# ---- ram_arbiter ----
--- config.mk ---
export PLATFORM = sky130hd
export DESIGN_NAME = ram_arbiter
export DESIGN_NICKNAME = d
export VERILOG_FILES = /design/src/rtl/ram_arb_pkg.sv /design/src/rtl/ram_arbiter_rr_arb2.sv /design/src/rtl/ram_arbiter.sv
export SDC_FILE = /design/constraint.sdc
export NUM_CORES = 1
export LEC_CHECK = 0
export CORE_MARGIN = 10
export CORE_UTILIZATION = 30
export CTS_CLUSTER_DIAMETER = 200
export DETAILED_ROUTE_END_ITERATION = 8
export PLACE_DENSITY = 0.72
export SYNTH_ARGS = -nofsm -noshare
export SYNTH_HDL_FRONTEND = slang
export SYNTH_SLANG_ARGS = --single-unit
--- constraint.sdc ---
create_clock -name clk -period 1.5 [get_ports clk]
set_clock_uncertainty 0.05 [all_clocks]
set_input_delay 0.225 -clock clk [delete_from_list [all_inputs] [get_ports clk]]
set_output_delay 0.225 -clock clk [all_outputs]
set_load 0.02 [all_outputs]
--- src/rtl/ram_arb_pkg.sv ---
// Shared types for ram_arbiter: state encoding, default sizes, read-tag record.
package ram_arb_pkg;

    localparam int RAM_ARB_DW = 8;
    localparam int RAM_ARB_AW = 4;

    typedef enum logic {
        INIT = 1'b0,
        RUN  = 1'b1
    } arb_state_e;

    typedef struct packed {
        logic vld;
        logic id;
    } rd_tag_t;

endpackage

--- src/rtl/ram_arbiter_rr_arb2.sv ---
// 2-way round-robin picker; grant is combinational, zero latency.
// Losing requester simply stays pending; rr_ptr moves to the other master after any grant.
module rr_arb2 (
    input  logic clk,
    input  logic reset_n,
    input  logic en,
    input  logic req0,
    input  logic req1,
    output logic gnt0,
    output logic gnt1
);

    logic rr_ptr_q;
    logic rr_ptr_d;

    always_comb begin
        gnt0     = en & req0 & (~req1 | ~rr_ptr_q);
        gnt1     = en & req1 & (~req0 |  rr_ptr_q);
        rr_ptr_d = rr_ptr_q;
        if (gnt0) begin
            rr_ptr_d = 1'b1;
        end else if (gnt1) begin
            rr_ptr_d = 1'b0;
        end
    end

    always_ff @(posedge clk or negedge reset_n) begin
        if (!reset_n) begin
            rr_ptr_q <= 1'b0;
        end else begin
            rr_ptr_q <= rr_ptr_d;
        end
    end

endmodule

--- src/rtl/ram_arbiter.sv ---
// Two-master round-robin sequencer for a single-port sync-read RAM; optional clearing sweep under RAM_ARB_INIT_EN.
// Latency: command on RAM pins 1 cycle after accept, tagged rvalid/rdata 2 cycles after accept.
// Backpressure: gnt is the only accept; a request not granted must be held until it is.
module ram_arbiter
    import ram_arb_pkg::*;
#(
    parameter int DW = RAM_ARB_DW,
    parameter int AW = RAM_ARB_AW
) (
    input  logic          clk,
    input  logic          reset_n,
    input  logic          req0,
    input  logic          req1,
    input  logic          wr0,
    input  logic          wr1,
    input  logic [AW-1:0] addr0,
    input  logic [AW-1:0] addr1,
    input  logic [DW-1:0] wdata0,
    input  logic [DW-1:0] wdata1,
    output logic          gnt0,
    output logic          gnt1,
    output logic          rvalid0,
    output logic          rvalid1,
    output logic [DW-1:0] rdata,
    output logic          init_done,
    output logic          ram_we,
    output logic          ram_re,
    output logic [AW-1:0] ram_addr,
    output logic [DW-1:0] ram_din,
    input  logic [DW-1:0] ram_dout
);

    logic          en;
    logic          ram_we_q,   ram_we_d;
    logic          ram_re_q,   ram_re_d;
    logic [AW-1:0] ram_addr_q, ram_addr_d;
    logic [DW-1:0] ram_din_q,  ram_din_d;
    rd_tag_t       tag0_q,     tag0_d;
    rd_tag_t       tag1_q,     tag1_d;

`ifdef RAM_ARB_INIT_EN
    arb_state_e    state_q,     state_d;
    logic [AW:0]   init_cnt_q,  init_cnt_d;
    logic          init_done_q, init_done_d;

    // Sweep issues one zero-write per cycle, then spends one more cycle before opening RUN.
    always_comb begin
        state_d     = state_q;
        init_cnt_d  = init_cnt_q;
        init_done_d = init_done_q;
        if (state_q == INIT) begin
            if (!init_cnt_q[AW]) begin
                init_cnt_d = init_cnt_q + 1'b1;
            end else begin
                state_d     = RUN;
                init_done_d = 1'b1;
            end
        end
    end

    always_ff @(posedge clk or negedge reset_n) begin
        if (!reset_n) begin
            state_q     <= INIT;
            init_cnt_q  <= '0;
            init_done_q <= 1'b0;
        end else begin
            state_q     <= state_d;
            init_cnt_q  <= init_cnt_d;
            init_done_q <= init_done_d;
        end
    end

    assign en        = init_done_q;
    assign init_done = init_done_q;
`else
    assign en        = 1'b1;
    assign init_done = 1'b1;
`endif

    rr_arb2 u_rr_arb2 (
        .clk     (clk),
        .reset_n (reset_n),
        .en      (en),
        .req0    (req0),
        .req1    (req1),
        .gnt0    (gnt0),
        .gnt1    (gnt1)
    );

    always_comb begin
        ram_we_d   = 1'b0;
        ram_re_d   = 1'b0;
        ram_addr_d = ram_addr_q;
        ram_din_d  = ram_din_q;
        tag0_d     = '0;
        tag1_d     = tag0_q;
        if (gnt0) begin
            ram_we_d   = wr0;
            ram_re_d   = ~wr0;
            ram_addr_d = addr0;
            ram_din_d  = wr0 ? wdata0 : ram_din_q;
            tag0_d.vld = ~wr0;
            tag0_d.id  = 1'b0;
        end else if (gnt1) begin
            ram_we_d   = wr1;
            ram_re_d   = ~wr1;
            ram_addr_d = addr1;
            ram_din_d  = wr1 ? wdata1 : ram_din_q;
            tag0_d.vld = ~wr1;
            tag0_d.id  = 1'b1;
        end
`ifdef RAM_ARB_INIT_EN
        if (state_q == INIT && !init_cnt_q[AW]) begin
            ram_we_d   = 1'b1;
            ram_addr_d = init_cnt_q[AW-1:0];
            ram_din_d  = '0;
        end
`endif
    end

    always_ff @(posedge clk or negedge reset_n) begin
        if (!reset_n) begin
            ram_we_q   <= 1'b0;
            ram_re_q   <= 1'b0;
            ram_addr_q <= '0;
            ram_din_q  <= '0;
            tag0_q     <= '0;
            tag1_q     <= '0;
        end else begin
            ram_we_q   <= ram_we_d;
            ram_re_q   <= ram_re_d;
            ram_addr_q <= ram_addr_d;
            ram_din_q  <= ram_din_d;
            tag0_q     <= tag0_d;
            tag1_q     <= tag1_d;
        end
    end

    assign ram_we   = ram_we_q;
    assign ram_re   = ram_re_q;
    assign ram_addr = ram_addr_q;
    assign ram_din  = ram_din_q;
    assign rvalid0  = tag1_q.vld & ~tag1_q.id;
    assign rvalid1  = tag1_q.vld &  tag1_q.id;
    assign rdata    = ram_dout;

endmodule

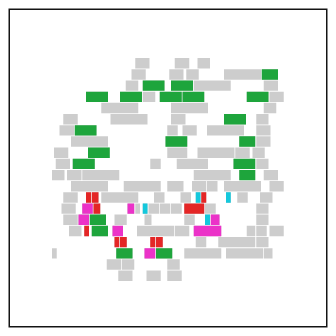
(ram_arbiter/logic_types.png)
colour	family	cells	most used
cyan	inv cells	4	inv_1
green	mux cells	20	mux2_4
magenta	aoi and oai cells	7	a22oi_1
red	nand cells	10	nand2_1

## metal layers
metal / vias to the layer above / GRT usage
met1: 338 / 0.1085
met5: - / 0
met4: 0 / 0.02416
li1: 349 / -
met2: 36 / 0.1358
met3: 4 / 0.02797
## where the power goes
group	internal, mW	switching (mW)	total [mW]
Clock	0.148	0.149	0.297
Sequential	0.566	0.0428	0.609
Combinational	0.305	0.249	0.555
## registers in the layout, indices dropped and copies added, names as in the netlist
signal,count
ram_addr,4
ram_din,8
ram_re,1
ram_we,1
tag0_q,1
tag1_q,2
u_rr_arb2.rr_ptr_q,1
==> results.sh <==
# implementation run metrics
export IMPL_cp_endpoint="ram_din[4]"
export IMPL_holdCritPathClass="in2async"
export IMPL_logic_gate_count=42
export IMPL_syn_to_final_growth_pct=55.03
export IMPL_critPathLaunch="u_rr_arb2.rr_ptr_q"
export IMPL_post_route_cell_area_sq_um=1505
export IMPL_worstReg2RegStart="u_rr_arb2.rr_ptr_q"
export IMPL_worst_path_buf_inv=1
export IMPL_h_tree_depth=1
export IMPL_setup_ws_ps=-73.09
export IMPL_ys_flops=18
export IMPL_tool_warnings=29
export IMPL_setup_tns_ps=-418.4
export IMPL_place_area_sq_um=1473
export IMPL_slowest_stage="dfrtp_1"
export IMPL_buf_share=0.3458
export IMPL_worstPathArrival_ps=1700
export IMPL_flops=18
export IMPL_status="complete, but fails checks"
export IMPL_die_h_microns=76.89
export IMPL_tritoncts="done"
export IMPL_finish_utilization=0.4890
export IMPL_setup_viol=8
export IMPL_sh_comb_area=0.2843
export IMPL_fin_crit_sh=1.049
export IMPL_ir_drop_uv=377.0
export IMPL_synthSimpleGateAreaFrac=0.07088
export IMPL_synth_warnings=0
export IMPL_drive_gt1_frac=0.2960
export IMPL_path_clk_slew_ps=110
export IMPL_die_w_microns=76.89
export IMPL_regToRegSetupSlack_ps=-70
export IMPL_yosysTopAreaCell="dfrtp_1"
export IMPL_yosys_mux_area_fraction=0.2629
export IMPL_first_pass_iters=4
export IMPL_dieArea_sq_um=5912
export IMPL_failed_checks="setup timing"

# ---- countdown_timer_scheduler ----
==> countdown_timer_scheduler/sizes.png <==
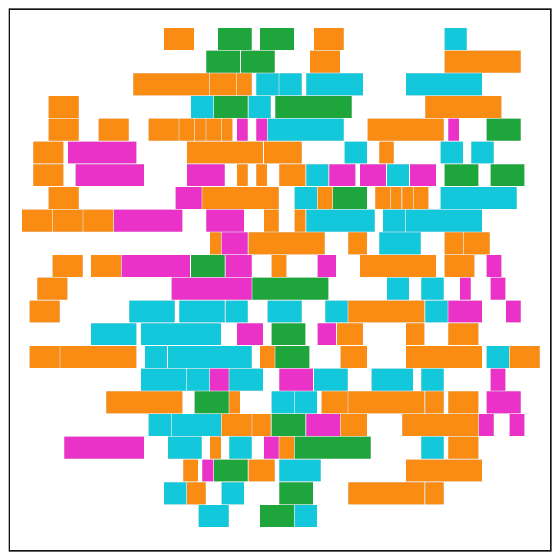
## src/rtl/countdown_timer_scheduler_pkg.sv

```systemverilog
// rtl/countdown_timer_scheduler_pkg.sv - shared constants for the countdown timer scheduler
// Purpose: FSM state encoding and default parameter values used by the
//          scheduler top level and its arbiter.
package countdown_timer_scheduler_pkg;

  localparam int DEFAULT_NUM_REQ = 4;
  localparam int DEFAULT_WIDTH   = 4;

  // 2'b11 is unused; the FSM treats it as illegal and returns to IDLE.
  localparam logic [1:0] ST_IDLE  = 2'b00;
  localparam logic [1:0] ST_COUNT = 2'b01;
  localparam logic [1:0] ST_DONE  = 2'b10;

endpackage

```

## src/rtl/countdown_timer_scheduler_rr_arbiter.sv

```systemverilog
// rtl/countdown_timer_scheduler_rr_arbiter.sv - combinational round-robin arbiter
// Purpose: picks the first asserted request searching upward from last+1,
//          wrapping modulo NUM_REQ, so the previous owner gets lowest priority.
// Ports:
//   req     in   NUM_REQ  request vector
//   last    in   IW       index of the previous owner
//   winner  out  IW       index of the chosen requester
//   onehot  out  NUM_REQ  one-hot form of winner (zero when nothing requested)
//   any     out  1        at least one request is asserted
module rr_arbiter #(
  parameter int NUM_REQ = 4,
  parameter int IW      = 2
) (
  input  logic [NUM_REQ-1:0] req,
  input  logic [IW-1:0]      last,
  output logic [IW-1:0]      winner,
  output logic [NUM_REQ-1:0] onehot,
  output logic               any
);

  // Outer loop walks priority order (offset 1 = highest); the inner loop
  // keeps every bit index a loop constant.
  always_comb begin
    winner = '0;
    onehot = '0;
    any    = 1'b0;
    for (int k = 1; k <= NUM_REQ; k++) begin
      for (int i = 0; i < NUM_REQ; i++) begin
        if (!any && req[i] && (i == (int'(last) + k) % NUM_REQ)) begin
          any       = 1'b1;
          winner    = IW'(i);
          onehot[i] = 1'b1;
        end
      end
    end
  end

endmodule

```

## src/rtl/countdown_timer_scheduler.sv

```systemverilog
// rtl/countdown_timer_scheduler.sv - round-robin scheduler sharing one countdown counter
// Purpose: grants a single down counter to one of NUM_REQ requesters, loads
//          that requester's delay, counts to zero and pulses its done.
// Ports:
//   clk    in   1                rising-edge clock
//   reset  in   1                asynchronous active-low reset
//   req    in   NUM_REQ          per-requester level request
//   delay  in   NUM_REQ*WIDTH    packed delays, slice i = delay[i*WIDTH +: WIDTH]
//   abort  in   1                cancel the active countdown (COUNT only)
//   grant  out  NUM_REQ          one-hot owner, zero when idle
//   done   out  NUM_REQ          one-cycle completion pulse
//   busy   out  1                counter owned (COUNT or DONE)
//   count  out  WIDTH            current counter value
module countdown_timer_scheduler
  import countdown_timer_scheduler_pkg::*;
#(
  parameter int NUM_REQ = DEFAULT_NUM_REQ,
  parameter int WIDTH   = DEFAULT_WIDTH
) (
  input  logic                       clk,
  input  logic                       reset,
  input  logic [NUM_REQ-1:0]         req,
  input  logic [NUM_REQ*WIDTH-1:0]   delay,
  input  logic                       abort,
  output logic [NUM_REQ-1:0]         grant,
  output logic [NUM_REQ-1:0]         done,
  output logic                       busy,
  output logic [WIDTH-1:0]           count
);

  localparam int IW = (NUM_REQ > 1) ? $clog2(NUM_REQ) : 1;

  logic [1:0]         state;
  logic [IW-1:0]      last;
  logic [IW-1:0]      owner;
  logic [IW-1:0]      winner;
  logic [NUM_REQ-1:0] win_onehot;
  logic               win_any;
  logic [WIDTH-1:0]   win_delay;

  rr_arbiter #(
    .NUM_REQ (NUM_REQ),
    .IW      (IW)
  ) u_arb (
    .req    (req),
    .last   (last),
    .winner (winner),
    .onehot (win_onehot),
    .any    (win_any)
  );

  // Delay slice of the arbitration winner; only consumed on the grant edge.
  always_comb begin
    win_delay = '0;
    for (int i = 0; i < NUM_REQ; i++) begin
      if (winner == IW'(i)) win_delay = delay[i*WIDTH +: WIDTH];
    end
  end

  assign busy = (state == ST_COUNT) || (state == ST_DONE);

  always_ff @(posedge clk or negedge reset) begin
    if (!reset) begin
      state <= ST_IDLE;
      grant <= '0;
      done  <= '0;
      count <= '0;
      owner <= '0;
      last  <= IW'(NUM_REQ - 1);
    end else begin
      case (state)
        ST_IDLE: begin
          done <= '0;
          if (win_any) begin
            grant <= win_onehot;
            count <= win_delay;
            owner <= winner;
            state <= ST_COUNT;
          end else begin
            grant <= '0;
            count <= '0;
          end
        end
        ST_COUNT: begin
          // abort wins over reaching zero, so an abort on the final count
          // still suppresses done.
          if (abort) begin
            grant <= '0;
            count <= '0;
            last  <= owner;
            state <= ST_IDLE;
          end else if (count == '0) begin
            done  <= grant;
            state <= ST_DONE;
          end else begin
            count <= count - WIDTH'(1);
          end
        end
        ST_DONE: begin
          done  <= '0;
          grant <= '0;
          last  <= owner;
          state <= ST_IDLE;
        end
        default: begin
          done  <= '0;
          grant <= '0;
          count <= '0;
          state <= ST_IDLE;
        end
      endcase
    end
  end

endmodule

```

## config.mk

```make
export PLATFORM = sky130hd
export DESIGN_NAME = countdown_timer_scheduler
export DESIGN_NICKNAME = d
export VERILOG_FILES = /design/src/rtl/countdown_timer_scheduler_pkg.sv /design/src/rtl/countdown_timer_scheduler_rr_arbiter.sv /design/src/rtl/countdown_timer_scheduler.sv
export SDC_FILE = /design/constraint.sdc
export NUM_CORES = 1
export LEC_CHECK = 0
export CAP_MARGIN = 0
export CORE_UTILIZATION = 29
export CTS_BUF_LIST = sky130_fd_sc_hd__clkbuf_16
export DETAILED_ROUTE_END_ITERATION = 10
export PLACE_DENSITY = 0.59
export SETUP_SLACK_MARGIN = 0.5
export SLEW_MARGIN = 20
export SYNTH_ARGS = -nofsm -noshare
export SYNTH_HDL_FRONTEND = slang
export SYNTH_HIERARCHICAL = 1
export SYNTH_SLANG_ARGS = --single-unit
```

## constraint.sdc

```tcl
create_clock -name clk -period 2.1 [get_ports clk]
set_clock_uncertainty 0.2 [all_clocks]
set_input_delay 0.525 -clock clk [delete_from_list [all_inputs] [get_ports clk]]
set_output_delay 0.525 -clock clk [all_outputs]
set_load 0.01 [all_outputs]
```

==> results.sh <==
# implementation run metrics
export IMPL_status="complete, but fails checks"
export IMPL_failed_checks="setup timing"
export IMPL_ys_sh_aoi=0.1747
export IMPL_worst_path_dominant_cell_family="AND-OR/OR-AND gates"
export IMPL_crit_fanout=5
export IMPL_numClockSinks=18
export IMPL_worst_pin_slew_ps=397.9
export IMPL_rows=22
export IMPL_grt_start_max_net_pins=19
export IMPL_highest_layer="met4"
export IMPL_hold_depth=1
export IMPL_inv_count=7
export IMPL_setup_ws_ps=-67.22
export IMPL_tool_warnings=32
export IMPL_setup_viol=3
export IMPL_path_class="reg2reg"
export IMPL_met3_length_microns=119
## Picture notes: countdown_timer_scheduler/sizes.png
colour	size	cells	share
cyan	_3 and _4 cells	50	27%
green	_6 and larger	20	11%
magenta	_2 cells	34	19%
orange	_0 and _1 cells	78	43%

## worst register-to-register path: cells and delay by family (launching register included)
family	cells	cell delay [ps]
simple gates	1	210
flops	1	540
compound gates	3	620
buf+inv	1	120
mux	1	360
## what timing repair did
item	4_1_cts	5_1_grt
buffers inserted	15	9
pin swaps	9	8
gates resized	79	25
gates cloned	0	0
setup endpoints to repair	31	29
## power groups by stage
stage                     Combinational, mW  Sequential [mW]  Clock, mW
after floorplan                       0.828            0.614          0
after global placement                 1.23            0.610          0
after detailed placement               1.25            0.620          0
after CTS                              1.64            0.602      0.391
after global routing                   1.97            0.619      0.413
final                                  1.82            0.603      0.388

# ---- mmio_uart_tx ----
`src/rtl/mmio_uart_tx.sv`:
```
// Memory-mapped 8N1 UART transmitter with TX FIFO and registered status readback.
// Optional parity bit (even, CTRL.PAR_ODD inverts) is enabled by defining MMIO_UART_PARITY_EN.
module mmio_uart_tx #(
    parameter int              XLEN         = 32,
    parameter logic [XLEN-1:0] BASE_ADDR    = 32'hA000_0000,
    parameter int              CLKS_PER_BIT = 868,
    parameter int              FIFO_DEPTH   = 16
) (
    input  logic            clk_i,
    input  logic            resetn_i,
    input  logic [XLEN-1:0] mem_addr_i,
    input  logic            mem_write_en_i,
    input  logic [XLEN-1:0] mem_write_data_i,
    input  logic            mem_read_en_i,
    output logic [XLEN-1:0] mem_read_data_o,
    output logic            uart_tx_o,
    output logic            tx_busy_o
);
    localparam int AW = $clog2(FIFO_DEPTH);
    localparam int CW = (CLKS_PER_BIT > 1) ? $clog2(CLKS_PER_BIT) : 1;
    localparam logic [CW-1:0] BAUD_LAST = CW'(CLKS_PER_BIT - 1);
    localparam logic [AW:0]   LVL_FULL  = (AW + 1)'(FIFO_DEPTH);
    localparam logic [3:0] OFF_CTRL = 4'h0, OFF_TXDATA = 4'h4, OFF_STATUS = 4'h8;

    typedef enum logic [2:0] {S_IDLE, S_START, S_DATA, S_PARITY, S_STOP} state_t;

    state_t          r_state, w_state_next;
    logic            r_tx_en, r_ovf, r_busy;
    logic [XLEN-1:0] r_rdata, w_rd_val;
    logic [7:0]      r_fifo [FIFO_DEPTH];
    logic [AW:0]     r_wr_ptr, r_rd_ptr, w_level;
    logic [CW-1:0]   r_baud;
    logic [2:0]      r_bit_cnt;
    logic [7:0]      r_shift, w_head;
    logic            w_hit, w_wr, w_empty, w_full, w_can_pop, w_pop, w_push_req, w_push;
    logic            w_baud_done, w_tx_bit;
    logic [3:0]      w_offset;
    logic            w_unused_wdata;
`ifdef MMIO_UART_PARITY_EN
    logic            r_par_odd, r_parity;
`endif

    assign w_hit       = (mem_addr_i[XLEN-1:4] == BASE_ADDR[XLEN-1:4]);
    assign w_offset    = mem_addr_i[3:0];
    assign w_wr        = mem_write_en_i && w_hit;
    assign w_level     = r_wr_ptr - r_rd_ptr;
    assign w_empty     = (r_wr_ptr == r_rd_ptr);
    assign w_full      = (w_level == LVL_FULL);
    assign w_head      = r_fifo[r_rd_ptr[AW-1:0]];
    assign w_can_pop   = r_tx_en && !w_empty;
    assign w_push_req  = w_wr && (w_offset == OFF_TXDATA);
    // A pop in the same cycle frees the slot, so a push into a full FIFO is still accepted.
    assign w_push      = w_push_req && (!w_full || w_pop);
    assign w_baud_done = (r_baud == BAUD_LAST);
    assign w_unused_wdata = ^mem_write_data_i[XLEN-1:8];

    // NOTE: the FIFO storage has no reset; the pointers alone define validity, so clearing the array buys nothing.
    always_ff @(posedge clk_i) begin
        if (w_push) r_fifo[r_wr_ptr[AW-1:0]] <= mem_write_data_i[7:0];
    end

    // NOTE: sequential state uses non-blocking assignments so every register samples pre-edge values.
    always_ff @(posedge clk_i or negedge resetn_i) begin
        if (!resetn_i) begin
            r_wr_ptr <= '0;
            r_rd_ptr <= '0;
            r_tx_en  <= 1'b0;
            r_ovf    <= 1'b0;
            r_busy   <= 1'b0;
            r_rdata  <= '0;
`ifdef MMIO_UART_PARITY_EN
            r_par_odd <= 1'b0;
`endif
        end else begin
            if (w_push) r_wr_ptr <= r_wr_ptr + (AW + 1)'(1);
            if (w_pop)  r_rd_ptr <= r_rd_ptr + (AW + 1)'(1);
            if (w_wr && w_offset == OFF_CTRL) begin
                r_tx_en <= mem_write_data_i[0];
`ifdef MMIO_UART_PARITY_EN
                r_par_odd <= mem_write_data_i[1];
`endif
            end
            if (w_push_req && !w_push)
                r_ovf <= 1'b1;
            else if (w_wr && w_offset == OFF_STATUS && mem_write_data_i[3])
                r_ovf <= 1'b0;
            r_busy <= (r_state != S_IDLE) || w_can_pop;
            if (mem_read_en_i) r_rdata <= w_hit ? w_rd_val : '0;
        end
    end

    always_ff @(posedge clk_i or negedge resetn_i) begin
        if (!resetn_i) begin
            r_baud    <= '0;
            r_bit_cnt <= '0;
            r_shift   <= '0;
`ifdef MMIO_UART_PARITY_EN
            r_parity  <= 1'b0;
`endif
        end else begin
            r_baud <= (r_state == S_IDLE || w_baud_done) ? '0 : r_baud + CW'(1);
            if (w_pop) begin
                r_shift   <= w_head;
                r_bit_cnt <= '0;
`ifdef MMIO_UART_PARITY_EN
                r_parity  <= ^w_head;
`endif
            end else if (r_state == S_DATA && w_baud_done) begin
                r_shift   <= r_shift >> 1;
                r_bit_cnt <= r_bit_cnt + 3'd1;
            end
        end
    end

    always_ff @(posedge clk_i or negedge resetn_i) begin
        if (!resetn_i) r_state <= S_IDLE;
        else           r_state <= w_state_next;
    end

    always_comb begin
        w_state_next = r_state;
        case (r_state)
            S_IDLE:  if (w_can_pop) w_state_next = S_START;
            S_START: if (w_baud_done) w_state_next = S_DATA;
            S_DATA:
                if (w_baud_done && r_bit_cnt == 3'd7) begin
`ifdef MMIO_UART_PARITY_EN
                    w_state_next = S_PARITY;
`else
                    w_state_next = S_STOP;
`endif
                end
            S_PARITY: if (w_baud_done) w_state_next = S_STOP;
            S_STOP:  if (w_baud_done) w_state_next = w_can_pop ? S_START : S_IDLE;
            default: w_state_next = S_IDLE;
        endcase
    end

    // NOTE: every combinational output gets a default first so no path can infer a latch.
    always_comb begin
        w_tx_bit = 1'b1;
        w_pop    = 1'b0;
        case (r_state)
            S_IDLE:  w_pop = w_can_pop;
            S_START: w_tx_bit = 1'b0;
            S_DATA:  w_tx_bit = r_shift[0];
`ifdef MMIO_UART_PARITY_EN
            S_PARITY: w_tx_bit = r_parity ^ r_par_odd;
`endif
            S_STOP:  w_pop = w_baud_done && w_can_pop;
            default: w_tx_bit = 1'b1;
        endcase
    end

    always_comb begin
        w_rd_val = '0;
        case (w_offset)
            OFF_CTRL: begin
                w_rd_val[0] = r_tx_en;
`ifdef MMIO_UART_PARITY_EN
                w_rd_val[1] = r_par_odd;
`endif
            end
            OFF_STATUS: begin
                w_rd_val[0]        = w_full;
                w_rd_val[1]        = w_empty;
                w_rd_val[2]        = r_busy;
                w_rd_val[3]        = r_ovf;
                w_rd_val[8 +: AW+1] = w_level;
            end
            default: w_rd_val = '0;
        endcase
    end

    assign uart_tx_o       = w_tx_bit;
    assign tx_busy_o       = r_busy;
    assign mem_read_data_o = r_rdata;
endmodule

```
`config.mk`:
```
export PLATFORM = sky130hd
export DESIGN_NAME = mmio_uart_tx
export DESIGN_NICKNAME = d
export VERILOG_FILES = /design/src/rtl/mmio_uart_tx.sv
export SDC_FILE = /design/constraint.sdc
export NUM_CORES = 1
export LEC_CHECK = 0
export CAP_MARGIN = 30
export CELL_PAD_IN_SITES_DETAIL_PLACEMENT = 0
export CELL_PAD_IN_SITES_GLOBAL_PLACEMENT = 1
export CORE_AREA = 2 2 107 150
export DETAILED_ROUTE_END_ITERATION = 10
export DIE_AREA = 0 0 109 152
export PLACE_DENSITY = 0.92
export SLEW_MARGIN = 20
export SYNTH_ARGS = -nofsm -noshare
export SYNTH_HDL_FRONTEND = slang
export SYNTH_SLANG_ARGS = --single-unit
```
`constraint.sdc`:
```
create_clock -name clk_i -period 5.4 [get_ports clk_i]
set_clock_uncertainty 0.05 [all_clocks]
set_input_delay 0.81 -clock clk_i [delete_from_list [all_inputs] [get_ports clk_i]]
set_output_delay 0.81 -clock clk_i [all_outputs]
set_load 0.02 [all_outputs]
```
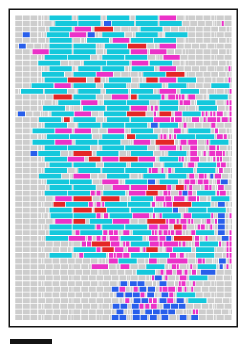
(mmio_uart_tx/placement_by_type.png)
The bar under the picture is 20 microns long. Fill, decap, tap and diode cells in grey.
colour	class	cells	share of their area
blue	remaining buffers and delay cells	59	6.8%
magenta	combinational and other logic	259	27%
cyan	sequential cells	174	59%
red	clock drivers and dummy loads	32	7.4%

==> results.sh <==
# implementation run metrics
export IMPL_root_buffer="clkbuf_16"
export IMPL_power_top_consumer="registers"
export IMPL_synth_seq_share=0.6674
export IMPL_r2r_cells=6
export IMPL_ys_cells=453
export IMPL_logic_gate_count=241
export IMPL_post_route_cell_area_sq_um=8760
export IMPL_grt_start_max_net_pins=37
export IMPL_layout_top_cells="edfxtp_1 (128), clkdlybuf4s50_1 (53), dfrtp_1 (45), mux4_2 (40), conb_1 (23)"
export IMPL_clkPwrFrac=0.452
export IMPL_drc=0
export IMPL_tool_warnings=53
export IMPL_slew_headroom=0.5421
export IMPL_status="completed"
export IMPL_inv_count=18
export IMPL_grt_pass1_wl_microns=23940
export IMPL_mi_logic_area_sq_um=2236
export IMPL_yosys_mux_area_fraction=0.1339
export IMPL_fin_crit_sh=0.6307
export IMPL_buf_share=0.06656
export IMPL_grt_use_met1=0.2395
export IMPL_worstPathArrival_ps=3420
export IMPL_final_max_slew_viol_count=0
export IMPL_holdCritPathClass="in2async"
export IMPL_die_w_microns=109
export IMPL_layout_top_cell="edfxtp_1"
export IMPL_grt_pass1_vias=4329
export IMPL_cp_cell_sequence="clkdlybuf4s50_1 > nor4b_1 > nand4_1 > or4_1 > a41oi_4 > and3_1"
export IMPL_flop_area_sq_um=4996
export IMPL_comb_cell_power_uw=70.3
export IMPL_worst_path_buf_inv=1
export IMPL_tritoncts="done"
export IMPL_yosysTopAreaCell="edfxtp_1"
export IMPL_crit_fanout=21
export IMPL_setup_viol=0
export IMPL_routed_via_density=5.656
export IMPL_path_clk_slew_ps=70
export IMPL_setup_ws_ps=1994
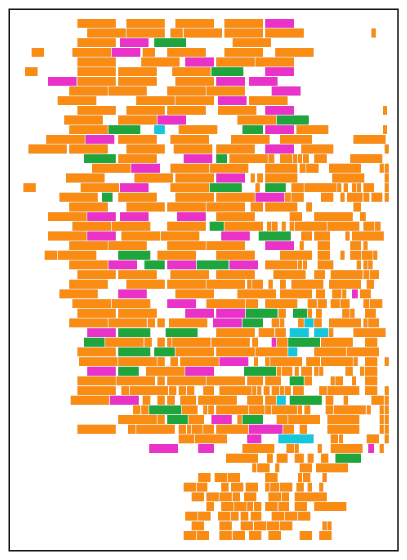
(mmio_uart_tx/sizes.png)
colour	size	cells	share
orange	_0 and _1 cells	438	84%
magenta	_2 cells	47	9.0%
cyan	_3 and _4 cells	7	1.3%
green	_6 and larger	32	6.1%

==> how the worst max path moves through the flow <==
stage	from	end	slack (ps)	cells past startpoint
after global placement	mem_addr_i[5]	r_fifo[15][2]	1620	6
after CTS	mem_addr_i[13]	r_fifo[15][1]	2000	6
after detailed placement	mem_addr_i[13]	r_fifo[15][2]	1540	6
after floorplan	mem_addr_i[13]	r_fifo[11][0]	2520	6
after global routing	mem_addr_i[27]	r_fifo[0][3]	1810	6
final	mem_addr_i[13]	r_fifo[2][7]	1990	6

# ---- sat_counter ----
File: src/rtl/count_checker_sat_counter.sv
// sat_counter: up-counter that sticks at MAX, with a clear that wins over increment
module sat_counter #(
  parameter int W   = 8,
  parameter int MAX = (1 << W) - 1
) (
  input  logic         clk,
  input  logic         rst_n,
  input  logic         i_inc,
  input  logic         i_clr,
  output logic [W-1:0] o_q
);
  logic [W-1:0] r_q;
  // Count up on request, hold at MAX, drop to zero on clear
  always_ff @(posedge clk or negedge rst_n)
    if (!rst_n) r_q <= '0;
    else if (i_clr) r_q <= '0;
    else if (i_inc && r_q != W'(MAX)) r_q <= r_q + 1'b1;
  assign o_q = r_q;
endmodule

File: config.mk
export PLATFORM = sky130hd
export DESIGN_NAME = sat_counter
export DESIGN_NICKNAME = d
export VERILOG_FILES = /design/src/rtl/count_checker_sat_counter.sv
export SDC_FILE = /design/constraint.sdc
export NUM_CORES = 1
export LEC_CHECK = 0
export ABC_AREA = 1
export CAP_MARGIN = 40
export CELL_PAD_IN_SITES_DETAIL_PLACEMENT = 2
export CELL_PAD_IN_SITES_GLOBAL_PLACEMENT = 2
export CORE_MARGIN = 2
export CORE_UTILIZATION = 25
export DETAILED_ROUTE_END_ITERATION = 8
export GPL_TIMING_DRIVEN = 0
export PLACE_DENSITY_LB_ADDON = 0.1
export SKIP_LAST_GASP = 1
export SYNTH_ARGS = -nofsm -noshare
export SYNTH_HDL_FRONTEND = slang
export SYNTH_SLANG_ARGS = --single-unit
File: constraint.sdc
create_clock -name clk -period 1.8 [get_ports clk]
set_clock_uncertainty 0.1 [all_clocks]
set_input_delay 0.36 -clock clk [delete_from_list [all_inputs] [get_ports clk]]
set_output_delay 0.36 -clock clk [all_outputs]
set_load 0.03 [all_outputs]
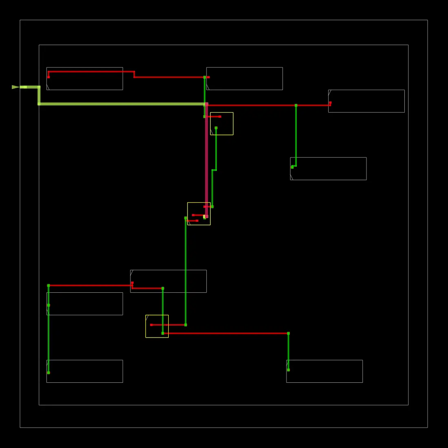
(sat_counter/clocks.png)
Clock Sinks: 8
cts bufs inserted: 3

==> results.sh <==
# implementation run metrics
export IMPL_period_needed_ps=1618
export IMPL_die_w_microns=49.25
export IMPL_ys_flops=8
export IMPL_place_congestion=0.6929
export IMPL_ir_drop_uv=230.0
export IMPL_layout_top_cells="nand2_1 (25), inv_1 (10), nand3_1 (9), dfrtp_1 (8), dlygate4sd2_1 (8)"
export IMPL_use_met3=0.03988
export IMPL_syn_area_sq_um=511.7
export IMPL_path_clk_slew_ps=60
export IMPL_met2_length_microns=712
export IMPL_holdCritPathClass="in2async"
export IMPL_die_h_microns=49.25
export IMPL_regToRegSetupSlack_ps=220
export IMPL_met2_usage=0.2455
export IMPL_diodes=0
export IMPL_dp_slack_ps=3.341
export IMPL_setup_tns_ps=0
export IMPL_setup_worst_path_end_class="primary output"
export IMPL_slowest_delay_ps=460
export IMPL_highest_layer="met4"
export IMPL_synth_seq_share=0.3912
export IMPL_synth_cell_types=15
export IMPL_fill_cells=251
export IMPL_grt_util_all_layers=0.1569
export IMPL_timing_hold_ws_ps=304.1
export IMPL_core_area_sq_um=1942
export IMPL_p_int_uw=289.7
export IMPL_routed_via_density=4.470
export IMPL_required_ps=1340
export IMPL_yosys_area_sq_um=511.7
export IMPL_worst_path_dominant_cell_family="flip-flops"
export IMPL_clockBufferDepth=2
export IMPL_ys_sh_adder=0.02445
export IMPL_power_top_consumer="registers"
export IMPL_path_depth=1
export IMPL_status="completed"
export IMPL_mi_logic_area_sq_um=265.3
export IMPL_powerDensity_nw_per_um2=625.9
export IMPL_cp_endpoint="o_q[5]"
export IMPL_tool_warnings=26
export IMPL_r2r_cells=7
export IMPL_critPathLaunch="o_q[5]"
-- Yosys cell counts, drive strengths merged --
cell type / instances / area share
inv: 10 / 0.073
a21oi: 5 / 0.056
clkinv: 1 / 0.017
dfrtp: 8 / 0.39
nand2: 28 / 0.23
nor2: 7 / 0.061
o21bai: 2 / 0.029
nor3: 2 / 0.020
o21ai: 1 / 0.0098
ha: 1 / 0.024
nand3: 9 / 0.088
-- final cells by class --
cell class,count,share of cell area
tap,27,0.05056
multi-input combinational,55,0.3970
inverter,11,0.06929
sequential,8,0.2996
timing repair buffer,11,0.1498
clock buffer,3,0.03371

# ---- param_misr_bist ----
==> param_misr_bist/logic_types.png <==
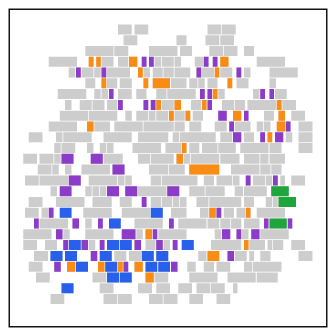
==> param_misr_bist/placement_by_type.png <==
The bar under the picture is 20 microns long. Fill, decap, tap and diode cells in grey.
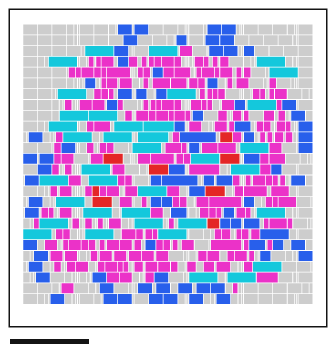
===== config.mk =====
export PLATFORM = sky130hd
export DESIGN_NAME = param_misr_bist
export DESIGN_NICKNAME = d
export VERILOG_FILES = /design/src/rtl/param_misr_bist.sv
export SDC_FILE = /design/constraint.sdc
export NUM_CORES = 1
export LEC_CHECK = 0
export ABC_CLOCK_PERIOD_IN_PS = 2200
export CORE_MARGIN = 3
export CORE_UTILIZATION = 40
export CTS_CLUSTER_DIAMETER = 120
export DETAILED_ROUTE_END_ITERATION = 12
export MAX_ROUTING_LAYER = met4
export PLACE_DENSITY_LB_ADDON = 0.2
export SYNTH_ARGS = -nofsm -noshare
export SYNTH_HDL_FRONTEND = slang
export SYNTH_SLANG_ARGS = --single-unit

===== constraint.sdc =====
create_clock -name clk -period 2.2 [get_ports clk]
set_clock_uncertainty 0.1 [all_clocks]
set_input_delay 0.22 -clock clk [delete_from_list [all_inputs] [get_ports clk]]
set_output_delay 0.22 -clock clk [all_outputs]
set_load 0.02 [all_outputs]

===== src/rtl/param_misr_bist.sv =====
// Parametrised MISR response analyser: compacts `cycles` valid words after start, then checks against golden.
// Done pulse N+1 cycles after start (plus one per z_valid gap); z_valid low simply stalls compaction.
module param_misr_bist #(
    parameter int                WIDTH = 8,
    parameter logic [WIDTH-1:0]  POLY  = WIDTH'('h1D),
    parameter logic [WIDTH-1:0]  SEED  = '0,
    parameter int                CNT_W = 16
) (
    input  logic             clk,
    input  logic             rst,
    input  logic             start,
    input  logic [CNT_W-1:0] cycles,
    input  logic             z_valid,
    input  logic [WIDTH-1:0] z,
    input  logic [WIDTH-1:0] golden,
    output logic             busy,
    output logic             done,
    output logic [WIDTH-1:0] signature,
    output logic             pass
);

    typedef enum logic [1:0] {
        S_IDLE,
        S_COMPACT,
        S_DONE
    } state_t;

    // Stage 0 always takes the feedback bit, whatever POLY[0] says.
    localparam logic [WIDTH-1:0] TAPS = POLY | {{(WIDTH-1){1'b0}}, 1'b1};

    state_t           state;
    logic [WIDTH-1:0] q;
    logic [CNT_W-1:0] rem;
    logic [WIDTH-1:0] nxt;

    always_comb begin
        nxt = z ^ {q[WIDTH-2:0], 1'b0} ^ (TAPS & {WIDTH{q[WIDTH-1]}});
    end

    always_ff @(posedge clk) begin
        if (rst) begin
            state     <= S_IDLE;
            q         <= '0;
            rem       <= '0;
            busy      <= 1'b0;
            done      <= 1'b0;
            signature <= '0;
            pass      <= 1'b0;
        end else begin
            done <= 1'b0;
            case (state)
                S_IDLE: begin
                    if (start) begin
                        q   <= SEED;
                        rem <= cycles;
                        if (cycles != '0) begin
                            state <= S_COMPACT;
                            busy  <= 1'b1;
                        end else begin
                            state     <= S_DONE;
                            done      <= 1'b1;
                            signature <= SEED;
                            pass      <= (SEED == golden);
                        end
                    end
                end
                S_COMPACT: begin
                    // rem is nonzero throughout COMPACT, so the decrement cannot wrap.
                    if (z_valid && (rem != '0)) begin
                        q   <= nxt;
                        rem <= rem - CNT_W'(1);
                        if (rem == CNT_W'(1)) begin
                            state     <= S_DONE;
                            busy      <= 1'b0;
                            done      <= 1'b1;
                            signature <= nxt;
                            pass      <= (nxt == golden);
                        end
                    end
                end
                S_DONE: begin
                    state <= S_IDLE;
                end
                default: begin
                    state <= S_IDLE;
                    busy  <= 1'b0;
                end
            endcase
        end
    end

endmodule

==> results.sh <==
# implementation run metrics
export IMPL_holdCritPathClass="reg2reg"
export IMPL_path_clk_slew_ps=80
export IMPL_synth_avg_cell_area_sq_um=7.702
export IMPL_grt_pass1_vias=2164
export IMPL_root_buffer="clkbuf_8"
export IMPL_area_share_clock_buf_inv=0.02846
export IMPL_totalWireLength_microns=6754
export IMPL_ys_flops=37
export IMPL_grt_pass1_wl_microns=10230
export IMPL_first_pass_iters=4
export IMPL_period_needed_ps=2299
export IMPL_largestClassByArea="logic gates"
export IMPL_worstReg2RegStart="rem[7]"
export IMPL_ir_drop_uv=358.6
export IMPL_die_h_microns=79.69
export IMPL_setup_ws_ps=-99.33
export IMPL_grt_start_max_net_pins=38
export IMPL_ys_top_logic_family="simple AND/OR/NAND/NOR gates"
export IMPL_crit_fanout=5
export IMPL_dp_slack_ps=-80.38
export IMPL_p_int_mw=1.360
export IMPL_status="complete, but fails checks"
export IMPL_syn_area_sq_um=2172
export IMPL_leakage_nw=1.213
export IMPL_stdcell_count=422
export IMPL_tritoncts="done"
export IMPL_setup_viol=33
export IMPL_failed_checks="setup timing"
export IMPL_syn_to_final_growth_pct=47.75
export IMPL_synth_seq_share=0.3410
export IMPL_largest_registers="rem (16), q (8), signature (8)"
export IMPL_logic_gate_count=219
export IMPL_fill_cells=457
## Picture notes: param_misr_bist/logic_types.png
colour	family	cells	most used
purple	nand cells	60	nand2_1
green	fa/ha/maj cells	3	ha_1
orange	nor cells	35	nor2_1
blue	xor and xnor cells	19	xor2_1

## Picture notes: param_misr_bist/placement_by_type.png
colour	class	cells	share of their area
cyan	sequential cells	37	24%
red	clock drivers and dummy loads	8	2.9%
magenta	combinational and other logic	224	47%
blue	remaining buffers and delay cells	83	26%

routing by layer:
metal | wire, microns | global-route usage
met5 | 0 | -
met4 | 121 | 0.04639
met3 | 303 | 0.03047
met2 | 3239 | 0.3297
met1 | 3090 | 0.2817
worst reg2reg max path: cells and delay by family, from the launching register on:
| kind | cells | cell delay, ps |
|---|---|---|
| AOI/OAI and AO/OA | 2 | 250 |
| and+or+nand+nor | 3 | 1200 |
| buffers and inverters | 2 | 340 |
| DFF | 1 | 330 |

# ---- if_stage_bht ----
==> if_stage_bht/clocks.png <==
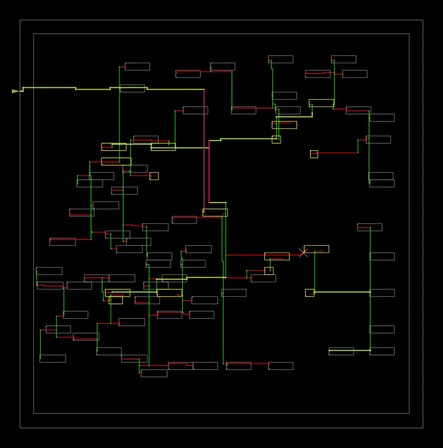
==> if_stage_bht/logic_types.png <==
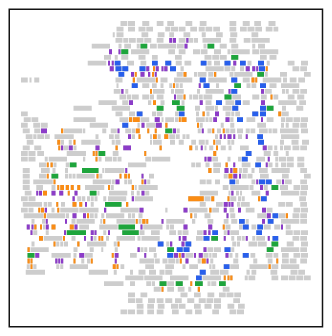
--- config.mk ---
export PLATFORM = sky130hd
export DESIGN_NAME = if_stage_bht
export DESIGN_NICKNAME = d
export VERILOG_FILES = /design/src/rtl/if_stage_bht.sv
export SDC_FILE = /design/constraint.sdc
export NUM_CORES = 1
export LEC_CHECK = 0
export ABC_CLOCK_PERIOD_IN_PS = 6200
export CORE_AREA = 5 5 145 147
export DETAILED_ROUTE_END_ITERATION = 10
export DIE_AREA = 0 0 150 152
export PLACE_DENSITY_LB_ADDON = 0.25
export SYNTH_ARGS = -nofsm -noshare
export SYNTH_HDL_FRONTEND = slang
export SYNTH_SLANG_ARGS = --single-unit
--- constraint.sdc ---
create_clock -name clk -period 6.2 [get_ports clk]
set_clock_uncertainty 0.15 [all_clocks]
set_input_delay 0.62 -clock clk [delete_from_list [all_inputs] [get_ports clk]]
set_output_delay 0.62 -clock clk [all_outputs]
set_load 0.02 [all_outputs]
--- src/rtl/if_stage_bht.sv ---
`default_nettype none
// ============================================================================
//  Module   : if_stage_bht
//  Purpose  : Instruction-fetch stage. Holds the PC, drives the instruction
//             memory address and predicts conditional branches with a
//             PC-indexed table of 2-bit saturating counters trained from EX.
//             Also handles EX redirect, program switch, stall and a sticky
//             halt.
//  Ports    :
//    clk, rst        clock / asynchronous active-high reset
//    imem_addr       instruction-memory address (low bits of pc)
//    imem_rdata      instruction at imem_addr, valid in the same cycle
//    stall_PC        hold the PC (hazard stall)
//    changeFlow      EX redirect; load jb_addr
//    jb_addr         redirect target
//    switch_program  program switch; load SPART_pc
//    SPART_pc        new program start PC
//    upd_valid       EX resolved a conditional branch this cycle
//    upd_pc          PC of the resolved branch
//    upd_taken       resolved direction (1 = taken)
//    instr           fetched instruction (= imem_rdata)
//    pc_out          current PC
//    pc_1            pc + 1
//    pred_taken      current instruction is a branch predicted taken
//    pred_addr       pc_1 + sign-extended instr[15:0]
//    halt            halt opcode fetched or sticky halted state
//  Revision : 1.0  initial release
// ============================================================================
module if_stage_bht #(
   parameter int              PC_W        = 32,
   parameter int              IMEM_AW     = 10,
   parameter int              BHT_ENTRIES = 16,
   parameter logic [PC_W-1:0] RESET_PC    = '0
) (
   input  logic               clk,
   input  logic               rst,
   output logic [IMEM_AW-1:0] imem_addr,
   input  logic [31:0]        imem_rdata,
   input  logic               stall_PC,
   input  logic               changeFlow,
   input  logic [PC_W-1:0]    jb_addr,
   input  logic               switch_program,
   input  logic [PC_W-1:0]    SPART_pc,
   input  logic               upd_valid,
   input  logic [PC_W-1:0]    upd_pc,
   input  logic               upd_taken,
   output logic [31:0]        instr,
   output logic [PC_W-1:0]    pc_out,
   output logic [PC_W-1:0]    pc_1,
   output logic               pred_taken,
   output logic [PC_W-1:0]    pred_addr,
   output logic               halt
);

   localparam int         IDX_W      = $clog2(BHT_ENTRIES);
   localparam logic [5:0] OP_BR_LO   = 6'h13;
   localparam logic [5:0] OP_BR_HI   = 6'h19;
   localparam logic [5:0] OP_HALT    = 6'h31;
   localparam logic [1:0] CTR_RESET  = 2'b01;  // weakly not-taken

   logic [PC_W-1:0]   pc;
   logic [PC_W-1:0]   pc_next;
   logic              halted;
   logic [5:0]        opcode;
   logic              is_branch;
   logic              halt_op;
   logic signed [15:0] offset;
   logic [PC_W-1:0]   offset_ext;
   logic [IDX_W-1:0]  rd_idx;
   logic [IDX_W-1:0]  upd_idx;
   logic [1:0]        ctr [BHT_ENTRIES];
   logic              unused_bits;

   // ---------------------------------------------------------------------
   // Decode and prediction (all combinational from the current pc / instr)
   // ---------------------------------------------------------------------
   assign instr      = imem_rdata;
   assign imem_addr  = pc[IMEM_AW-1:0];
   assign pc_out     = pc;
   assign pc_1       = pc + PC_W'(1);

   assign opcode     = imem_rdata[31:26];
   assign is_branch  = (opcode >= OP_BR_LO) && (opcode <= OP_BR_HI);
   assign halt_op    = (opcode == OP_HALT);
   assign halt       = halted | halt_op;

   // Size cast of a signed value sign-extends the branch offset to PC_W.
   assign offset     = imem_rdata[15:0];
   assign offset_ext = PC_W'(offset);
   assign pred_addr  = pc_1 + offset_ext;

   // No tag: every PC with the same low index bits shares one counter.
   assign rd_idx     = pc[IDX_W-1:0];
   assign upd_idx    = upd_pc[IDX_W-1:0];
   assign pred_taken = is_branch & ctr[rd_idx][1];

   assign unused_bits = ^{imem_rdata[25:16], upd_pc};

   // ---------------------------------------------------------------------
   // Next-PC selection, highest priority first
   // ---------------------------------------------------------------------
   always_comb begin
      pc_next = pc_1;
      if (switch_program) begin
         pc_next = SPART_pc;
      end else if (changeFlow) begin
         pc_next = jb_addr;
      end else if (stall_PC || halt) begin
         pc_next = pc;
      end else if (pred_taken) begin
         pc_next = pred_addr;
      end
   end

   always_ff @(posedge clk or posedge rst) begin
      if (rst) begin
         pc     <= RESET_PC;
         halted <= 1'b0;
      end else begin
         pc <= pc_next;
         // A redirect or switch squashes a halt fetched on the wrong path.
         if (switch_program || changeFlow) begin
            halted <= 1'b0;
         end else if (halt_op) begin
            halted <= 1'b1;
         end
      end
   end

   // ---------------------------------------------------------------------
   // Branch history table: one saturating counter per entry. Training is
   // independent of stall / halt / redirect; a same-cycle fetch of the
   // updated index sees the old value.
   // ---------------------------------------------------------------------
   for (genvar i = 0; i < BHT_ENTRIES; i++) begin : g_bht
      logic [1:0] cnt;

      always_ff @(posedge clk or posedge rst) begin
         if (rst) begin
            cnt <= CTR_RESET;
         end else if (upd_valid && (upd_idx == IDX_W'(i))) begin
            if (upd_taken) begin
               if (cnt != 2'b11) cnt <= cnt + 2'b01;
            end else begin
               if (cnt != 2'b00) cnt <= cnt - 2'b01;
            end
         end
      end

      assign ctr[i] = cnt;
   end

endmodule
`default_nettype wire

==> results.sh <==
# implementation run metrics
export IMPL_status="complete, but fails checks"
export IMPL_failed_checks="DRC"
export IMPL_final_max_slew_viol_count=0
export IMPL_finish_utilization=0.4648
export IMPL_leakage_nw=3.565
export IMPL_power_frac_seq=0.227
export IMPL_setup_worst_path_end_class="primary output"
export IMPL_crit_fanout=10
export IMPL_critPathLaunch="pc_out[1]"
export IMPL_drive_gt1_frac=0.06348
export IMPL_r2r_end="pc_out[28]"
export IMPL_tool_warnings=59
export IMPL_worst_path_dominant_cell_family="simple AND/OR/NAND/NOR gates"
export IMPL_antenna_found_initial=0
export IMPL_critPathLaunchType="flop"
export IMPL_ys_top_logic_family="AND-OR/OR-AND gates"
export IMPL_slowest_delay_ps=630
export IMPL_routedWlPerCell_microns=19.18
export IMPL_synth_cell_types=69
export IMPL_hp_start="g_bht[4].cnt[0]"
export IMPL_setup_viol=0
export IMPL_vias=7043
export IMPL_rsz0062_at_grt="false"
export IMPL_place_area_sq_um=8881
export IMPL_routed_via_density=5.443
export IMPL_post_cts_setup_buffers=0
export IMPL_p_seq_uw=511
export IMPL_h_tree_depth=3
export IMPL_synth_avg_cell_area_sq_um=7.885
export IMPL_drc=1
export IMPL_synthFlopType="dfrtp_1"
export IMPL_rows=52
export IMPL_totalWireLength_microns=24820
export IMPL_met2_usage=0.3556
export IMPL_worstReg2RegStart="pc_out[1]"
export IMPL_ir_drop_uv=134.4
export IMPL_die_h_microns=152
export IMPL_async_flop_share=1.000
Notes on if_stage_bht/clocks.png above:
Clock buffer cells: 10
final sequential cell count: 65
P_clk: 552 uW

Notes on if_stage_bht/logic_types.png above:
colour	family	cells	most used
blue	xor and xnor cells	57	xnor2_1
green	mux cells	31	mux2i_1
orange	nor cells	119	nor2_1
purple	nand cells	139	nand2_1

[layout make-up]
cell class | instances | area (sq um) | share of cell area
multi-input cells | 687 | 4487 | 0.4881
repair buffers | 234 | 2322 | 0.2526
flip-flops and latches | 65 | 1647 | 0.1791
well taps | 270 | 337.8 | 0.03675
inverters | 22 | 87.58 | 0.009528
clock buffers | 10 | 239.0 | 0.02600
clock inverters | 6 | 72.57 | 0.007894
[routing by layer]
metal | wire, microns | share of wire
met3 | 1646 | 0.066
met1 | 10890 | 0.44
met4 | 166 | 0.0067
met5 | 0 | 0
met2 | 12120 | 0.49

# ---- bcd_bin_converter_flat ----
## config.mk

```make
export PLATFORM = sky130hd
export DESIGN_NAME = bcd_bin_converter_flat
export DESIGN_NICKNAME = d
export VERILOG_FILES = /design/src/rtl/bcd_pkg.sv /design/src/rtl/bcd_bin_converter_if.sv /design/src/rtl/bcd_add3.sv /design/src/rtl/bcd_bin_converter.sv /design/src/flat_wrapper.sv
export SDC_FILE = /design/constraint.sdc
export NUM_CORES = 1
export LEC_CHECK = 0
export ABC_AREA = 1
export CORE_MARGIN = 2
export CORE_UTILIZATION = 45
export CTS_CLUSTER_SIZE = 14
export DETAILED_ROUTE_END_ITERATION = 7
export PLACE_DENSITY = 0.7
export SLEW_MARGIN = 20
export SYNTH_ARGS = -nofsm -noshare
export SYNTH_HDL_FRONTEND = slang
export SYNTH_SLANG_ARGS = --single-unit
```

## constraint.sdc

```tcl
create_clock -name clk -period 1.2 [get_ports clk]
set_input_delay 0.3 -clock clk [delete_from_list [all_inputs] [get_ports clk]]
set_output_delay 0.3 -clock clk [all_outputs]
set_load 0.02 [all_outputs]
```

## src/rtl/bcd_pkg.sv

```systemverilog
// Shared types and helpers for the sequential binary-to-BCD converter.
package bcd_pkg;

    typedef enum logic {
        IDLE  = 1'b0,
        SHIFT = 1'b1
    } state_e;

    localparam int BCD_NIBBLE_W = 4;

    // Counter must hold the value WIDTH itself, not just WIDTH-1.
    function automatic int cnt_width(input int width);
        return $clog2(width + 1);
    endfunction

    function automatic longint unsigned pow10(input int n);
        longint unsigned r;
        r = 64'd1;
        for (int i = 0; i < n; i++) begin
            r = r * 64'd10;
        end
        return r;
    endfunction

endpackage

```

## src/rtl/bcd_bin_converter_if.sv

```systemverilog
// Start/busy/done handshake plus data between the converter and its user.
interface bcd_bin_converter_if
    import bcd_pkg::*;
#(
    parameter int WIDTH  = 8,
    parameter int DIGITS = 3
) ();

    logic                           start;
    logic [WIDTH-1:0]               bin_in;
    logic                           busy;
    logic                           done;
    logic [BCD_NIBBLE_W*DIGITS-1:0] bcd_out;

    modport master (output start, bin_in, input busy, done, bcd_out);
    modport slave  (input start, bin_in, output busy, done, bcd_out);

endinterface

```

## src/rtl/bcd_add3.sv

```systemverilog
// Double-dabble digit correction: a nibble of 5 or more gets +3 before the
// shift so that the doubled value carries correctly into the next digit.
module bcd_add3 (
    input  logic [3:0] nibble_i,
    output logic [3:0] nibble_o
);

    assign nibble_o = (nibble_i >= 4'd5) ? nibble_i + 4'd3 : nibble_i;

endmodule

```

## src/rtl/bcd_bin_converter.sv

```systemverilog
// Binary-to-BCD converter, one double-dabble step per clock.
// bcd_out is a separate holding register so the downstream display only
// ever sees complete results.
//
//   state | meaning
//   IDLE  | waiting for start; bcd_out holds last result
//   SHIFT | add-3 then shift, once per edge, WIDTH times
module bcd_bin_converter
    import bcd_pkg::*;
#(
    parameter int WIDTH  = 8,
    parameter int DIGITS = 3
) (
    input  logic                clk,
    input  logic                rst_n,
    bcd_bin_converter_if.slave  bus
);

    localparam int BCD_W = BCD_NIBBLE_W * DIGITS;
    localparam int SCR_W = BCD_W + WIDTH;
    localparam int CNT_W = cnt_width(WIDTH);
    localparam longint unsigned MAX_BIN = (64'd1 << WIDTH) - 64'd1;

    if (pow10(DIGITS) <= MAX_BIN) begin : g_range_check
        $error("bcd_bin_converter: DIGITS too small to represent 2**WIDTH-1");
    end

    state_e             state_q, state_d;
    logic [CNT_W-1:0]   cnt_q, cnt_d;
    logic [SCR_W-1:0]   scratch_q, scratch_d;
    logic [BCD_W-1:0]   bcd_q, bcd_d;
    logic               done_q, done_d;
    logic [BCD_W-1:0]   adj_bcd;

    // Per-digit add-3 correction on the BCD part of the scratch register.
    for (genvar g = 0; g < DIGITS; g++) begin : g_add3
        bcd_add3 u_add3 (
            .nibble_i (scratch_q[WIDTH + g*BCD_NIBBLE_W +: BCD_NIBBLE_W]),
            .nibble_o (adj_bcd[g*BCD_NIBBLE_W +: BCD_NIBBLE_W])
        );
    end

    // State and datapath registers with synchronous reset.
    always_ff @(posedge clk) begin
        if (!rst_n) begin
            state_q   <= IDLE;
            cnt_q     <= '0;
            scratch_q <= '0;
            bcd_q     <= '0;
            done_q    <= 1'b0;
        end else begin
            state_q   <= state_d;
            cnt_q     <= cnt_d;
            scratch_q <= scratch_d;
            bcd_q     <= bcd_d;
            done_q    <= done_d;
        end
    end

    // Next-state: capture on start, then correct-and-shift until the count expires.
    always_comb begin
        state_d   = state_q;
        cnt_d     = cnt_q;
        scratch_d = scratch_q;
        bcd_d     = bcd_q;
        done_d    = 1'b0;
        case (state_q)
            IDLE: begin
                if (bus.start) begin
                    scratch_d = {{BCD_W{1'b0}}, bus.bin_in};
                    cnt_d     = CNT_W'(WIDTH);
                    state_d   = SHIFT;
                end
            end
            SHIFT: begin
                scratch_d = {adj_bcd, scratch_q[WIDTH-1:0]} << 1;
                cnt_d     = cnt_q - CNT_W'(1);
                if (cnt_q == CNT_W'(1)) begin
                    bcd_d   = scratch_d[SCR_W-1 -: BCD_W];
                    done_d  = 1'b1;
                    state_d = IDLE;
                end
            end
            default: state_d = IDLE;
        endcase
    end

    assign bus.busy    = (state_q == SHIFT);
    assign bus.done    = done_q;
    assign bus.bcd_out = bcd_q;

endmodule

```

## src/flat_wrapper.sv

```systemverilog
// flat-port wrapper written by rule: the top's interface ports become plain ports
module bcd_bin_converter_flat import bcd_pkg::*;
#(
    parameter int WIDTH  = 8,
    parameter int DIGITS = 3
)
  (clk, rst_n, bus_start, bus_bin_in, bus_busy, bus_done, bus_bcd_out);
  bcd_bin_converter_if #(.WIDTH(WIDTH), .DIGITS(DIGITS)) bus_i ();
  input  logic clk;
  input  logic rst_n;
  input wire logic [$bits(bus_i.start)-1:0] bus_start;
  input wire logic [$bits(bus_i.bin_in)-1:0] bus_bin_in;
  output wire logic [$bits(bus_i.busy)-1:0] bus_busy;
  output wire logic [$bits(bus_i.done)-1:0] bus_done;
  output wire logic [$bits(bus_i.bcd_out)-1:0] bus_bcd_out;
  assign bus_i.start = bus_start;
  assign bus_i.bin_in = bus_bin_in;
  assign bus_busy = bus_i.busy;
  assign bus_done = bus_i.done;
  assign bus_bcd_out = bus_i.bcd_out;
  bcd_bin_converter #(.WIDTH(WIDTH), .DIGITS(DIGITS)) u_core (.clk(clk), .rst_n(rst_n), .bus(bus_i));
endmodule
```

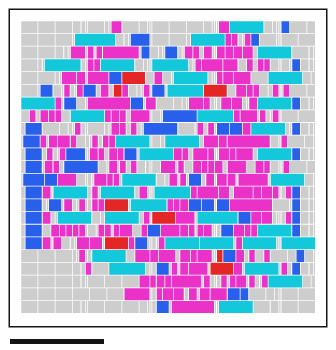
(bcd_bin_converter_flat/placement_by_type.png)
The bar under the picture is 20 microns long. Fill, decap, tap and diode cells in grey.
colour	class	cells	share of their area
cyan	sequential cells	38	31%
blue	remaining buffers and delay cells	53	18%
magenta	combinational and other logic	202	48%
red	clock drivers and dummy loads	8	3.7%

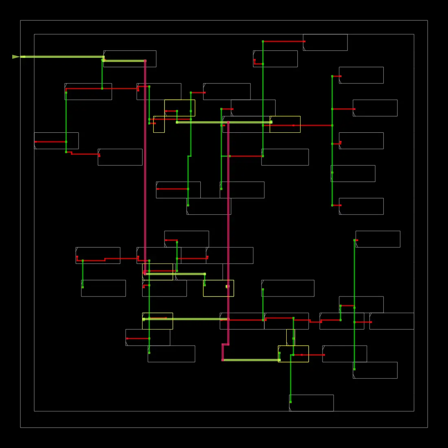
(bcd_bin_converter_flat/clocks.png)
worst skew pair latency: 290 ps
cts bufs inserted: 5

==> results.sh <==
# implementation run metrics
export IMPL_status="completed"
export IMPL_routedWlPerCell_microns=11.36
export IMPL_worst_path_dominant_cell_family="flip-flops"
export IMPL_dp_slack_ps=-263.0
export IMPL_p_int_mw=1.901
export IMPL_synth_avg_cell_area_sq_um=7.277
export IMPL_grt_use_met1=0.2205
export IMPL_grt_util_all_layers=0.1865
export IMPL_ys_top_logic_family="simple AND/OR/NAND/NOR gates"
export IMPL_stdcell_count=351
export IMPL_place_area_sq_um=2261
export IMPL_synth_cell_types=22
export IMPL_syn_num_nets=269
export IMPL_inv_count=32
export IMPL_totalWireLength_microns=3987
export IMPL_power_clock_uw=888
export IMPL_clkPwrFrac=0.354
export IMPL_buf_share=0.1710
export IMPL_worst_path_buf_inv=1
export IMPL_synthCells=250
export IMPL_met3_length_microns=183
export IMPL_finish_utilization=0.6458
export IMPL_synth_warnings=0
export IMPL_seq_share=0.3052
export IMPL_numClockSinks=38
export IMPL_slew_headroom=0.7614
export IMPL_busiest_layer="met2"
export IMPL_leakage_nw=1.279
export IMPL_met2_length_microns=1946
[final timing paths]
path	startpoint	endpoint	slack [ps]	cells after the start
min	u_core.bus.bcd_out[3]	u_core.bus.bcd_out[3]	450	2
min reg2reg	u_core.bus.bcd_out[3]	u_core.bus.bcd_out[3]	450	2
max	u_core.cnt_q[0]	u_core.cnt_q[1]	40	4
max reg2reg	u_core.cnt_q[0]	u_core.cnt_q[1]	40	4
[state kept, by name, indices dropped and copies added, names as in the netlist]
signal	cells
u_core.cnt_q	4
u_core.bus.busy	1
u_core.scratch_q	20
u_core.bus.bcd_out	12
u_core.bus.done	1

# ---- rom_arbiter_flat ----
**src/rtl/rom_arbiter_pkg.sv**
```systemverilog
// Shared constants and helpers for the single-port instruction ROM arbiter.
package rom_arbiter_pkg;

  // The ROM is mapped at byte address 0. It holds 2^ROM_AW 32-bit words.
  localparam logic [31:0] ROM_BASE = 32'h0000_0000;

  // Width of the fetch starvation counter. It holds STARVE_MAX values up to 15.
  localparam int STARVE_W = 4;

  // Returns the size of the ROM window in bytes for a given word-address width.
  function automatic logic [31:0] rom_window_bytes(input int unsigned rom_aw);
    return 32'd4 << rom_aw;
  endfunction

  // Flags an access as an error when the byte address is not word aligned,
  // or when the address falls outside the ROM window.
  function automatic logic rom_addr_err(input logic [31:0] addr,
                                        input int unsigned rom_aw);
    logic [31:0] offs;
    logic [31:0] hi;
    offs = addr - ROM_BASE;
    hi   = offs >> (rom_aw + 2);
    return (offs[1:0] != 2'b00) || (hi != 32'h0);
  endfunction

endpackage

```
**src/rtl/rom_arbiter_if.sv**
```systemverilog
// Bundles the fetch port, the load port and the ROM port of the arbiter.
// The master side holds the requesters and the ROM. The slave side is the arbiter.
interface rom_arbiter_if #(parameter int ROM_AW = 7);
  logic              if_req;
  logic [31:0]       if_addr;
  logic              if_gnt;
  logic              if_valid;
  logic [31:0]       if_rdata;
  logic              if_err;

  logic              ld_req;
  logic [31:0]       ld_addr;
  logic              ld_gnt;
  logic              ld_valid;
  logic [31:0]       ld_rdata;
  logic              ld_err;

  logic [ROM_AW-1:0] rom_a;
  logic [31:0]       rom_q;

  modport master (
    output if_req, if_addr, ld_req, ld_addr, rom_q,
    input  if_gnt, if_valid, if_rdata, if_err,
    input  ld_gnt, ld_valid, ld_rdata, ld_err, rom_a
  );

  modport slave (
    input  if_req, if_addr, ld_req, ld_addr, rom_q,
    output if_gnt, if_valid, if_rdata, if_err,
    output ld_gnt, ld_valid, ld_rdata, ld_err, rom_a
  );
endinterface

```
**src/rtl/rom_arbiter_resp_reg.sv**
```systemverilog
// Per-requester response register. It captures the ROM word, or zero on an
// error access, in the cycle that requester is granted. It then presents the
// word with a one-cycle valid strobe. The data and error values hold until the
// next grant to the same requester.
module rom_resp_reg (
  input  logic        clk,
  input  logic        clrn,
  input  logic        gnt,
  input  logic        err_in,
  input  logic [31:0] rdata_in,
  output logic        valid,
  output logic [31:0] rdata,
  output logic        err
);

  logic        valid_q, valid_d;
  logic [31:0] rdata_q, rdata_d;
  logic        err_q, err_d;

  // Load a new response only on a grant; otherwise hold the last one.
  always_comb begin
    valid_d = gnt;
    rdata_d = rdata_q;
    err_d   = err_q;
    if (gnt) begin
      rdata_d = err_in ? 32'h0 : rdata_in;
      err_d   = err_in;
    end
  end

  // Response state. Reset drops any valid that is still pending.
  always_ff @(posedge clk or negedge clrn) begin
    if (!clrn) begin
      valid_q <= 1'b0;
      rdata_q <= 32'h0;
      err_q   <= 1'b0;
    end else begin
      valid_q <= valid_d;
      rdata_q <= rdata_d;
      err_q   <= err_d;
    end
  end

  assign valid = valid_q;
  assign rdata = rdata_q;
  assign err   = err_q;

endmodule

```
**src/rtl/rom_arbiter.sv**
```systemverilog
// Shares one synchronous ROM read port between instruction fetch and loads.
// Loads win a conflict. A starvation counter hands the port to fetch after
// STARVE_MAX consecutive refused fetch cycles.
module rom_arbiter
  import rom_arbiter_pkg::*;
#(
  parameter int ROM_AW     = 7,
  parameter int STARVE_MAX = 4
) (
  input logic         clk,
  input logic         clrn,
  rom_arbiter_if.slave bus
);

  logic [STARVE_W-1:0] starve_q, starve_d;
  logic                starved;
  logic                if_gnt;
  logic                ld_gnt;
  logic [31:0]         gnt_addr;
  logic                acc_err;

  assign starved = (starve_q == STARVE_W'(STARVE_MAX));

  // Grant selection and ROM address. Grants are gated by clrn so they
  // read low while reset is asserted.
  always_comb begin
    if_gnt   = clrn & bus.if_req & (~bus.ld_req | starved);
    ld_gnt   = clrn & bus.ld_req & ~(bus.if_req & starved);
    gnt_addr = 32'h0;
    if (ld_gnt)
      gnt_addr = bus.ld_addr;
    else if (if_gnt)
      gnt_addr = bus.if_addr;
    acc_err   = rom_addr_err(gnt_addr, ROM_AW);
    bus.rom_a = gnt_addr[ROM_AW+1:2];
  end

  // Count the cycles fetch is refused while it requests. Clear the count
  // once fetch is served or drops its request.
  always_comb begin
    starve_d = starve_q;
    if (!bus.if_req || if_gnt)
      starve_d = '0;
    else if (ld_gnt && !starved)
      starve_d = starve_q + STARVE_W'(1);
  end

  // Starvation counter state.
  always_ff @(posedge clk or negedge clrn) begin
    if (!clrn)
      starve_q <= '0;
    else
      starve_q <= starve_d;
  end

  assign bus.if_gnt = if_gnt;
  assign bus.ld_gnt = ld_gnt;

  rom_resp_reg u_if_resp (
    .clk      (clk),
    .clrn     (clrn),
    .gnt      (if_gnt),
    .err_in   (acc_err),
    .rdata_in (bus.rom_q),
    .valid    (bus.if_valid),
    .rdata    (bus.if_rdata),
    .err      (bus.if_err)
  );

  rom_resp_reg u_ld_resp (
    .clk      (clk),
    .clrn     (clrn),
    .gnt      (ld_gnt),
    .err_in   (acc_err),
    .rdata_in (bus.rom_q),
    .valid    (bus.ld_valid),
    .rdata    (bus.ld_rdata),
    .err      (bus.ld_err)
  );

endmodule

```
**src/flat_wrapper.sv**
```systemverilog
// flat-port wrapper written by rule: the top's interface ports become plain ports
module rom_arbiter_flat import rom_arbiter_pkg::*;
#(
  parameter int ROM_AW     = 7,
  parameter int STARVE_MAX = 4
)
  (clk, clrn, bus_if_req, bus_if_addr, bus_ld_req, bus_ld_addr, bus_rom_q, bus_if_gnt, bus_if_valid, bus_if_rdata, bus_if_err, bus_ld_gnt, bus_ld_valid, bus_ld_rdata, bus_ld_err, bus_rom_a);
  rom_arbiter_if #(.ROM_AW(ROM_AW)) bus_i ();
  input logic clk;
  input logic clrn;
  input wire logic [$bits(bus_i.if_req)-1:0] bus_if_req;
  input wire logic [$bits(bus_i.if_addr)-1:0] bus_if_addr;
  input wire logic [$bits(bus_i.ld_req)-1:0] bus_ld_req;
  input wire logic [$bits(bus_i.ld_addr)-1:0] bus_ld_addr;
  input wire logic [$bits(bus_i.rom_q)-1:0] bus_rom_q;
  output wire logic [$bits(bus_i.if_gnt)-1:0] bus_if_gnt;
  output wire logic [$bits(bus_i.if_valid)-1:0] bus_if_valid;
  output wire logic [$bits(bus_i.if_rdata)-1:0] bus_if_rdata;
  output wire logic [$bits(bus_i.if_err)-1:0] bus_if_err;
  output wire logic [$bits(bus_i.ld_gnt)-1:0] bus_ld_gnt;
  output wire logic [$bits(bus_i.ld_valid)-1:0] bus_ld_valid;
  output wire logic [$bits(bus_i.ld_rdata)-1:0] bus_ld_rdata;
  output wire logic [$bits(bus_i.ld_err)-1:0] bus_ld_err;
  output wire logic [$bits(bus_i.rom_a)-1:0] bus_rom_a;
  assign bus_i.if_req = bus_if_req;
  assign bus_i.if_addr = bus_if_addr;
  assign bus_i.ld_req = bus_ld_req;
  assign bus_i.ld_addr = bus_ld_addr;
  assign bus_i.rom_q = bus_rom_q;
  assign bus_if_gnt = bus_i.if_gnt;
  assign bus_if_valid = bus_i.if_valid;
  assign bus_if_rdata = bus_i.if_rdata;
  assign bus_if_err = bus_i.if_err;
  assign bus_ld_gnt = bus_i.ld_gnt;
  assign bus_ld_valid = bus_i.ld_valid;
  assign bus_ld_rdata = bus_i.ld_rdata;
  assign bus_ld_err = bus_i.ld_err;
  assign bus_rom_a = bus_i.rom_a;
  rom_arbiter #(.ROM_AW(ROM_AW), .STARVE_MAX(STARVE_MAX)) u_core (.clk(clk), .clrn(clrn), .bus(bus_i));
endmodule
```
**config.mk**
```make
export PLATFORM = sky130hd
export DESIGN_NAME = rom_arbiter_flat
export DESIGN_NICKNAME = d
export VERILOG_FILES = /design/src/rtl/rom_arbiter_pkg.sv /design/src/rtl/rom_arbiter_if.sv /design/src/rtl/rom_arbiter_resp_reg.sv /design/src/rtl/rom_arbiter.sv /design/src/flat_wrapper.sv
export SDC_FILE = /design/constraint.sdc
export NUM_CORES = 1
export LEC_CHECK = 0
export ABC_AREA = 1
export ABC_CLOCK_PERIOD_IN_PS = 2560
export CORE_ASPECT_RATIO = 1.1
export CORE_UTILIZATION = 30
export DETAILED_ROUTE_END_ITERATION = 7
export SYNTH_ARGS = -nofsm -noshare
export SYNTH_HDL_FRONTEND = slang
export SYNTH_SLANG_ARGS = --single-unit
```
**constraint.sdc**
```tcl
create_clock -name clk -period 2.56 [get_ports clk]
set_input_delay 0.768 -clock clk [delete_from_list [all_inputs] [get_ports clk]]
set_output_delay 0.768 -clock clk [all_outputs]
set_load 0.02 [all_outputs]
```
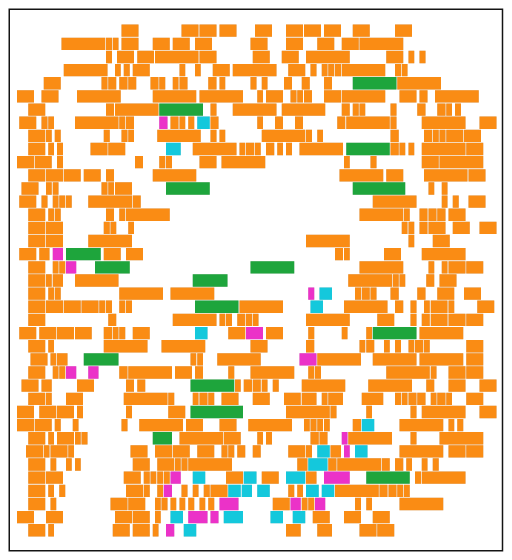
(rom_arbiter_flat/sizes.png)
colour	size	cells	share
magenta	_2 cells	19	3.3%
orange	_0 and _1 cells	519	90%
green	_6 and larger	16	2.8%
cyan	_3 and _4 cells	22	3.8%

==> results.sh <==
# implementation run metrics
export IMPL_critical_path_most_common_cell="nand2_1"
export IMPL_use_met3=0.04269
export IMPL_path_class="reg2out"
export IMPL_critPathLaunch="u_core.starve_q[1]"
export IMPL_root_buffer="clkbuf_16"
export IMPL_comb_cell_power_uw=313
export IMPL_holdCritPathClass="reg2reg"
export IMPL_busiest_layer="met2"
export IMPL_timing_final_hold_violations=0
export IMPL_seq_share=0.3275
export IMPL_min_to="u_core.u_ld_resp.rdata[5]"
export IMPL_grt_use_met1=0.2166
export IMPL_slowest_stage="dfrtp_1"
export IMPL_hold_depth=2
export IMPL_synth_top_cell_area_share=0.5488
export IMPL_clkPwrFrac=0.475
export IMPL_overflow=0
export IMPL_io_pins=177
export IMPL_syn_area_sq_um=3283
export IMPL_timing_hold_ws_ps=476.4
export IMPL_largestClassByArea="non-clock buffers"
export IMPL_p_seq_mw=1.15
export IMPL_tool_warnings=27
export IMPL_totalWireLength_microns=9854
export IMPL_dpl_hpwl_microns=6827
export IMPL_diodes=0
export IMPL_synthSimpleGateAreaFrac=0.3689
export IMPL_buf_share=0.3395
export IMPL_syn_num_nets=491
export IMPL_status="completed"
export IMPL_common_cells="nand2_1 (166), dfrtp_1 (72), nand3_1 (65)"
export IMPL_cp_endpoint="bus_rom_a[2]"
export IMPL_ys_flops=72
export IMPL_timing_fmax_ghz=0.4061
export IMPL_mi_logic_area_sq_um=1299
export IMPL_portBuffers=176
export IMPL_worstPathArrival_ps=1690
export IMPL_synthFlopType="dfrtp_1"
export IMPL_die_h_microns=111.7
export IMPL_logic_gate_count=288
export IMPL_path_clk_slew_ps=60
export IMPL_setup_viol=0
export IMPL_antenna_found_initial=0
export IMPL_maxCapViolCount=0
export IMPL_setup_worst_path_end_class="primary output"
export IMPL_yosysTopAreaCell="dfrtp_1"
export IMPL_drtIter0Drc=102
export IMPL_grt_pass1_wl_microns=16100
export IMPL_fin_crit_sh=0.9619
export IMPL_tritoncts="done"
export IMPL_worst_path_buf_inv=2
export IMPL_synth_cell_types=23
export IMPL_sh_comb_area=0.2361
export IMPL_synth_seq_share=0.5488
export IMPL_place_area_sq_um=5182
export IMPL_worst_path_dominant_cell_family="simple AND/OR/NAND/NOR gates"
export IMPL_setup_tns_ps=0
export IMPL_insertion_delay_ps=330
export IMPL_switchingPower_uw=607.6
export IMPL_num_nets_final=673
export IMPL_setup_ws_ps=97.51
export IMPL_leakage_nw=2.703
export IMPL_powerDensity_nw_per_um2=505.3
export IMPL_worstReg2RegStart="u_core.starve_q[1]"
export IMPL_drc=0
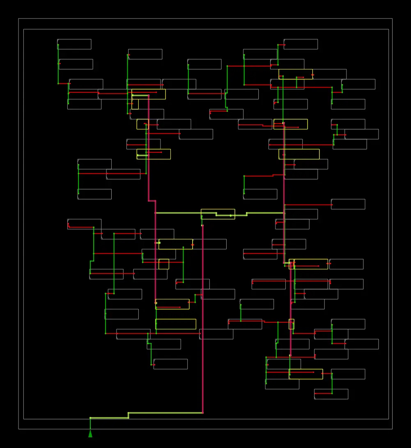
(rom_arbiter_flat/clocks.png)
cts bufs inserted: 9
skew final: 7.624 ps
Clock buffer cells: 11
final sequential cell count: 72
Clock Sinks: 72

==> sequential cells by signal, summed over array words and instances, names as in the netlist <==
register                cells
u_core.starve_q             4
u_core.u_if_resp.err        1
u_core.u_if_resp.rdata     32
u_core.u_if_resp.valid      1
u_core.u_ld_resp.err        1
u_core.u_ld_resp.rdata     32
u_core.u_ld_resp.valid      1
==> metal layers <==
layer	wire length (microns)	vias up
li1	-	1597
met1	3983	1510
met2	4933	135
met3	724	14
met4	213	0
met5	0	-

# ---- input_arbiter ----
==> input_arbiter/placement_by_type.png <==
The bar under the picture is 50 microns long. Fill, decap, tap and diode cells in grey.
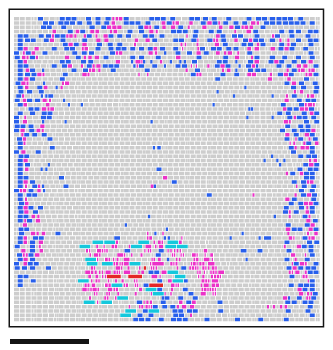
==> input_arbiter/clocks.png <==
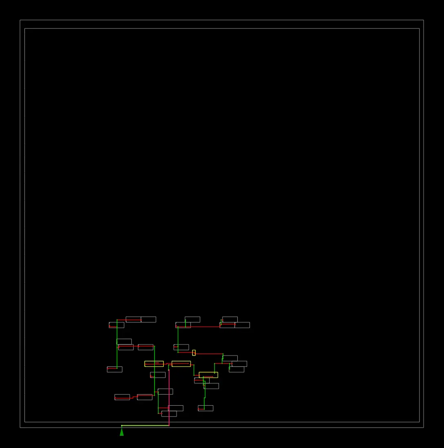
`src/rtl/rapidio_pkg.sv`:
```
// rapidio_pkg: shared constants for the RapidIO user-side input path.
// Holds the arbiter state encoding and the default ack timeout.
package rapidio_pkg;

   localparam logic [1:0] ST_IDLE     = 2'd0;
   localparam logic [1:0] ST_XFER     = 2'd1;
   localparam logic [1:0] ST_WAIT_ACK = 2'd2;

   localparam int ACK_TIMEOUT_DEF = 4096;
   localparam int WAIT_CNT_MIN    = 12;

   // Wait counter is never narrower than WAIT_CNT_MIN bits.
   function automatic int wait_cnt_width(input int timeout);
      int w;
      w = $clog2(timeout);
      return (w > WAIT_CNT_MIN) ? w : WAIT_CNT_MIN;
   endfunction

endpackage

```
`src/rtl/rr_select.sv`:
```
// rr_select: round-robin pick of the first set request after ptr.
// Pure combinational; result is one-hot or all zero.
module rr_select #(
   parameter int NUM_REQ = 4,
   parameter int PTR_W   = 2
) (
   input  logic [NUM_REQ-1:0] req,
   input  logic [PTR_W-1:0]   ptr,
   output logic [NUM_REQ-1:0] gnt
);

   // Walk distances 1..NUM_REQ from ptr and keep the first requester hit.
   always_comb begin
      logic found;
      gnt   = '0;
      found = 1'b0;
      for (int k = 1; k <= NUM_REQ; k++) begin
         for (int i = 0; i < NUM_REQ; i++) begin
            if (!found && req[i] &&
                i == (int'(ptr) + k) % NUM_REQ) begin
               gnt[i] = 1'b1;
               found  = 1'b1;
            end
         end
      end
   end

endmodule

```
`src/rtl/input_arbiter.sv`:
```
// input_arbiter: round-robin mux of user streams into the input reader.
// One transfer at a time; grant is held until ack or ack timeout.
module input_arbiter
   import rapidio_pkg::*;
#(
   parameter int NUM_REQ           = 4,
   parameter int DATA_WIDTH        = 64,
   parameter int DATA_LENGTH_WIDTH = 20,
   parameter int ACK_TIMEOUT       = ACK_TIMEOUT_DEF
) (
   input  logic                                   clk,
   input  logic                                   reset,
   input  logic [NUM_REQ-1:0]                     req_in,
   input  logic [NUM_REQ*DATA_WIDTH-1:0]          user_data_in,
   input  logic [NUM_REQ-1:0]                     user_valid_in,
   input  logic [NUM_REQ-1:0]                     user_first_in,
   input  logic [NUM_REQ-1:0]                     user_last_in,
   input  logic [NUM_REQ*DATA_WIDTH/8-1:0]        user_keep_in,
   input  logic [NUM_REQ*DATA_LENGTH_WIDTH-1:0]   user_len_in,
   output logic [NUM_REQ-1:0]                     user_ready_out,
   output logic [NUM_REQ-1:0]                     user_ack_out,
   output logic [DATA_WIDTH-1:0]                  data_out,
   output logic [DATA_WIDTH/8-1:0]                data_keep_out,
   output logic [DATA_LENGTH_WIDTH-1:0]           data_len_out,
   output logic                                   data_valid_out,
   output logic                                   data_first_out,
   output logic                                   data_last_out,
   input  logic                                   data_ready_in,
   input  logic                                   ack_in,
   output logic [NUM_REQ-1:0]                     grant_out,
   output logic                                   busy_out,
   output logic                                   timeout_err_out
);

   localparam int KW = DATA_WIDTH / 8;
   localparam int LW = DATA_LENGTH_WIDTH;
   localparam int PW = $clog2(NUM_REQ);
   localparam int CW = wait_cnt_width(ACK_TIMEOUT);
   localparam logic [CW-1:0] CNT_LAST = CW'(ACK_TIMEOUT - 1);

   logic [1:0]            state;
   logic [NUM_REQ-1:0]    grant;
   logic [NUM_REQ-1:0]    sel;
   logic [PW-1:0]         rr_ptr;
   logic [PW-1:0]         gidx;
   logic [CW-1:0]         wait_cnt;
   logic [NUM_REQ-1:0]    ack_pulse;
   logic                  timeout_pulse;
   logic                  xfer;
   logic                  beat;
   logic                  gvalid;
   logic                  gfirst;
   logic                  glast;
   logic [DATA_WIDTH-1:0] gdata;
   logic [KW-1:0]         gkeep;
   logic [LW-1:0]         glen;

   rr_select #(
      .NUM_REQ (NUM_REQ),
      .PTR_W   (PW)
   ) u_rr_select (
      .req (req_in),
      .ptr (rr_ptr),
      .gnt (sel)
   );

   // Extract the granted requester's lane from the packed buses.
   always_comb begin
      gidx   = '0;
      gvalid = 1'b0;
      gfirst = 1'b0;
      glast  = 1'b0;
      gdata  = '0;
      gkeep  = '0;
      glen   = '0;
      for (int i = 0; i < NUM_REQ; i++) begin
         if (grant[i]) begin
            gidx   = PW'(i);
            gvalid = user_valid_in[i];
            gfirst = user_first_in[i];
            glast  = user_last_in[i];
            gdata  = user_data_in[i*DATA_WIDTH +: DATA_WIDTH];
            gkeep  = user_keep_in[i*KW +: KW];
            glen   = user_len_in[i*LW +: LW];
         end
      end
   end

   assign xfer = (state == ST_XFER);
   assign beat = xfer & gvalid & data_ready_in;

   assign data_valid_out  = xfer & gvalid;
   assign data_first_out  = xfer & gvalid & gfirst;
   assign data_last_out   = xfer & gvalid & glast;
   assign data_out        = xfer ? gdata : '0;
   assign data_keep_out   = xfer ? gkeep : '0;
   assign data_len_out    = xfer ? glen  : '0;
   assign user_ready_out  = xfer ? (grant & {NUM_REQ{data_ready_in}}) : '0;
   assign grant_out       = grant;
   assign busy_out        = (state != ST_IDLE);
   assign user_ack_out    = ack_pulse;
   assign timeout_err_out = timeout_pulse;

   // Grant FSM, ack wait timer and one-cycle completion/error pulses.
   always_ff @(posedge clk) begin
      if (reset) begin
         state         <= ST_IDLE;
         grant         <= '0;
         rr_ptr        <= PW'(NUM_REQ - 1);
         wait_cnt      <= '0;
         ack_pulse     <= '0;
         timeout_pulse <= 1'b0;
      end else begin
         ack_pulse     <= '0;
         timeout_pulse <= 1'b0;
         unique case (state)
            ST_IDLE: begin
               if (|req_in) begin
                  grant <= sel;
                  state <= ST_XFER;
               end
            end
            ST_XFER: begin
               if (beat && glast) begin
                  wait_cnt <= '0;
                  state    <= ST_WAIT_ACK;
               end
            end
            ST_WAIT_ACK: begin
               if (ack_in) begin
                  ack_pulse <= grant;
                  rr_ptr    <= gidx;
                  grant     <= '0;
                  state     <= ST_IDLE;
               end else if (wait_cnt == CNT_LAST) begin
                  timeout_pulse <= 1'b1;
                  rr_ptr        <= gidx;
                  grant         <= '0;
                  state         <= ST_IDLE;
               end else begin
                  wait_cnt <= wait_cnt + CW'(1);
               end
            end
            default: begin
               grant <= '0;
               state <= ST_IDLE;
            end
         endcase
      end
   end

endmodule

```
`config.mk`:
```
export PLATFORM = sky130hd
export DESIGN_NAME = input_arbiter
export DESIGN_NICKNAME = d
export VERILOG_FILES = /design/src/rtl/rapidio_pkg.sv /design/src/rtl/rr_select.sv /design/src/rtl/input_arbiter.sv
export SDC_FILE = /design/constraint.sdc
export NUM_CORES = 1
export LEC_CHECK = 0
export ABC_AREA = 1
export ABC_CLOCK_PERIOD_IN_PS = 3580
export CORE_AREA = 2 2 196 198
export DETAILED_ROUTE_END_ITERATION = 7
export DIE_AREA = 0 0 198 200
export GPL_TIMING_DRIVEN = 0
export PLACE_DENSITY = 0.51
export SYNTH_ARGS = -nofsm -noshare
export SYNTH_HDL_FRONTEND = slang
export SYNTH_SLANG_ARGS = --single-unit
```
`constraint.sdc`:
```
create_clock -name clk -period 3.58 [get_ports clk]
set_input_delay 0.716 -clock clk [delete_from_list [all_inputs] [get_ports clk]]
set_output_delay 0.716 -clock clk [all_outputs]
set_load 0.005 [all_outputs]
```
==> results.sh <==
# implementation run metrics
export IMPL_cp_cell_sequence="nor2_1 > clkbuf_2 > buf_1 > a21oi_1 > clkdlybuf4s50_1"
export IMPL_busiest_layer="met2"
export IMPL_status="completed"
export IMPL_worstPathArrival_ps=2710
export IMPL_timing_final_hold_violations=0
export IMPL_setup_worst_path_end_class="primary output"
export IMPL_place_congestion=0.8213
export IMPL_setup_tns_ps=0
export IMPL_layout_top_cell="clkdlybuf4s50_1"
export IMPL_combPwrFrac=0.658
export IMPL_powerDensity_nw_per_um2=163.8
export IMPL_timing_fmax_ghz=0.2918
export IMPL_grt_pass1_wl_microns=44120
export IMPL_antenna_left=0
export IMPL_die_h_microns=200
export IMPL_layout_top_cells="clkdlybuf4s50_1 (496), a21oi_1 (88), a22oi_1 (72), o221ai_1 (72), nand2_1 (56)"
export IMPL_synth_avg_cell_area_sq_um=6.453
export IMPL_critPathLaunch="grant_out[2]"
export IMPL_ys_top_logic_family="AND-OR/OR-AND gates"
export IMPL_area_leaders="o221ai_1 (17%), a22oi_1 (14%), dfxtp_1 (13%), a21oi_1 (12%), nand2_1 (5.6%)"
export IMPL_syn_to_final_growth_pct=150.9
export IMPL_min_to="wait_cnt[4]"
export IMPL_tool_warnings=26
export IMPL_met2_usage=0.2673
export IMPL_diodes=4
export IMPL_path_depth=5
export IMPL_use_met3=0.03192
export IMPL_insertion_delay_ps=260
export IMPL_fin_crit_sh=0.9574
export IMPL_hp_start="wait_cnt[4]"
export IMPL_drtIter0Drc=312
export IMPL_vias=6999
Notes on input_arbiter/placement_by_type.png above:
colour	class	cells	share of their area
blue	remaining buffers and delay cells	561	59%
red	clock drivers and dummy loads	4	0.89%
cyan	sequential cells	25	5.6%
magenta	combinational and other logic	500	34%
flop share of the area: 0.05239
row count: 71

Notes on input_arbiter/clocks.png above:
P_clk: 249 uW
skew final: 3.244 ps
Clock Sinks: 25
final sequential cell count: 25

-- cells in the mapped netlist (all sizes together) --
library cell / number
nand2: 59
nand3: 17
nor2: 51
and3: 1
nor3b: 2
o21bai: 1
o22ai: 2
nand4: 10
a31oi: 3
nor4: 1
xnor2: 1
o211ai: 2
dfxtp: 25
xor2: 4
clkbuf: 50
buf: 15
o311ai: 1
a21oi: 88
ha: 1
o21ai: 24
nor3: 33
inv: 33
o221ai: 72
a221oi: 21
o21a: 1
a22oi: 72

# ---- mem_bist_ctrl_flat ----
==> mem_bist_ctrl_flat/layer_met2.png <==
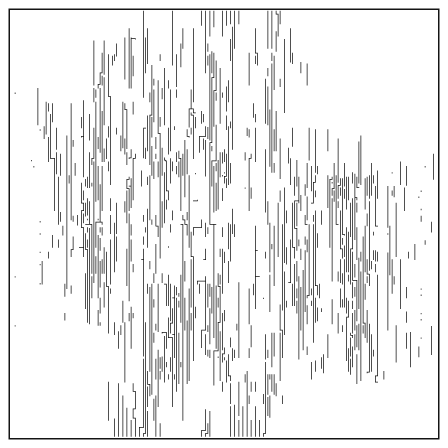
==> mem_bist_ctrl_flat/logic_types.png <==
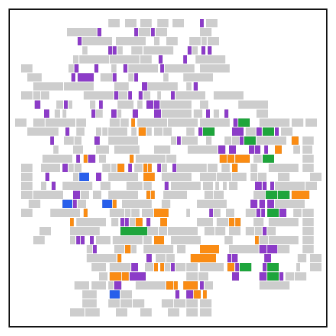
<file path="src/rtl/mem_bist_if.sv">
// Memory-side bus between the BIST controller and a single-port memory.
// The controller owns address, write data and write enable; the memory
// returns read data.
interface mem_bist_if #(
  parameter int ADDR_WIDTH = 16,
  parameter int DATA_WIDTH = 8
);
  logic [ADDR_WIDTH-1:0] mem_address;
  logic [DATA_WIDTH-1:0] mem_data_input;
  logic                  mem_write_enable;
  logic [DATA_WIDTH-1:0] mem_data_output;

  modport master (
    output mem_address,
    output mem_data_input,
    output mem_write_enable,
    input  mem_data_output
  );

  modport slave (
    input  mem_address,
    input  mem_data_input,
    input  mem_write_enable,
    output mem_data_output
  );
endinterface

</file>
<file path="src/rtl/mem_bist_ctrl.sv">
// Built-in self-test controller for a single-port memory.
// On start: clear every word, then write/readback a checkerboard per address,
// then verify the whole array again. Counts mismatches (saturating) and
// latches the address of the first one.
module mem_bist_ctrl #(
  parameter int DATA_WIDTH   = 8,
  parameter int ADDR_WIDTH   = 16,
  parameter int READ_LATENCY = 1,
  parameter int ERR_WIDTH    = 16
) (
  input  logic                  clk,
  input  logic                  reset,          // asynchronous, active low
  input  logic                  start,
  mem_bist_if.master            mem,
  output logic                  busy,
  output logic                  done,
  output logic                  pass,
  output logic [ERR_WIDTH-1:0]  error_count,
  output logic                  first_err_valid,
  output logic [ADDR_WIDTH-1:0] first_err_addr
);

  typedef enum logic [2:0] {
    S_IDLE, S_CLEAR, S_TWR, S_TRD, S_VRD, S_DONE
  } state_t;

  // One extra address bit so the sweep end is never confused with a wrap.
  localparam logic [ADDR_WIDTH:0] LAST_ADDR = {1'b0, {ADDR_WIDTH{1'b1}}};
  localparam int                  LAT_W     = (READ_LATENCY > 0) ? $clog2(READ_LATENCY + 1) : 1;
  localparam logic [LAT_W-1:0]    LAT_LAST  = LAT_W'(READ_LATENCY);
  localparam logic [ERR_WIDTH-1:0] ERR_MAX  = {ERR_WIDTH{1'b1}};

  state_t                state_q, state_d;
  logic [ADDR_WIDTH:0]   addr_q, addr_d;
  logic [LAT_W-1:0]      lat_q, lat_d;
  logic [ERR_WIDTH-1:0]  err_q, err_d;
  logic                  ferr_valid_q, ferr_valid_d;
  logic [ADDR_WIDTH-1:0] ferr_addr_q, ferr_addr_d;

  logic                  we;
  logic [DATA_WIDTH-1:0] din;
  logic [DATA_WIDTH-1:0] exp_word;
  logic                  last_addr;
  logic                  sample;
  logic                  mismatch;

  // Checkerboard: all-ones at even addresses, all-zeros at odd ones.
  assign exp_word  = {DATA_WIDTH{~addr_q[0]}};
  assign last_addr = (addr_q == LAST_ADDR);
  assign mismatch  = sample && (mem.mem_data_output != exp_word);

  // State and result registers; reset aborts a run and drops everything.
  // NOTE: sequential state uses non-blocking assignments so every register
  // samples the pre-edge values, independent of statement order.
  always_ff @(posedge clk or negedge reset) begin
    if (!reset) begin
      state_q      <= S_IDLE;
      addr_q       <= '0;
      lat_q        <= '0;
      err_q        <= '0;
      ferr_valid_q <= 1'b0;
      ferr_addr_q  <= '0;
    end else begin
      state_q      <= state_d;
      addr_q       <= addr_d;
      lat_q        <= lat_d;
      err_q        <= err_d;
      ferr_valid_q <= ferr_valid_d;
      ferr_addr_q  <= ferr_addr_d;
    end
  end

  // Next-state, memory drive and mismatch bookkeeping.
  always_comb begin
    // NOTE: every signal gets a default before the case so no path leaves
    // one unassigned, which would otherwise infer a latch.
    state_d      = state_q;
    addr_d       = addr_q;
    lat_d        = lat_q;
    err_d        = err_q;
    ferr_valid_d = ferr_valid_q;
    ferr_addr_d  = ferr_addr_q;
    we           = 1'b0;
    din          = '0;
    sample       = 1'b0;

    case (state_q)
      S_IDLE, S_DONE: begin
        if (start) begin
          state_d      = S_CLEAR;
          addr_d       = '0;
          lat_d        = '0;
          err_d        = '0;
          ferr_valid_d = 1'b0;
          ferr_addr_d  = '0;
        end
      end
      S_CLEAR: begin
        we = 1'b1;
        if (last_addr) begin
          state_d = S_TWR;
          addr_d  = '0;
        end else begin
          addr_d = addr_q + 1'b1;
        end
      end
      S_TWR: begin
        we      = 1'b1;
        din     = exp_word;
        lat_d   = '0;
        state_d = S_TRD;
      end
      S_TRD, S_VRD: begin
        if (lat_q == LAT_LAST) begin
          sample = 1'b1;
          lat_d  = '0;
          if (!last_addr) begin
            addr_d  = addr_q + 1'b1;
            state_d = (state_q == S_TRD) ? S_TWR : S_VRD;
          end else if (state_q == S_TRD) begin
            addr_d  = '0;
            state_d = S_VRD;
          end else begin
            addr_d  = '0;
            state_d = S_DONE;
          end
        end else begin
          lat_d = lat_q + 1'b1;
        end
      end
      default: state_d = S_IDLE;
    endcase

    if (mismatch) begin
      if (err_q != ERR_MAX) err_d = err_q + 1'b1;
      if (!ferr_valid_q) begin
        ferr_valid_d = 1'b1;
        ferr_addr_d  = addr_q[ADDR_WIDTH-1:0];
      end
    end
  end

  // Write enable comes straight from state so reset removes it at once.
  assign mem.mem_address      = addr_q[ADDR_WIDTH-1:0];
  assign mem.mem_data_input   = din;
  assign mem.mem_write_enable = we;

  assign busy            = (state_q == S_CLEAR) || (state_q == S_TWR) ||
                           (state_q == S_TRD)   || (state_q == S_VRD);
  assign done            = (state_q == S_DONE);
  assign pass            = done && (err_q == '0);
  assign error_count     = err_q;
  assign first_err_valid = ferr_valid_q;
  assign first_err_addr  = ferr_addr_q;

endmodule

</file>
<file path="src/flat_wrapper.sv">
// flat-port wrapper written by rule: the top's interface ports become plain ports
module mem_bist_ctrl_flat 
#(
  parameter int DATA_WIDTH   = 8,
  parameter int ADDR_WIDTH   = 16,
  parameter int READ_LATENCY = 1,
  parameter int ERR_WIDTH    = 16
)
  (clk, reset, start, busy, done, pass, error_count, first_err_valid, first_err_addr, mem_mem_address, mem_mem_data_input, mem_mem_write_enable, mem_mem_data_output);
  mem_bist_if #(.ADDR_WIDTH(ADDR_WIDTH), .DATA_WIDTH(DATA_WIDTH)) mem_i ();
  input  logic clk;
  input  logic reset;
  input  logic start;
  output logic busy;
  output logic done;
  output logic pass;
  output logic [ERR_WIDTH-1:0] error_count;
  output logic first_err_valid;
  output logic [ADDR_WIDTH-1:0] first_err_addr;
  output wire logic [$bits(mem_i.mem_address)-1:0] mem_mem_address;
  output wire logic [$bits(mem_i.mem_data_input)-1:0] mem_mem_data_input;
  output wire logic [$bits(mem_i.mem_write_enable)-1:0] mem_mem_write_enable;
  input wire logic [$bits(mem_i.mem_data_output)-1:0] mem_mem_data_output;
  assign mem_mem_address = mem_i.mem_address;
  assign mem_mem_data_input = mem_i.mem_data_input;
  assign mem_mem_write_enable = mem_i.mem_write_enable;
  assign mem_i.mem_data_output = mem_mem_data_output;
  mem_bist_ctrl #(.DATA_WIDTH(DATA_WIDTH), .ADDR_WIDTH(ADDR_WIDTH), .READ_LATENCY(READ_LATENCY), .ERR_WIDTH(ERR_WIDTH)) u_core (.clk(clk), .reset(reset), .start(start), .mem(mem_i), .busy(busy), .done(done), .pass(pass), .error_count(error_count), .first_err_valid(first_err_valid), .first_err_addr(first_err_addr));
endmodule
</file>
<file path="config.mk">
export PLATFORM = sky130hd
export DESIGN_NAME = mem_bist_ctrl_flat
export DESIGN_NICKNAME = d
export VERILOG_FILES = /design/src/rtl/mem_bist_if.sv /design/src/rtl/mem_bist_ctrl.sv /design/src/flat_wrapper.sv
export SDC_FILE = /design/constraint.sdc
export NUM_CORES = 1
export LEC_CHECK = 0
export CAP_MARGIN = 20
export CELL_PAD_IN_SITES_DETAIL_PLACEMENT = 0
export CELL_PAD_IN_SITES_GLOBAL_PLACEMENT = 1
export CORE_UTILIZATION = 38
export CTS_BUF_LIST = sky130_fd_sc_hd__clkbuf_8
export DETAILED_ROUTE_END_ITERATION = 8
export GPL_ROUTABILITY_DRIVEN = 0
export GPL_TIMING_DRIVEN = 1
export PLACE_DENSITY = 0.88
export RECOVER_POWER = 25
export SYNTH_ARGS = -nofsm -noshare
export SYNTH_HDL_FRONTEND = slang
export SYNTH_SLANG_ARGS = --single-unit
</file>
<file path="constraint.sdc">
create_clock -name clk -period 2.3 [get_ports clk]
set_input_delay 0.345 -clock clk [delete_from_list [all_inputs] [get_ports clk]]
set_output_delay 0.345 -clock clk [all_outputs]
set_load 0.01 [all_outputs]
</file>
==> results.sh <==
# implementation run metrics
export IMPL_syn_num_nets=368
export IMPL_area_share_clock_buf_inv=0.02167
export IMPL_flop_area_sq_um=1351
export IMPL_mi_logic_area_sq_um=1674
export IMPL_tritoncts="done"
export IMPL_crit_fanout=11
export IMPL_busiest_layer="met2"
export IMPL_cts_hold_buf=1
export IMPL_inv_count=5
export IMPL_synth_cell_types=60
export IMPL_yosys_mux_area_fraction=0.04029
export IMPL_setup_worst_path_end_class="primary output"
export IMPL_root_buffer="clkbuf_8"
export IMPL_placedCellCount=512
export IMPL_ys_cells=354
export IMPL_combPwrFrac=0.029
export IMPL_setup_ws_ps=141.2
export IMPL_synth_seq_share=0.4105
export IMPL_cp_endpoint="busy"
export IMPL_path_class="reg2out"
export IMPL_leakage_nw=1.908
export IMPL_status="completed"
export IMPL_async_flop_share=1.000
export IMPL_rsz0062_at_grt="false"
export IMPL_maxCapViolCount=0
export IMPL_critPathLaunchType="flop"
export IMPL_grt_util_all_layers=0.1845
export IMPL_buf_share=0.2248
export IMPL_power_top_consumer="registers"
export IMPL_routedWlPerCell_microns=15.34
export IMPL_post_cts_resized=4
export IMPL_tool_warnings=27
export IMPL_core_util_floorplan=0.3967
Notes on mem_bist_ctrl_flat/layer_met2.png above:
wire length on this layer	3860 microns
longest straight run	43.5 microns
share of all routed wire	48%
nets with wire on the layer	358
Via Count: 2851
GR Util met2: 0.2940

Notes on mem_bist_ctrl_flat/logic_types.png above:
colour	family	cells	most used
green	mux cells	12	mux2i_1
orange	nor cells	41	nor2_1
purple	nand cells	101	nand2_1
blue	xor and xnor cells	4	xnor2_1

[worst register-to-register path, stage by stage (launching register included)]
cell and delay (ps):
dfrtp_1 460, ha_1 230, and4_1 230, nor3b_2 270
nand3_2 270, buf_4 240, nand4b_1 100, mux2i_1 210
[metrics by stage]
step / hold slack (ps) / util
after floorplan: 49.41 / -
after global placement: 266.0 / 0.4889
after detailed placement: 264.1 / 0.4889
after CTS: 473.8 / 0.5051
after global routing: 552.8 / 0.5078
final: 532.7 / 0.5078

# ---- sliding_tile_move_player ----
**src/rtl/sliding_tile_pkg.sv**
```systemverilog
// Shared definitions for the 3x3 sliding-tile puzzle:
// direction codes, reset location and move helpers.
package sliding_tile_pkg;

    localparam logic [1:0] LEFT  = 2'b00;
    localparam logic [1:0] RIGHT = 2'b01;
    localparam logic [1:0] UP    = 2'b10;
    localparam logic [1:0] DOWN  = 2'b11;

    localparam logic [3:0] RESET_SPACE_LOC = 4'b1010;

    typedef enum logic [1:0] {
        IDLE = 2'd0,
        PLAY = 2'd1,
        UNDO = 2'd2
    } state_t;

    function automatic logic [1:0] opposite(input logic [1:0] dir);
        return dir ^ 2'b01;
    endfunction

    function automatic logic is_legal(
        input logic [3:0] loc,
        input logic [1:0] dir
    );
        logic ok;
        ok = 1'b0;
        case (dir)
            LEFT:    ok = (loc[1:0] != 2'd0);
            RIGHT:   ok = (loc[1:0] <  2'd2);
            UP:      ok = (loc[3:2] != 2'd0);
            default: ok = (loc[3:2] <  2'd2);
        endcase
        return ok;
    endfunction

    function automatic logic [3:0] next_loc(
        input logic [3:0] loc,
        input logic [1:0] dir
    );
        logic [3:0] nl;
        nl = loc;
        case (dir)
            LEFT:    nl[1:0] = loc[1:0] - 2'd1;
            RIGHT:   nl[1:0] = loc[1:0] + 2'd1;
            UP:      nl[3:2] = loc[3:2] - 2'd1;
            default: nl[3:2] = loc[3:2] + 2'd1;
        endcase
        return nl;
    endfunction

endpackage

```
**src/rtl/sliding_tile_move_fifo.sv**
```systemverilog
// Small synchronous FIFO of 2-bit move directions.
// Pushes when full and pops when empty are ignored.
module sliding_tile_move_fifo #(
    parameter int DEPTH = 8
) (
    input  logic       clk,
    input  logic       reset,
    input  logic       push,
    input  logic [1:0] din,
    input  logic       pop,
    output logic [1:0] dout,
    output logic       full,
    output logic       empty,
    output logic       last
);

    localparam int AW = $clog2(DEPTH);

    logic [1:0]    mem [DEPTH];
    logic [AW-1:0] wptr;
    logic [AW-1:0] rptr;
    logic [AW:0]   count;
    logic          do_push;
    logic          do_pop;

    assign full    = (count == (AW+1)'(DEPTH));
    assign empty   = (count == '0);
    assign last    = (count == (AW+1)'(1));
    assign dout    = mem[rptr];
    assign do_push = push && !full;
    assign do_pop  = pop && !empty;

    // Storage array, written on every accepted push.
    always_ff @(posedge clk) begin
        if (do_push) begin
            mem[wptr] <= din;
        end
    end

    // Pointers and occupancy; simultaneous push/pop leaves count unchanged.
    always_ff @(posedge clk) begin
        if (reset) begin
            wptr  <= '0;
            rptr  <= '0;
            count <= '0;
        end else begin
            if (do_push) wptr <= wptr + 1'b1;
            if (do_pop)  rptr <= rptr + 1'b1;
            if (do_push && !do_pop) count <= count + 1'b1;
            else if (do_pop && !do_push) count <= count - 1'b1;
        end
    end

endmodule

```
**src/rtl/sliding_tile_move_player.sv**
```systemverilog
// Move sequencer: buffers requested space moves, issues legal
// ones toward the puzzle, and can undo the recorded history.
module sliding_tile_move_player
    import sliding_tile_pkg::*;
#(
    parameter int DEPTH = 8,
    parameter int HIST  = 16
) (
    input  logic       clk,
    input  logic       reset,
    input  logic       in_val,
    output logic       in_rdy,
    input  logic [1:0] in_dir,
    input  logic       undo,
    output logic       out_val,
    output logic [1:0] out_dir,
    output logic [3:0] space_loc,
    output logic [7:0] issued_count,
    output logic [7:0] dropped_count,
    output logic       busy
);

    localparam int HW = $clog2(HIST);

    state_t state;
    state_t state_next;

    logic       fifo_pop;
    logic [1:0] fifo_dout;
    logic       fifo_full;
    logic       fifo_empty;
    logic       fifo_last;
    logic       in_fire;

    logic [1:0]    hist_mem [HIST];
    logic [HW-1:0] hist_ptr;
    logic [HW:0]   hist_count;
    logic [1:0]    hist_top;
    logic          hist_empty;
    logic          hist_last;
    logic          hist_push;
    logic          hist_pop;

    logic       issue;
    logic [1:0] issue_dir;
    logic       drop;

    assign in_rdy     = !fifo_full;
    assign in_fire    = in_val && in_rdy;
    assign busy       = (state != IDLE);
    assign hist_top   = hist_mem[hist_ptr - 1'b1];
    assign hist_empty = (hist_count == '0);
    assign hist_last  = (hist_count == (HW+1)'(1));

    sliding_tile_move_fifo #(
        .DEPTH (DEPTH)
    ) u_fifo (
        .clk   (clk),
        .reset (reset),
        .push  (in_fire),
        .din   (in_dir),
        .pop   (fifo_pop),
        .dout  (fifo_dout),
        .full  (fifo_full),
        .empty (fifo_empty),
        .last  (fifo_last)
    );

    // State register.
    always_ff @(posedge clk) begin
        if (reset) state <= IDLE;
        else       state <= state_next;
    end

    // Next state plus the per-cycle issue/drop/stack decisions.
    always_comb begin
        state_next = state;
        fifo_pop   = 1'b0;
        hist_push  = 1'b0;
        hist_pop   = 1'b0;
        issue      = 1'b0;
        issue_dir  = 2'b00;
        drop       = 1'b0;
        case (state)
            IDLE: begin
                if (undo && !hist_empty) state_next = UNDO;
                else if (!fifo_empty)    state_next = PLAY;
            end
            PLAY: begin
                if (undo && !hist_empty) begin
                    state_next = UNDO;
                end else if (fifo_empty) begin
                    state_next = IDLE;
                end else begin
                    fifo_pop = 1'b1;
                    if (is_legal(space_loc, fifo_dout)) begin
                        issue     = 1'b1;
                        issue_dir = fifo_dout;
                        hist_push = 1'b1;
                    end else begin
                        drop = 1'b1;
                    end
                    if (fifo_last && !in_fire) state_next = IDLE;
                end
            end
            UNDO: begin
                if (hist_empty) begin
                    state_next = fifo_empty ? IDLE : PLAY;
                end else begin
                    hist_pop  = 1'b1;
                    issue     = 1'b1;
                    issue_dir = opposite(hist_top);
                    if (hist_last) begin
                        state_next = (!fifo_empty || in_fire) ? PLAY : IDLE;
                    end
                end
            end
            default: state_next = IDLE;
        endcase
    end

    // History storage; a push when full overwrites the oldest slot.
    always_ff @(posedge clk) begin
        if (hist_push) begin
            hist_mem[hist_ptr] <= issue_dir;
        end
    end

    // Registered outputs, space mirror, counters and stack pointer.
    always_ff @(posedge clk) begin
        if (reset) begin
            out_val       <= 1'b0;
            out_dir       <= 2'b00;
            space_loc     <= RESET_SPACE_LOC;
            issued_count  <= 8'd0;
            dropped_count <= 8'd0;
            hist_ptr      <= '0;
            hist_count    <= '0;
        end else begin
            out_val <= issue;
            out_dir <= issue_dir;
            if (issue) begin
                space_loc <= next_loc(space_loc, issue_dir);
                if (issued_count != 8'hFF)
                    issued_count <= issued_count + 8'd1;
            end
            if (drop && dropped_count != 8'hFF)
                dropped_count <= dropped_count + 8'd1;
            if (hist_push) begin
                hist_ptr <= hist_ptr + 1'b1;
                if (hist_count != (HW+1)'(HIST))
                    hist_count <= hist_count + 1'b1;
            end else if (hist_pop) begin
                hist_ptr   <= hist_ptr - 1'b1;
                hist_count <= hist_count - 1'b1;
            end
        end
    end

endmodule
```
**config.mk**
```make
export PLATFORM = sky130hd
export DESIGN_NAME = sliding_tile_move_player
export DESIGN_NICKNAME = d
export VERILOG_FILES = /design/src/rtl/sliding_tile_pkg.sv /design/src/rtl/sliding_tile_move_fifo.sv /design/src/rtl/sliding_tile_move_player.sv
export SDC_FILE = /design/constraint.sdc
export NUM_CORES = 1
export LEC_CHECK = 0
export CAP_MARGIN = 0
export CORE_MARGIN = 4
export CORE_UTILIZATION = 30
export DETAILED_ROUTE_END_ITERATION = 10
export PLACE_DENSITY = 0.53
export SYNTH_ARGS = -nofsm -noshare
export SYNTH_HDL_FRONTEND = slang
export SYNTH_SLANG_ARGS = --single-unit
```
**constraint.sdc**
```tcl
create_clock -name clk -period 3.9 [get_ports clk]
set_input_delay 0.585 -clock clk [delete_from_list [all_inputs] [get_ports clk]]
set_output_delay 0.585 -clock clk [all_outputs]
set_load 0.02 [all_outputs]
```
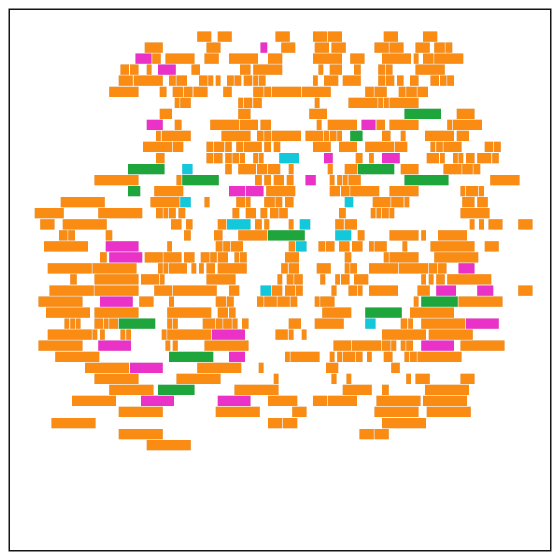
(sliding_tile_move_player/sizes.png)
colour	size	cells	share
green	_6 and larger	13	2.8%
magenta	_2 cells	24	5.1%
cyan	_3 and _4 cells	10	2.1%
orange	_0 and _1 cells	422	90%
Area Growth Syn to Fin: 17.21%
Setup WS post-layout: 801.2 ps
number of non-clock buffers in the layout: 34
post-route cell area: 5497 sq um

==> results.sh <==
# implementation run metrics
export IMPL_p_int_mw=2.104
export IMPL_busiest_layer="met2"
export IMPL_status="completed"
export IMPL_worstPathArrival_ps=3330
export IMPL_hp_start="u_fifo.rptr[1]"
export IMPL_routed_via_density=4.890
export IMPL_layout_top_cells="nor2_1 (50), edfxtp_1 (48), dfxtp_1 (47), nand2_1 (30), clkdlybuf4s50_1 (29)"
export IMPL_fin_crit_sh=0.7946
export IMPL_num_nets_final=490
export IMPL_setup_viol=0
export IMPL_portBuffers=30
export IMPL_setup_worst_path_end_class="flop"
export IMPL_synth_top_cell_by_count="nor2_1"
export IMPL_synthSimpleGateAreaFrac=0.2052
export IMPL_power_frac_seq=0.394
export IMPL_yosys_area_sq_um=4689
export IMPL_timing_final_hold_violations=0
export IMPL_common_cells="nor2_1 (50), edfxtp_1 (48), dfxtp_1 (47)"
export IMPL_mi_logic_area_sq_um=2141
export IMPL_regToRegSetupSlack_ps=800
export IMPL_synth_top_cell_area_share=0.3074
export IMPL_finish_utilization=0.3602
## flip-flops by register name (all words and copies together), names as in the netlist, named ones only
register and count:
out_dir 2, u_fifo.rptr 3, out_val 1, space_loc 4
issued_count 8, state 2, u_fifo.mem 16, dropped_count 8
hist_mem 32, hist_count 5, u_fifo.wptr 3, u_fifo.count 4
hist_ptr 4
## worst max-delay path, stage by stage (launching register included)
cell	delay (ps)
dfxtp_1	360
inv_1	90
ha_1	190
or4b_4	500
nand2_2	100
and3_1	270
inv_4	90
nor2_4	110
and3_1	400
nor3_4	170
nor4b_1	340
mux2_2	360

# ---- lfsr_bist_flat ----
<file path="src/rtl/lfsr_pkg.sv">
// Shared types and constants for the LFSR pattern generator / signature compactor family.
package lfsr_pkg;

  typedef enum logic [1:0] {
    IDLE = 2'd0,
    RUN  = 2'd1,
    DONE = 2'd2
  } state_t;

  typedef enum logic {
    MODE_GEN  = 1'b0,
    MODE_MISR = 1'b1
  } mode_t;

  // Maximal-length feedback masks; bit i set means dff[i] enters the XOR.
  function automatic logic [31:0] default_taps(input int width);
    logic [31:0] taps;
    case (width)
      4:       taps = 32'h0000_000C;
      5:       taps = 32'h0000_0014;
      6:       taps = 32'h0000_0030;
      7:       taps = 32'h0000_0060;
      8:       taps = 32'h0000_00B8;
      9:       taps = 32'h0000_0110;
      10:      taps = 32'h0000_0240;
      11:      taps = 32'h0000_0500;
      12:      taps = 32'h0000_0829;
      13:      taps = 32'h0000_100D;
      14:      taps = 32'h0000_2015;
      15:      taps = 32'h0000_6000;
      16:      taps = 32'h0000_D008;
      17:      taps = 32'h0001_2000;
      18:      taps = 32'h0002_0400;
      19:      taps = 32'h0004_0023;
      20:      taps = 32'h0009_0000;
      21:      taps = 32'h0014_0000;
      22:      taps = 32'h0030_0000;
      23:      taps = 32'h0042_0000;
      24:      taps = 32'h00E1_0000;
      25:      taps = 32'h0120_0000;
      26:      taps = 32'h0200_0023;
      27:      taps = 32'h0400_0013;
      28:      taps = 32'h0900_0000;
      29:      taps = 32'h1400_0000;
      30:      taps = 32'h2000_0029;
      31:      taps = 32'h4800_0000;
      32:      taps = 32'h8020_0003;
      default: taps = 32'h0000_0000;
    endcase
    return taps;
  endfunction

endpackage

</file>
<file path="src/rtl/lfsr_bist_if.sv">
// Control, data and scan signals between the test controller and lfsr_bist.
interface lfsr_bist_if #(
    parameter int NBIT  = 8,
    parameter int CNT_W = 16
) ();
    logic             start;
    logic             abort;
    logic             mode;
    logic [NBIT-1:0]  seed;
    logic [CNT_W-1:0] num_patterns;
    logic [NBIT-1:0]  data_in;
    logic             scan_en;
    logic             scan_in;
    logic [NBIT-1:0]  out;
    logic             valid;
    logic             busy;
    logic             done;
    logic             scan_out;

    modport master (
        output start, abort, mode, seed, num_patterns, data_in, scan_en, scan_in,
        input  out, valid, busy, done, scan_out
    );

    modport slave (
        input  start, abort, mode, seed, num_patterns, data_in, scan_en, scan_in,
        output out, valid, busy, done, scan_out
    );
endinterface

</file>
<file path="src/rtl/lfsr_step.sv">
// One Fibonacci LFSR step; in MISR mode the input word is folded into the shifted value.
module lfsr_step
    import lfsr_pkg::*;
#(
    parameter int              NBIT = 8,
    parameter logic [NBIT-1:0] TAPS = NBIT'(default_taps(NBIT))
) (
    input  logic [NBIT-1:0] dff,
    input  mode_t           mode,
    input  logic [NBIT-1:0] data_in,
    output logic [NBIT-1:0] nxt
);
    logic fb;

    always_comb begin
        fb  = ^(dff & TAPS);
        nxt = {dff[NBIT-2:0], fb};
        if (mode == MODE_MISR) begin
            nxt = nxt ^ data_in;
        end
    end
endmodule

</file>
<file path="src/rtl/lfsr_bist.sv">
// Counted-burst BIST pattern generator / MISR with a serial scan path through its state register.
module lfsr_bist
    import lfsr_pkg::*;
#(
    parameter int              NBIT  = 8,
    parameter logic [NBIT-1:0] TAPS  = NBIT'(default_taps(NBIT)),
    parameter int              CNT_W = 16
) (
    input  logic      clk,
    input  logic      rst,
    lfsr_bist_if.slave bus
);
    state_t           state;
    mode_t            mode_q;
    logic [NBIT-1:0]  dff;
    logic [NBIT-1:0]  step_nxt;
    logic [CNT_W-1:0] cnt;
    logic [CNT_W-1:0] n_q;

    lfsr_step #(
        .NBIT (NBIT),
        .TAPS (TAPS)
    ) u_step (
        .dff     (dff),
        .mode    (mode_q),
        .data_in (bus.data_in),
        .nxt     (step_nxt)
    );

    // NOTE: all state updates use non-blocking assignments so every register sees pre-edge values.
    always_ff @(posedge clk or negedge rst) begin
        if (!rst) begin
            state  <= IDLE;
            mode_q <= MODE_GEN;
            dff    <= '0;
            cnt    <= '0;
            n_q    <= '0;
        end else if (bus.abort) begin
            // Abort wins over everything; the register keeps its value for inspection.
            state <= IDLE;
            cnt   <= '0;
        end else begin
            unique case (state)
                IDLE, DONE: begin
                    if (bus.start) begin
                        mode_q <= mode_t'(bus.mode);
                        n_q    <= bus.num_patterns;
                        cnt    <= '0;
                        // An all-zero seed would lock the generator, so GEN substitutes 1.
                        if (mode_t'(bus.mode) == MODE_GEN && bus.seed == '0) begin
                            dff <= NBIT'(1);
                        end else begin
                            dff <= bus.seed;
                        end
                        state <= (bus.num_patterns != '0) ? RUN : DONE;
                    end else if (bus.scan_en) begin
                        dff   <= {dff[NBIT-2:0], bus.scan_in};
                        state <= IDLE;
                    end
                end
                RUN: begin
                    dff <= step_nxt;
                    cnt <= cnt + CNT_W'(1);
                    if (cnt == n_q - CNT_W'(1)) begin
                        state <= DONE;
                    end
                end
                default: state <= IDLE;
            endcase
        end
    end

    assign bus.out      = dff;
    assign bus.valid    = (state == RUN);
    assign bus.busy     = (state == RUN);
    assign bus.done     = (state == DONE);
    assign bus.scan_out = dff[NBIT-1];
endmodule

</file>
<file path="src/flat_wrapper.sv">
// flat-port wrapper written by rule: the top's interface ports become plain ports
module lfsr_bist_flat import lfsr_pkg::*;
#(
    parameter int              NBIT  = 8,
    parameter logic [NBIT-1:0] TAPS  = NBIT'(default_taps(NBIT)),
    parameter int              CNT_W = 16
)
  (clk, rst, bus_start, bus_abort, bus_mode, bus_seed, bus_num_patterns, bus_data_in, bus_scan_en, bus_scan_in, bus_out, bus_valid, bus_busy, bus_done, bus_scan_out);
  lfsr_bist_if #(.NBIT(NBIT), .CNT_W(CNT_W)) bus_i ();
  input  logic clk;
  input  logic rst;
  input wire logic [$bits(bus_i.start)-1:0] bus_start;
  input wire logic [$bits(bus_i.abort)-1:0] bus_abort;
  input wire logic [$bits(bus_i.mode)-1:0] bus_mode;
  input wire logic [$bits(bus_i.seed)-1:0] bus_seed;
  input wire logic [$bits(bus_i.num_patterns)-1:0] bus_num_patterns;
  input wire logic [$bits(bus_i.data_in)-1:0] bus_data_in;
  input wire logic [$bits(bus_i.scan_en)-1:0] bus_scan_en;
  input wire logic [$bits(bus_i.scan_in)-1:0] bus_scan_in;
  output wire logic [$bits(bus_i.out)-1:0] bus_out;
  output wire logic [$bits(bus_i.valid)-1:0] bus_valid;
  output wire logic [$bits(bus_i.busy)-1:0] bus_busy;
  output wire logic [$bits(bus_i.done)-1:0] bus_done;
  output wire logic [$bits(bus_i.scan_out)-1:0] bus_scan_out;
  assign bus_i.start = bus_start;
  assign bus_i.abort = bus_abort;
  assign bus_i.mode = bus_mode;
  assign bus_i.seed = bus_seed;
  assign bus_i.num_patterns = bus_num_patterns;
  assign bus_i.data_in = bus_data_in;
  assign bus_i.scan_en = bus_scan_en;
  assign bus_i.scan_in = bus_scan_in;
  assign bus_out = bus_i.out;
  assign bus_valid = bus_i.valid;
  assign bus_busy = bus_i.busy;
  assign bus_done = bus_i.done;
  assign bus_scan_out = bus_i.scan_out;
  lfsr_bist #(.NBIT(NBIT), .TAPS(TAPS), .CNT_W(CNT_W)) u_core (.clk(clk), .rst(rst), .bus(bus_i));
endmodule
</file>
<file path="config.mk">
export PLATFORM = sky130hd
export DESIGN_NAME = lfsr_bist_flat
export DESIGN_NICKNAME = d
export VERILOG_FILES = /design/src/rtl/lfsr_pkg.sv /design/src/rtl/lfsr_bist_if.sv /design/src/rtl/lfsr_step.sv /design/src/rtl/lfsr_bist.sv /design/src/flat_wrapper.sv
export SDC_FILE = /design/constraint.sdc
export NUM_CORES = 1
export LEC_CHECK = 0
export ABC_AREA = 1
export CORE_MARGIN = 2
export CORE_UTILIZATION = 50
export CTS_BUF_LIST = sky130_fd_sc_hd__clkbuf_8 sky130_fd_sc_hd__clkbuf_16
export DETAILED_ROUTE_END_ITERATION = 6
export HOLD_SLACK_MARGIN = 0.08
export PLACE_DENSITY = 0.77
export SLEW_MARGIN = 40
export SYNTH_ARGS = -nofsm -noshare
export SYNTH_HDL_FRONTEND = slang
export SYNTH_SLANG_ARGS = --single-unit
</file>
<file path="constraint.sdc">
create_clock -name clk -period 1.8 [get_ports clk]
set_input_delay 0.45 -clock clk [delete_from_list [all_inputs] [get_ports clk]]
set_output_delay 0.45 -clock clk [all_outputs]
set_load 0.01 [all_outputs]
</file>
==> results.sh <==
# implementation run metrics
export IMPL_rows=27
export IMPL_leakage_nw=1.830
export IMPL_setup_ws_ps=-23.82
export IMPL_setup_worst_path_end_class="flop"
export IMPL_grt_util_all_layers=0.2689
export IMPL_layout_top_cell="nand2_1"
export IMPL_setup_viol=1
export IMPL_place_area_sq_um=3685
export IMPL_finish_utilization=0.7186
export IMPL_failed_checks="setup timing"
export IMPL_synthCells=408
export IMPL_first_pass_iters=5
export IMPL_worstPathArrival_ps=2080
export IMPL_power_frac_seq=0.388
export IMPL_routed_via_density=5.423
export IMPL_tool_warnings=27
export IMPL_busiest_layer="met2"
export IMPL_path_depth=6
export IMPL_core_area_sq_um=5473
export IMPL_synth_avg_cell_area_sq_um=6.934
export IMPL_largestClassByArea="logic gates"
export IMPL_antenna_found_initial=0
export IMPL_rsz0062_at_grt="true"
export IMPL_met3_length_microns=494
export IMPL_period_needed_ps=1824
export IMPL_holdCritPathClass="in2async"
export IMPL_totalPowerFinal_mw=3.235
export IMPL_status="complete, but fails checks"
export IMPL_maxCapViolCount=0
export IMPL_post_route_cell_area_sq_um=3933
export IMPL_post_cts_resized=12
metrics by stage:
step                      setup slack (ps)  instances
final                               -23.82        577
after CTS                            12.29        570
after floorplan                      169.5        408
after detailed placement            -191.6        559
after global placement              -126.5        559
after global routing                -122.3        577
logic make-up after synthesis:
kind of cell / share of synthesized area
AND-OR/OR-AND: 0.1446
XOR/XNOR: 0.05573
adder cells (fa/ha/maj): 0.008844
buffers and inverters: 0.07828
flip-flops: 0.3804
multiplexers: 0.003538
AND/OR/NAND/NOR: 0.3286
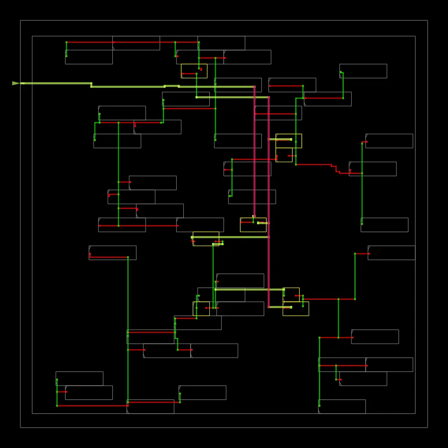
(lfsr_bist_flat/clocks.png)
P_clk: 681 uW
cts bufs inserted: 5
final sequential cell count: 43
Clock buffer cells: 5
Clock Sinks: 43

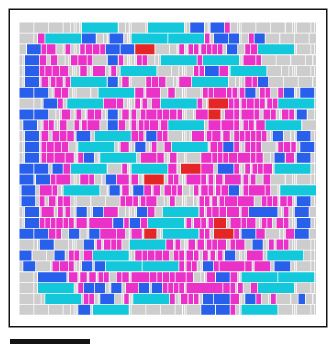
(lfsr_bist_flat/placement_by_type.png)
The bar under the picture is 20 microns long. Fill, decap, tap and diode cells in grey.
colour	class	cells	share of their area
blue	remaining buffers and delay cells	98	23%
cyan	sequential cells	43	28%
magenta	combinational and other logic	356	46%
red	clock drivers and dummy loads	8	2.5%


# ---- pc_sequencer ----
==> pc_sequencer/placement_by_type.png <==
The bar under the picture is 20 microns long. Fill, decap, tap and diode cells in grey.
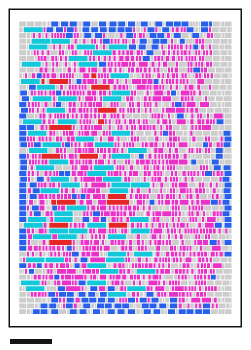
==> pc_sequencer/sizes.png <==
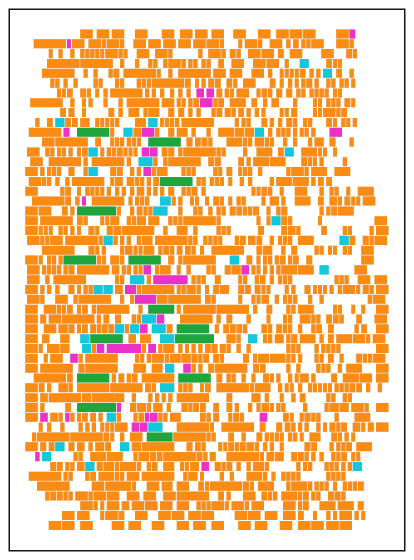
## config.mk

```make
export PLATFORM = sky130hd
export DESIGN_NAME = pc_sequencer
export DESIGN_NICKNAME = d
export VERILOG_FILES = /design/src/rtl/pc_sequencer.sv
export SDC_FILE = /design/constraint.sdc
export NUM_CORES = 1
export LEC_CHECK = 0
export ABC_AREA = 1
export ABC_CLOCK_PERIOD_IN_PS = 3800
export CAP_MARGIN = 10
export CORE_ASPECT_RATIO = 1.4
export CORE_MARGIN = 4
export CORE_UTILIZATION = 50
export DETAILED_ROUTE_END_ITERATION = 10
export PLACE_DENSITY = 0.8
export REMOVE_ABC_BUFFERS = 1
export SYNTH_ARGS = -nofsm -noshare
export SYNTH_HDL_FRONTEND = slang
export SYNTH_SLANG_ARGS = --single-unit
```

## constraint.sdc

```tcl
create_clock -name clk -period 3.8 [get_ports clk]
set_input_delay 0.76 -clock clk [delete_from_list [all_inputs] [get_ports clk]]
set_output_delay 0.76 -clock clk [all_outputs]
set_load 0.02 [all_outputs]
```

## src/rtl/pc_sequencer.sv

```systemverilog
// Program counter sequencer: sequential fetch, branch/jump/register redirects,
// exception entry and return, and a single-entry latch that holds a redirect
// seen during a stall until the stall releases.
module pc_sequencer #(
  parameter int          ADDR_W   = 32,
  parameter logic [31:0] RESET_PC = 32'h0000_3000,
  parameter logic [31:0] EXC_VEC  = 32'h0000_4180
) (
  input  logic              clk,
  input  logic              reset,
  input  logic              stall,
  input  logic              branch,
  input  logic              jtype,
  input  logic              jr,
  input  logic              exc,
  input  logic              eret,
  input  logic [25:0]       imm26,
  input  logic [ADDR_W-1:0] reg_jump,
  input  logic [ADDR_W-1:0] epc,
  output logic [ADDR_W-1:0] pc,
  output logic [ADDR_W-1:0] pc4,
  output logic              pending,
  output logic              misalign
);

  localparam logic [ADDR_W-1:0] RESET_VAL = RESET_PC[ADDR_W-1:0];
  localparam logic [ADDR_W-1:0] EXC_VAL   = EXC_VEC[ADDR_W-1:0];
  localparam logic [ADDR_W-1:0] FOUR      = {{(ADDR_W-3){1'b0}}, 3'd4};

  logic [ADDR_W-1:0] pc_q, pc_d;
  logic [ADDR_W-1:0] target_q, target_d;
  logic              pending_q, pending_d;

  logic [ADDR_W-1:0] branchOffset;
  logic [ADDR_W-1:0] branchTarget;
  logic [ADDR_W-1:0] jumpTarget;
  logic [ADDR_W-1:0] redirTarget;
  logic              redirect;

  assign pc4          = pc_q + FOUR;
  assign branchOffset = {{(ADDR_W-18){imm26[15]}}, imm26[15:0], 2'b00};
  assign branchTarget = pc4 + branchOffset;
  assign redirect     = branch | jtype | jr;

  // A 28-bit PC has no upper region bits to keep for j/jal.
  generate
    if (ADDR_W > 28) begin : gWideJump
      assign jumpTarget = {pc_q[ADDR_W-1:28], imm26, 2'b00};
    end else begin : gNarrowJump
      assign jumpTarget = {imm26, 2'b00};
    end
  endgenerate

  // Redirect target selection: branch wins over jtype, which wins over jr.
  always_comb begin
    redirTarget = reg_jump;
    if (branch) begin
      redirTarget = branchTarget;
    end else if (jtype) begin
      redirTarget = jumpTarget;
    end
  end

  // Next-state priority: exc, eret, stall, fresh redirect, latched redirect, pc+4.
  always_comb begin
    pc_d      = pc_q;
    target_d  = target_q;
    pending_d = pending_q;
    if (exc) begin
      pc_d      = EXC_VAL;
      pending_d = 1'b0;
    end else if (eret) begin
      pc_d      = epc;
      pending_d = 1'b0;
    end else if (stall) begin
      if (redirect) begin
        target_d  = redirTarget;
        pending_d = 1'b1;
      end
    end else if (redirect) begin
      pc_d      = redirTarget;
      pending_d = 1'b0;
    end else if (pending_q) begin
      pc_d      = target_q;
      pending_d = 1'b0;
    end else begin
      pc_d = pc4;
    end
  end

  // State registers with asynchronous reset to the boot address.
  always_ff @(posedge clk or posedge reset) begin
    if (reset) begin
      pc_q      <= RESET_VAL;
      target_q  <= '0;
      pending_q <= 1'b0;
    end else begin
      pc_q      <= pc_d;
      target_q  <= target_d;
      pending_q <= pending_d;
    end
  end

  assign pc       = pc_q;
  assign pending  = pending_q;
  assign misalign = |pc_q[1:0];

endmodule

```

==> results.sh <==
# implementation run metrics
export IMPL_status="completed"
export IMPL_antenna_found_initial=0
export IMPL_antenna_left=0
export IMPL_die_h_microns=149.4
export IMPL_routed_via_density=5.398
export IMPL_totalWireLength_microns=26630
export IMPL_cts_hold_buf=0
export IMPL_crit_fanout=5
export IMPL_edf_count=0
export IMPL_mi_logic_area_sq_um=4768
export IMPL_grt_pass1_vias=8073
export IMPL_worst_pin_slew_ps=733.3
export IMPL_largestClassByArea="logic gates"
export IMPL_overflow=0
export IMPL_first_pass_iters=6
export IMPL_critPathLaunchType="flop"
export IMPL_dieArea_sq_um=16290
export IMPL_post_cts_setup_buffers=0
export IMPL_num_nets_final=1530
export IMPL_insertion_delay_ps=340
export IMPL_synthSimpleGateAreaFrac=0.4306
export IMPL_layout_top_cell="nand2_1"
export IMPL_cp_cell_sequence="nand3_1 > nor2_2 > nand3_1 > nor2_2 > nand3_1 > xor2_1 > inv_1 > ha_1 > nand2_1 > nor2_1 > nor3b_1 > nand3_1 > nand3_1 > nand2_1 > nand3_1 > nand2_1 > nand2_1 > nand2_1 > nand2_1 > nand2_1"
export IMPL_timing_fmax_ghz=0.2774
export IMPL_tool_warnings=31
export IMPL_holdCritPathClass="reg2reg"
export IMPL_use_met3=0.03841
export IMPL_area_share_clock_buf_inv=0.03675
export IMPL_grt_pass1_wl_microns=40990
export IMPL_met2_length_microns=13080
export IMPL_area_leaders="nand2_1 (23%), dfrtp_1 (22%), nor2_1 (8.0%), inv_1 (7.6%), ha_1 (6.3%)"
export IMPL_fill_cells=1356
export IMPL_taps=185
Notes on pc_sequencer/placement_by_type.png above:
colour	class	cells	share of their area
blue	remaining buffers and delay cells	189	20%
magenta	combinational and other logic	1130	58%
cyan	sequential cells	65	18%
red	clock drivers and dummy loads	16	3.8%
post-layout util: 0.6699
row count: 51
core area: 13970 sq um
flop share of the area: 0.1740
post-route cell area: 9361 sq um

Notes on pc_sequencer/sizes.png above:
colour	size	cells	share
green	_6 and larger	14	1.0%
orange	_0 and _1 cells	1315	94%
magenta	_2 cells	34	2.4%
cyan	_3 and _4 cells	37	2.6%
Setup WS post-layout: 195.1 ps
Area Growth Syn to Fin: 31.03%
number of non-clock buffers in the layout: 189

==> sequential cells by signal, summed over array words and instances, names as in the netlist <==
signal	flops
pc	32
target_q	32
pending	1
==> worst paths after layout <==
| check | from | to | cells after the start |
|---|---|---|---|
| min in group asynchronous | reset | pc[23] | 2 |
| worst min register to register | target_q[2] | target_q[2] | 2 |
| worst max register to register | pc[3] | pc[26] | 20 |
| worst min-delay path | target_q[2] | target_q[2] | 2 |
| max in group asynchronous | reset | pc[13] | 3 |
| worst max-delay path | pc[3] | pc[26] | 20 |


==> gallery <==
Drive-strength map.
(a)
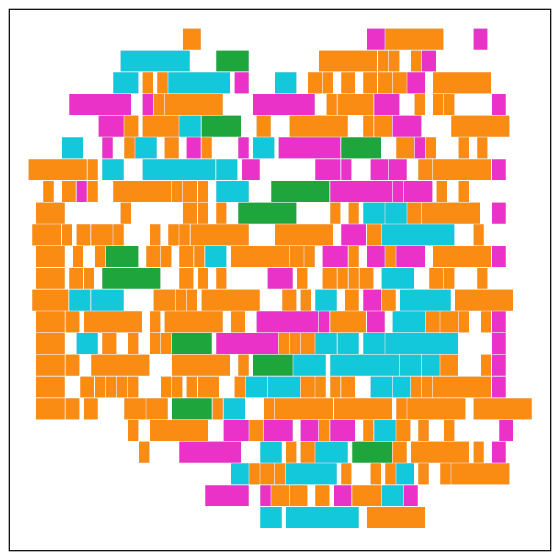
(b)
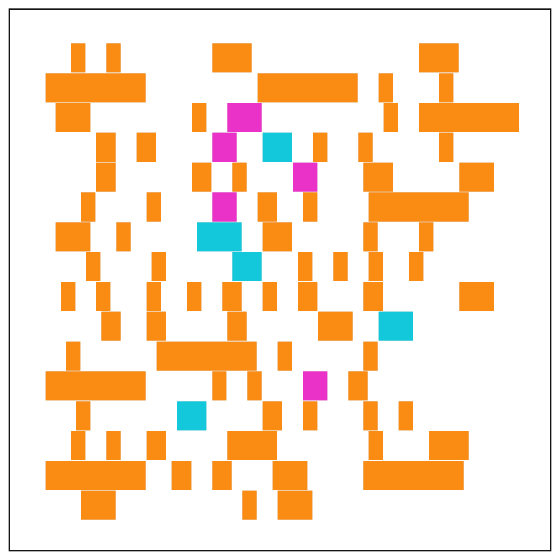
(c)
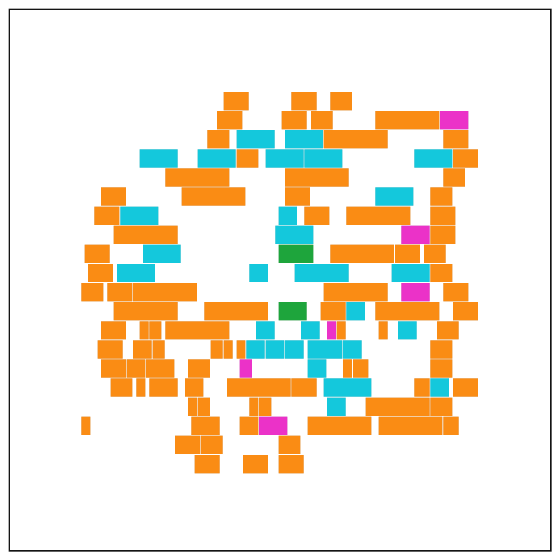
(d)
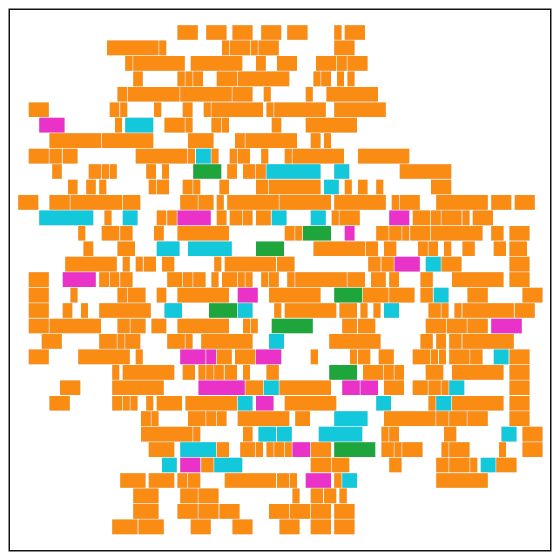
(e)
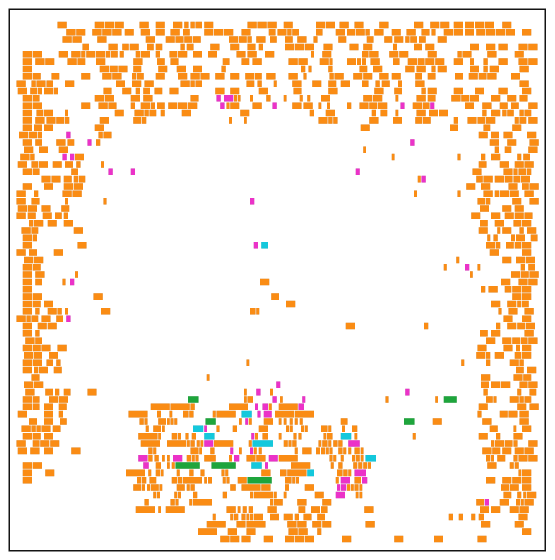
(f)
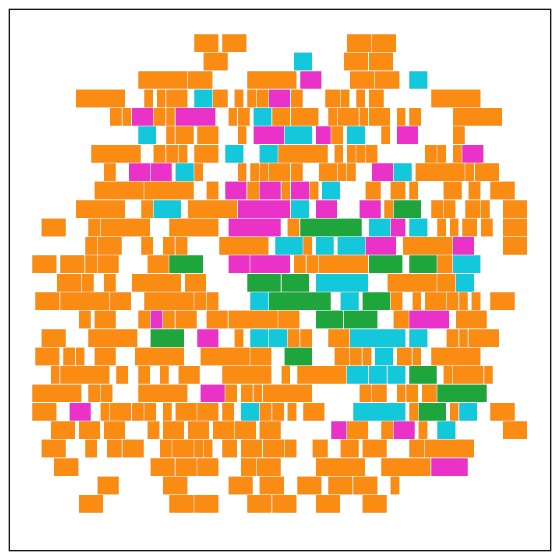
Of these, fewest cells: (b)
Of these, most cells: (e)
(c) is ram_arbiter.
(f) is param_misr_bist.
(a) is bcd_bin_converter_flat.
(e) is input_arbiter.
(b) is sat_counter.
(d) is mem_bist_ctrl_flat.

Key to (a):
colour	size	cells	share
green	_6 and larger	11	3.7%
cyan	_3 and _4 cells	45	15%
orange	_0 and _1 cells	191	63%
magenta	_2 cells	54	18%


==> screenshots <==
Signal wires on met2.
shot_01.png
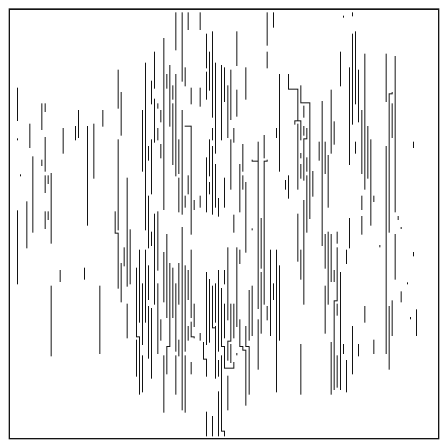
shot_02.png
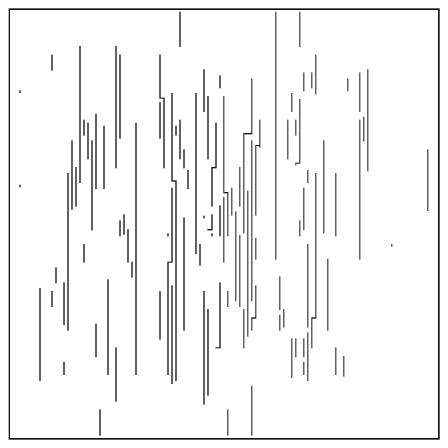
shot_03.png
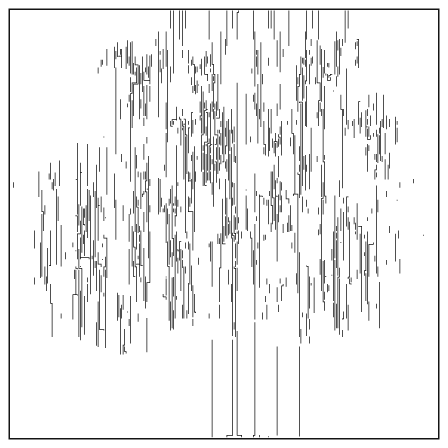
shot_04.png
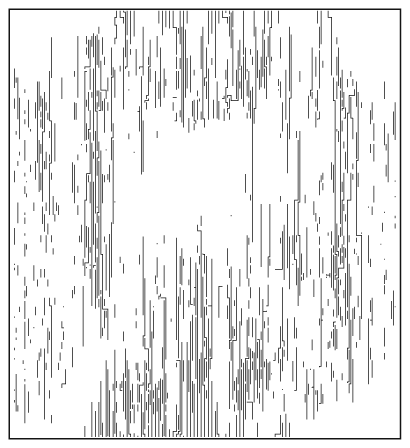
shot_04.png -> rom_arbiter_flat
shot_03.png -> sliding_tile_move_player
shot_02.png -> sat_counter
shot_01.png -> countdown_timer_scheduler

Power is estimated from default activity; no workload was simulated.
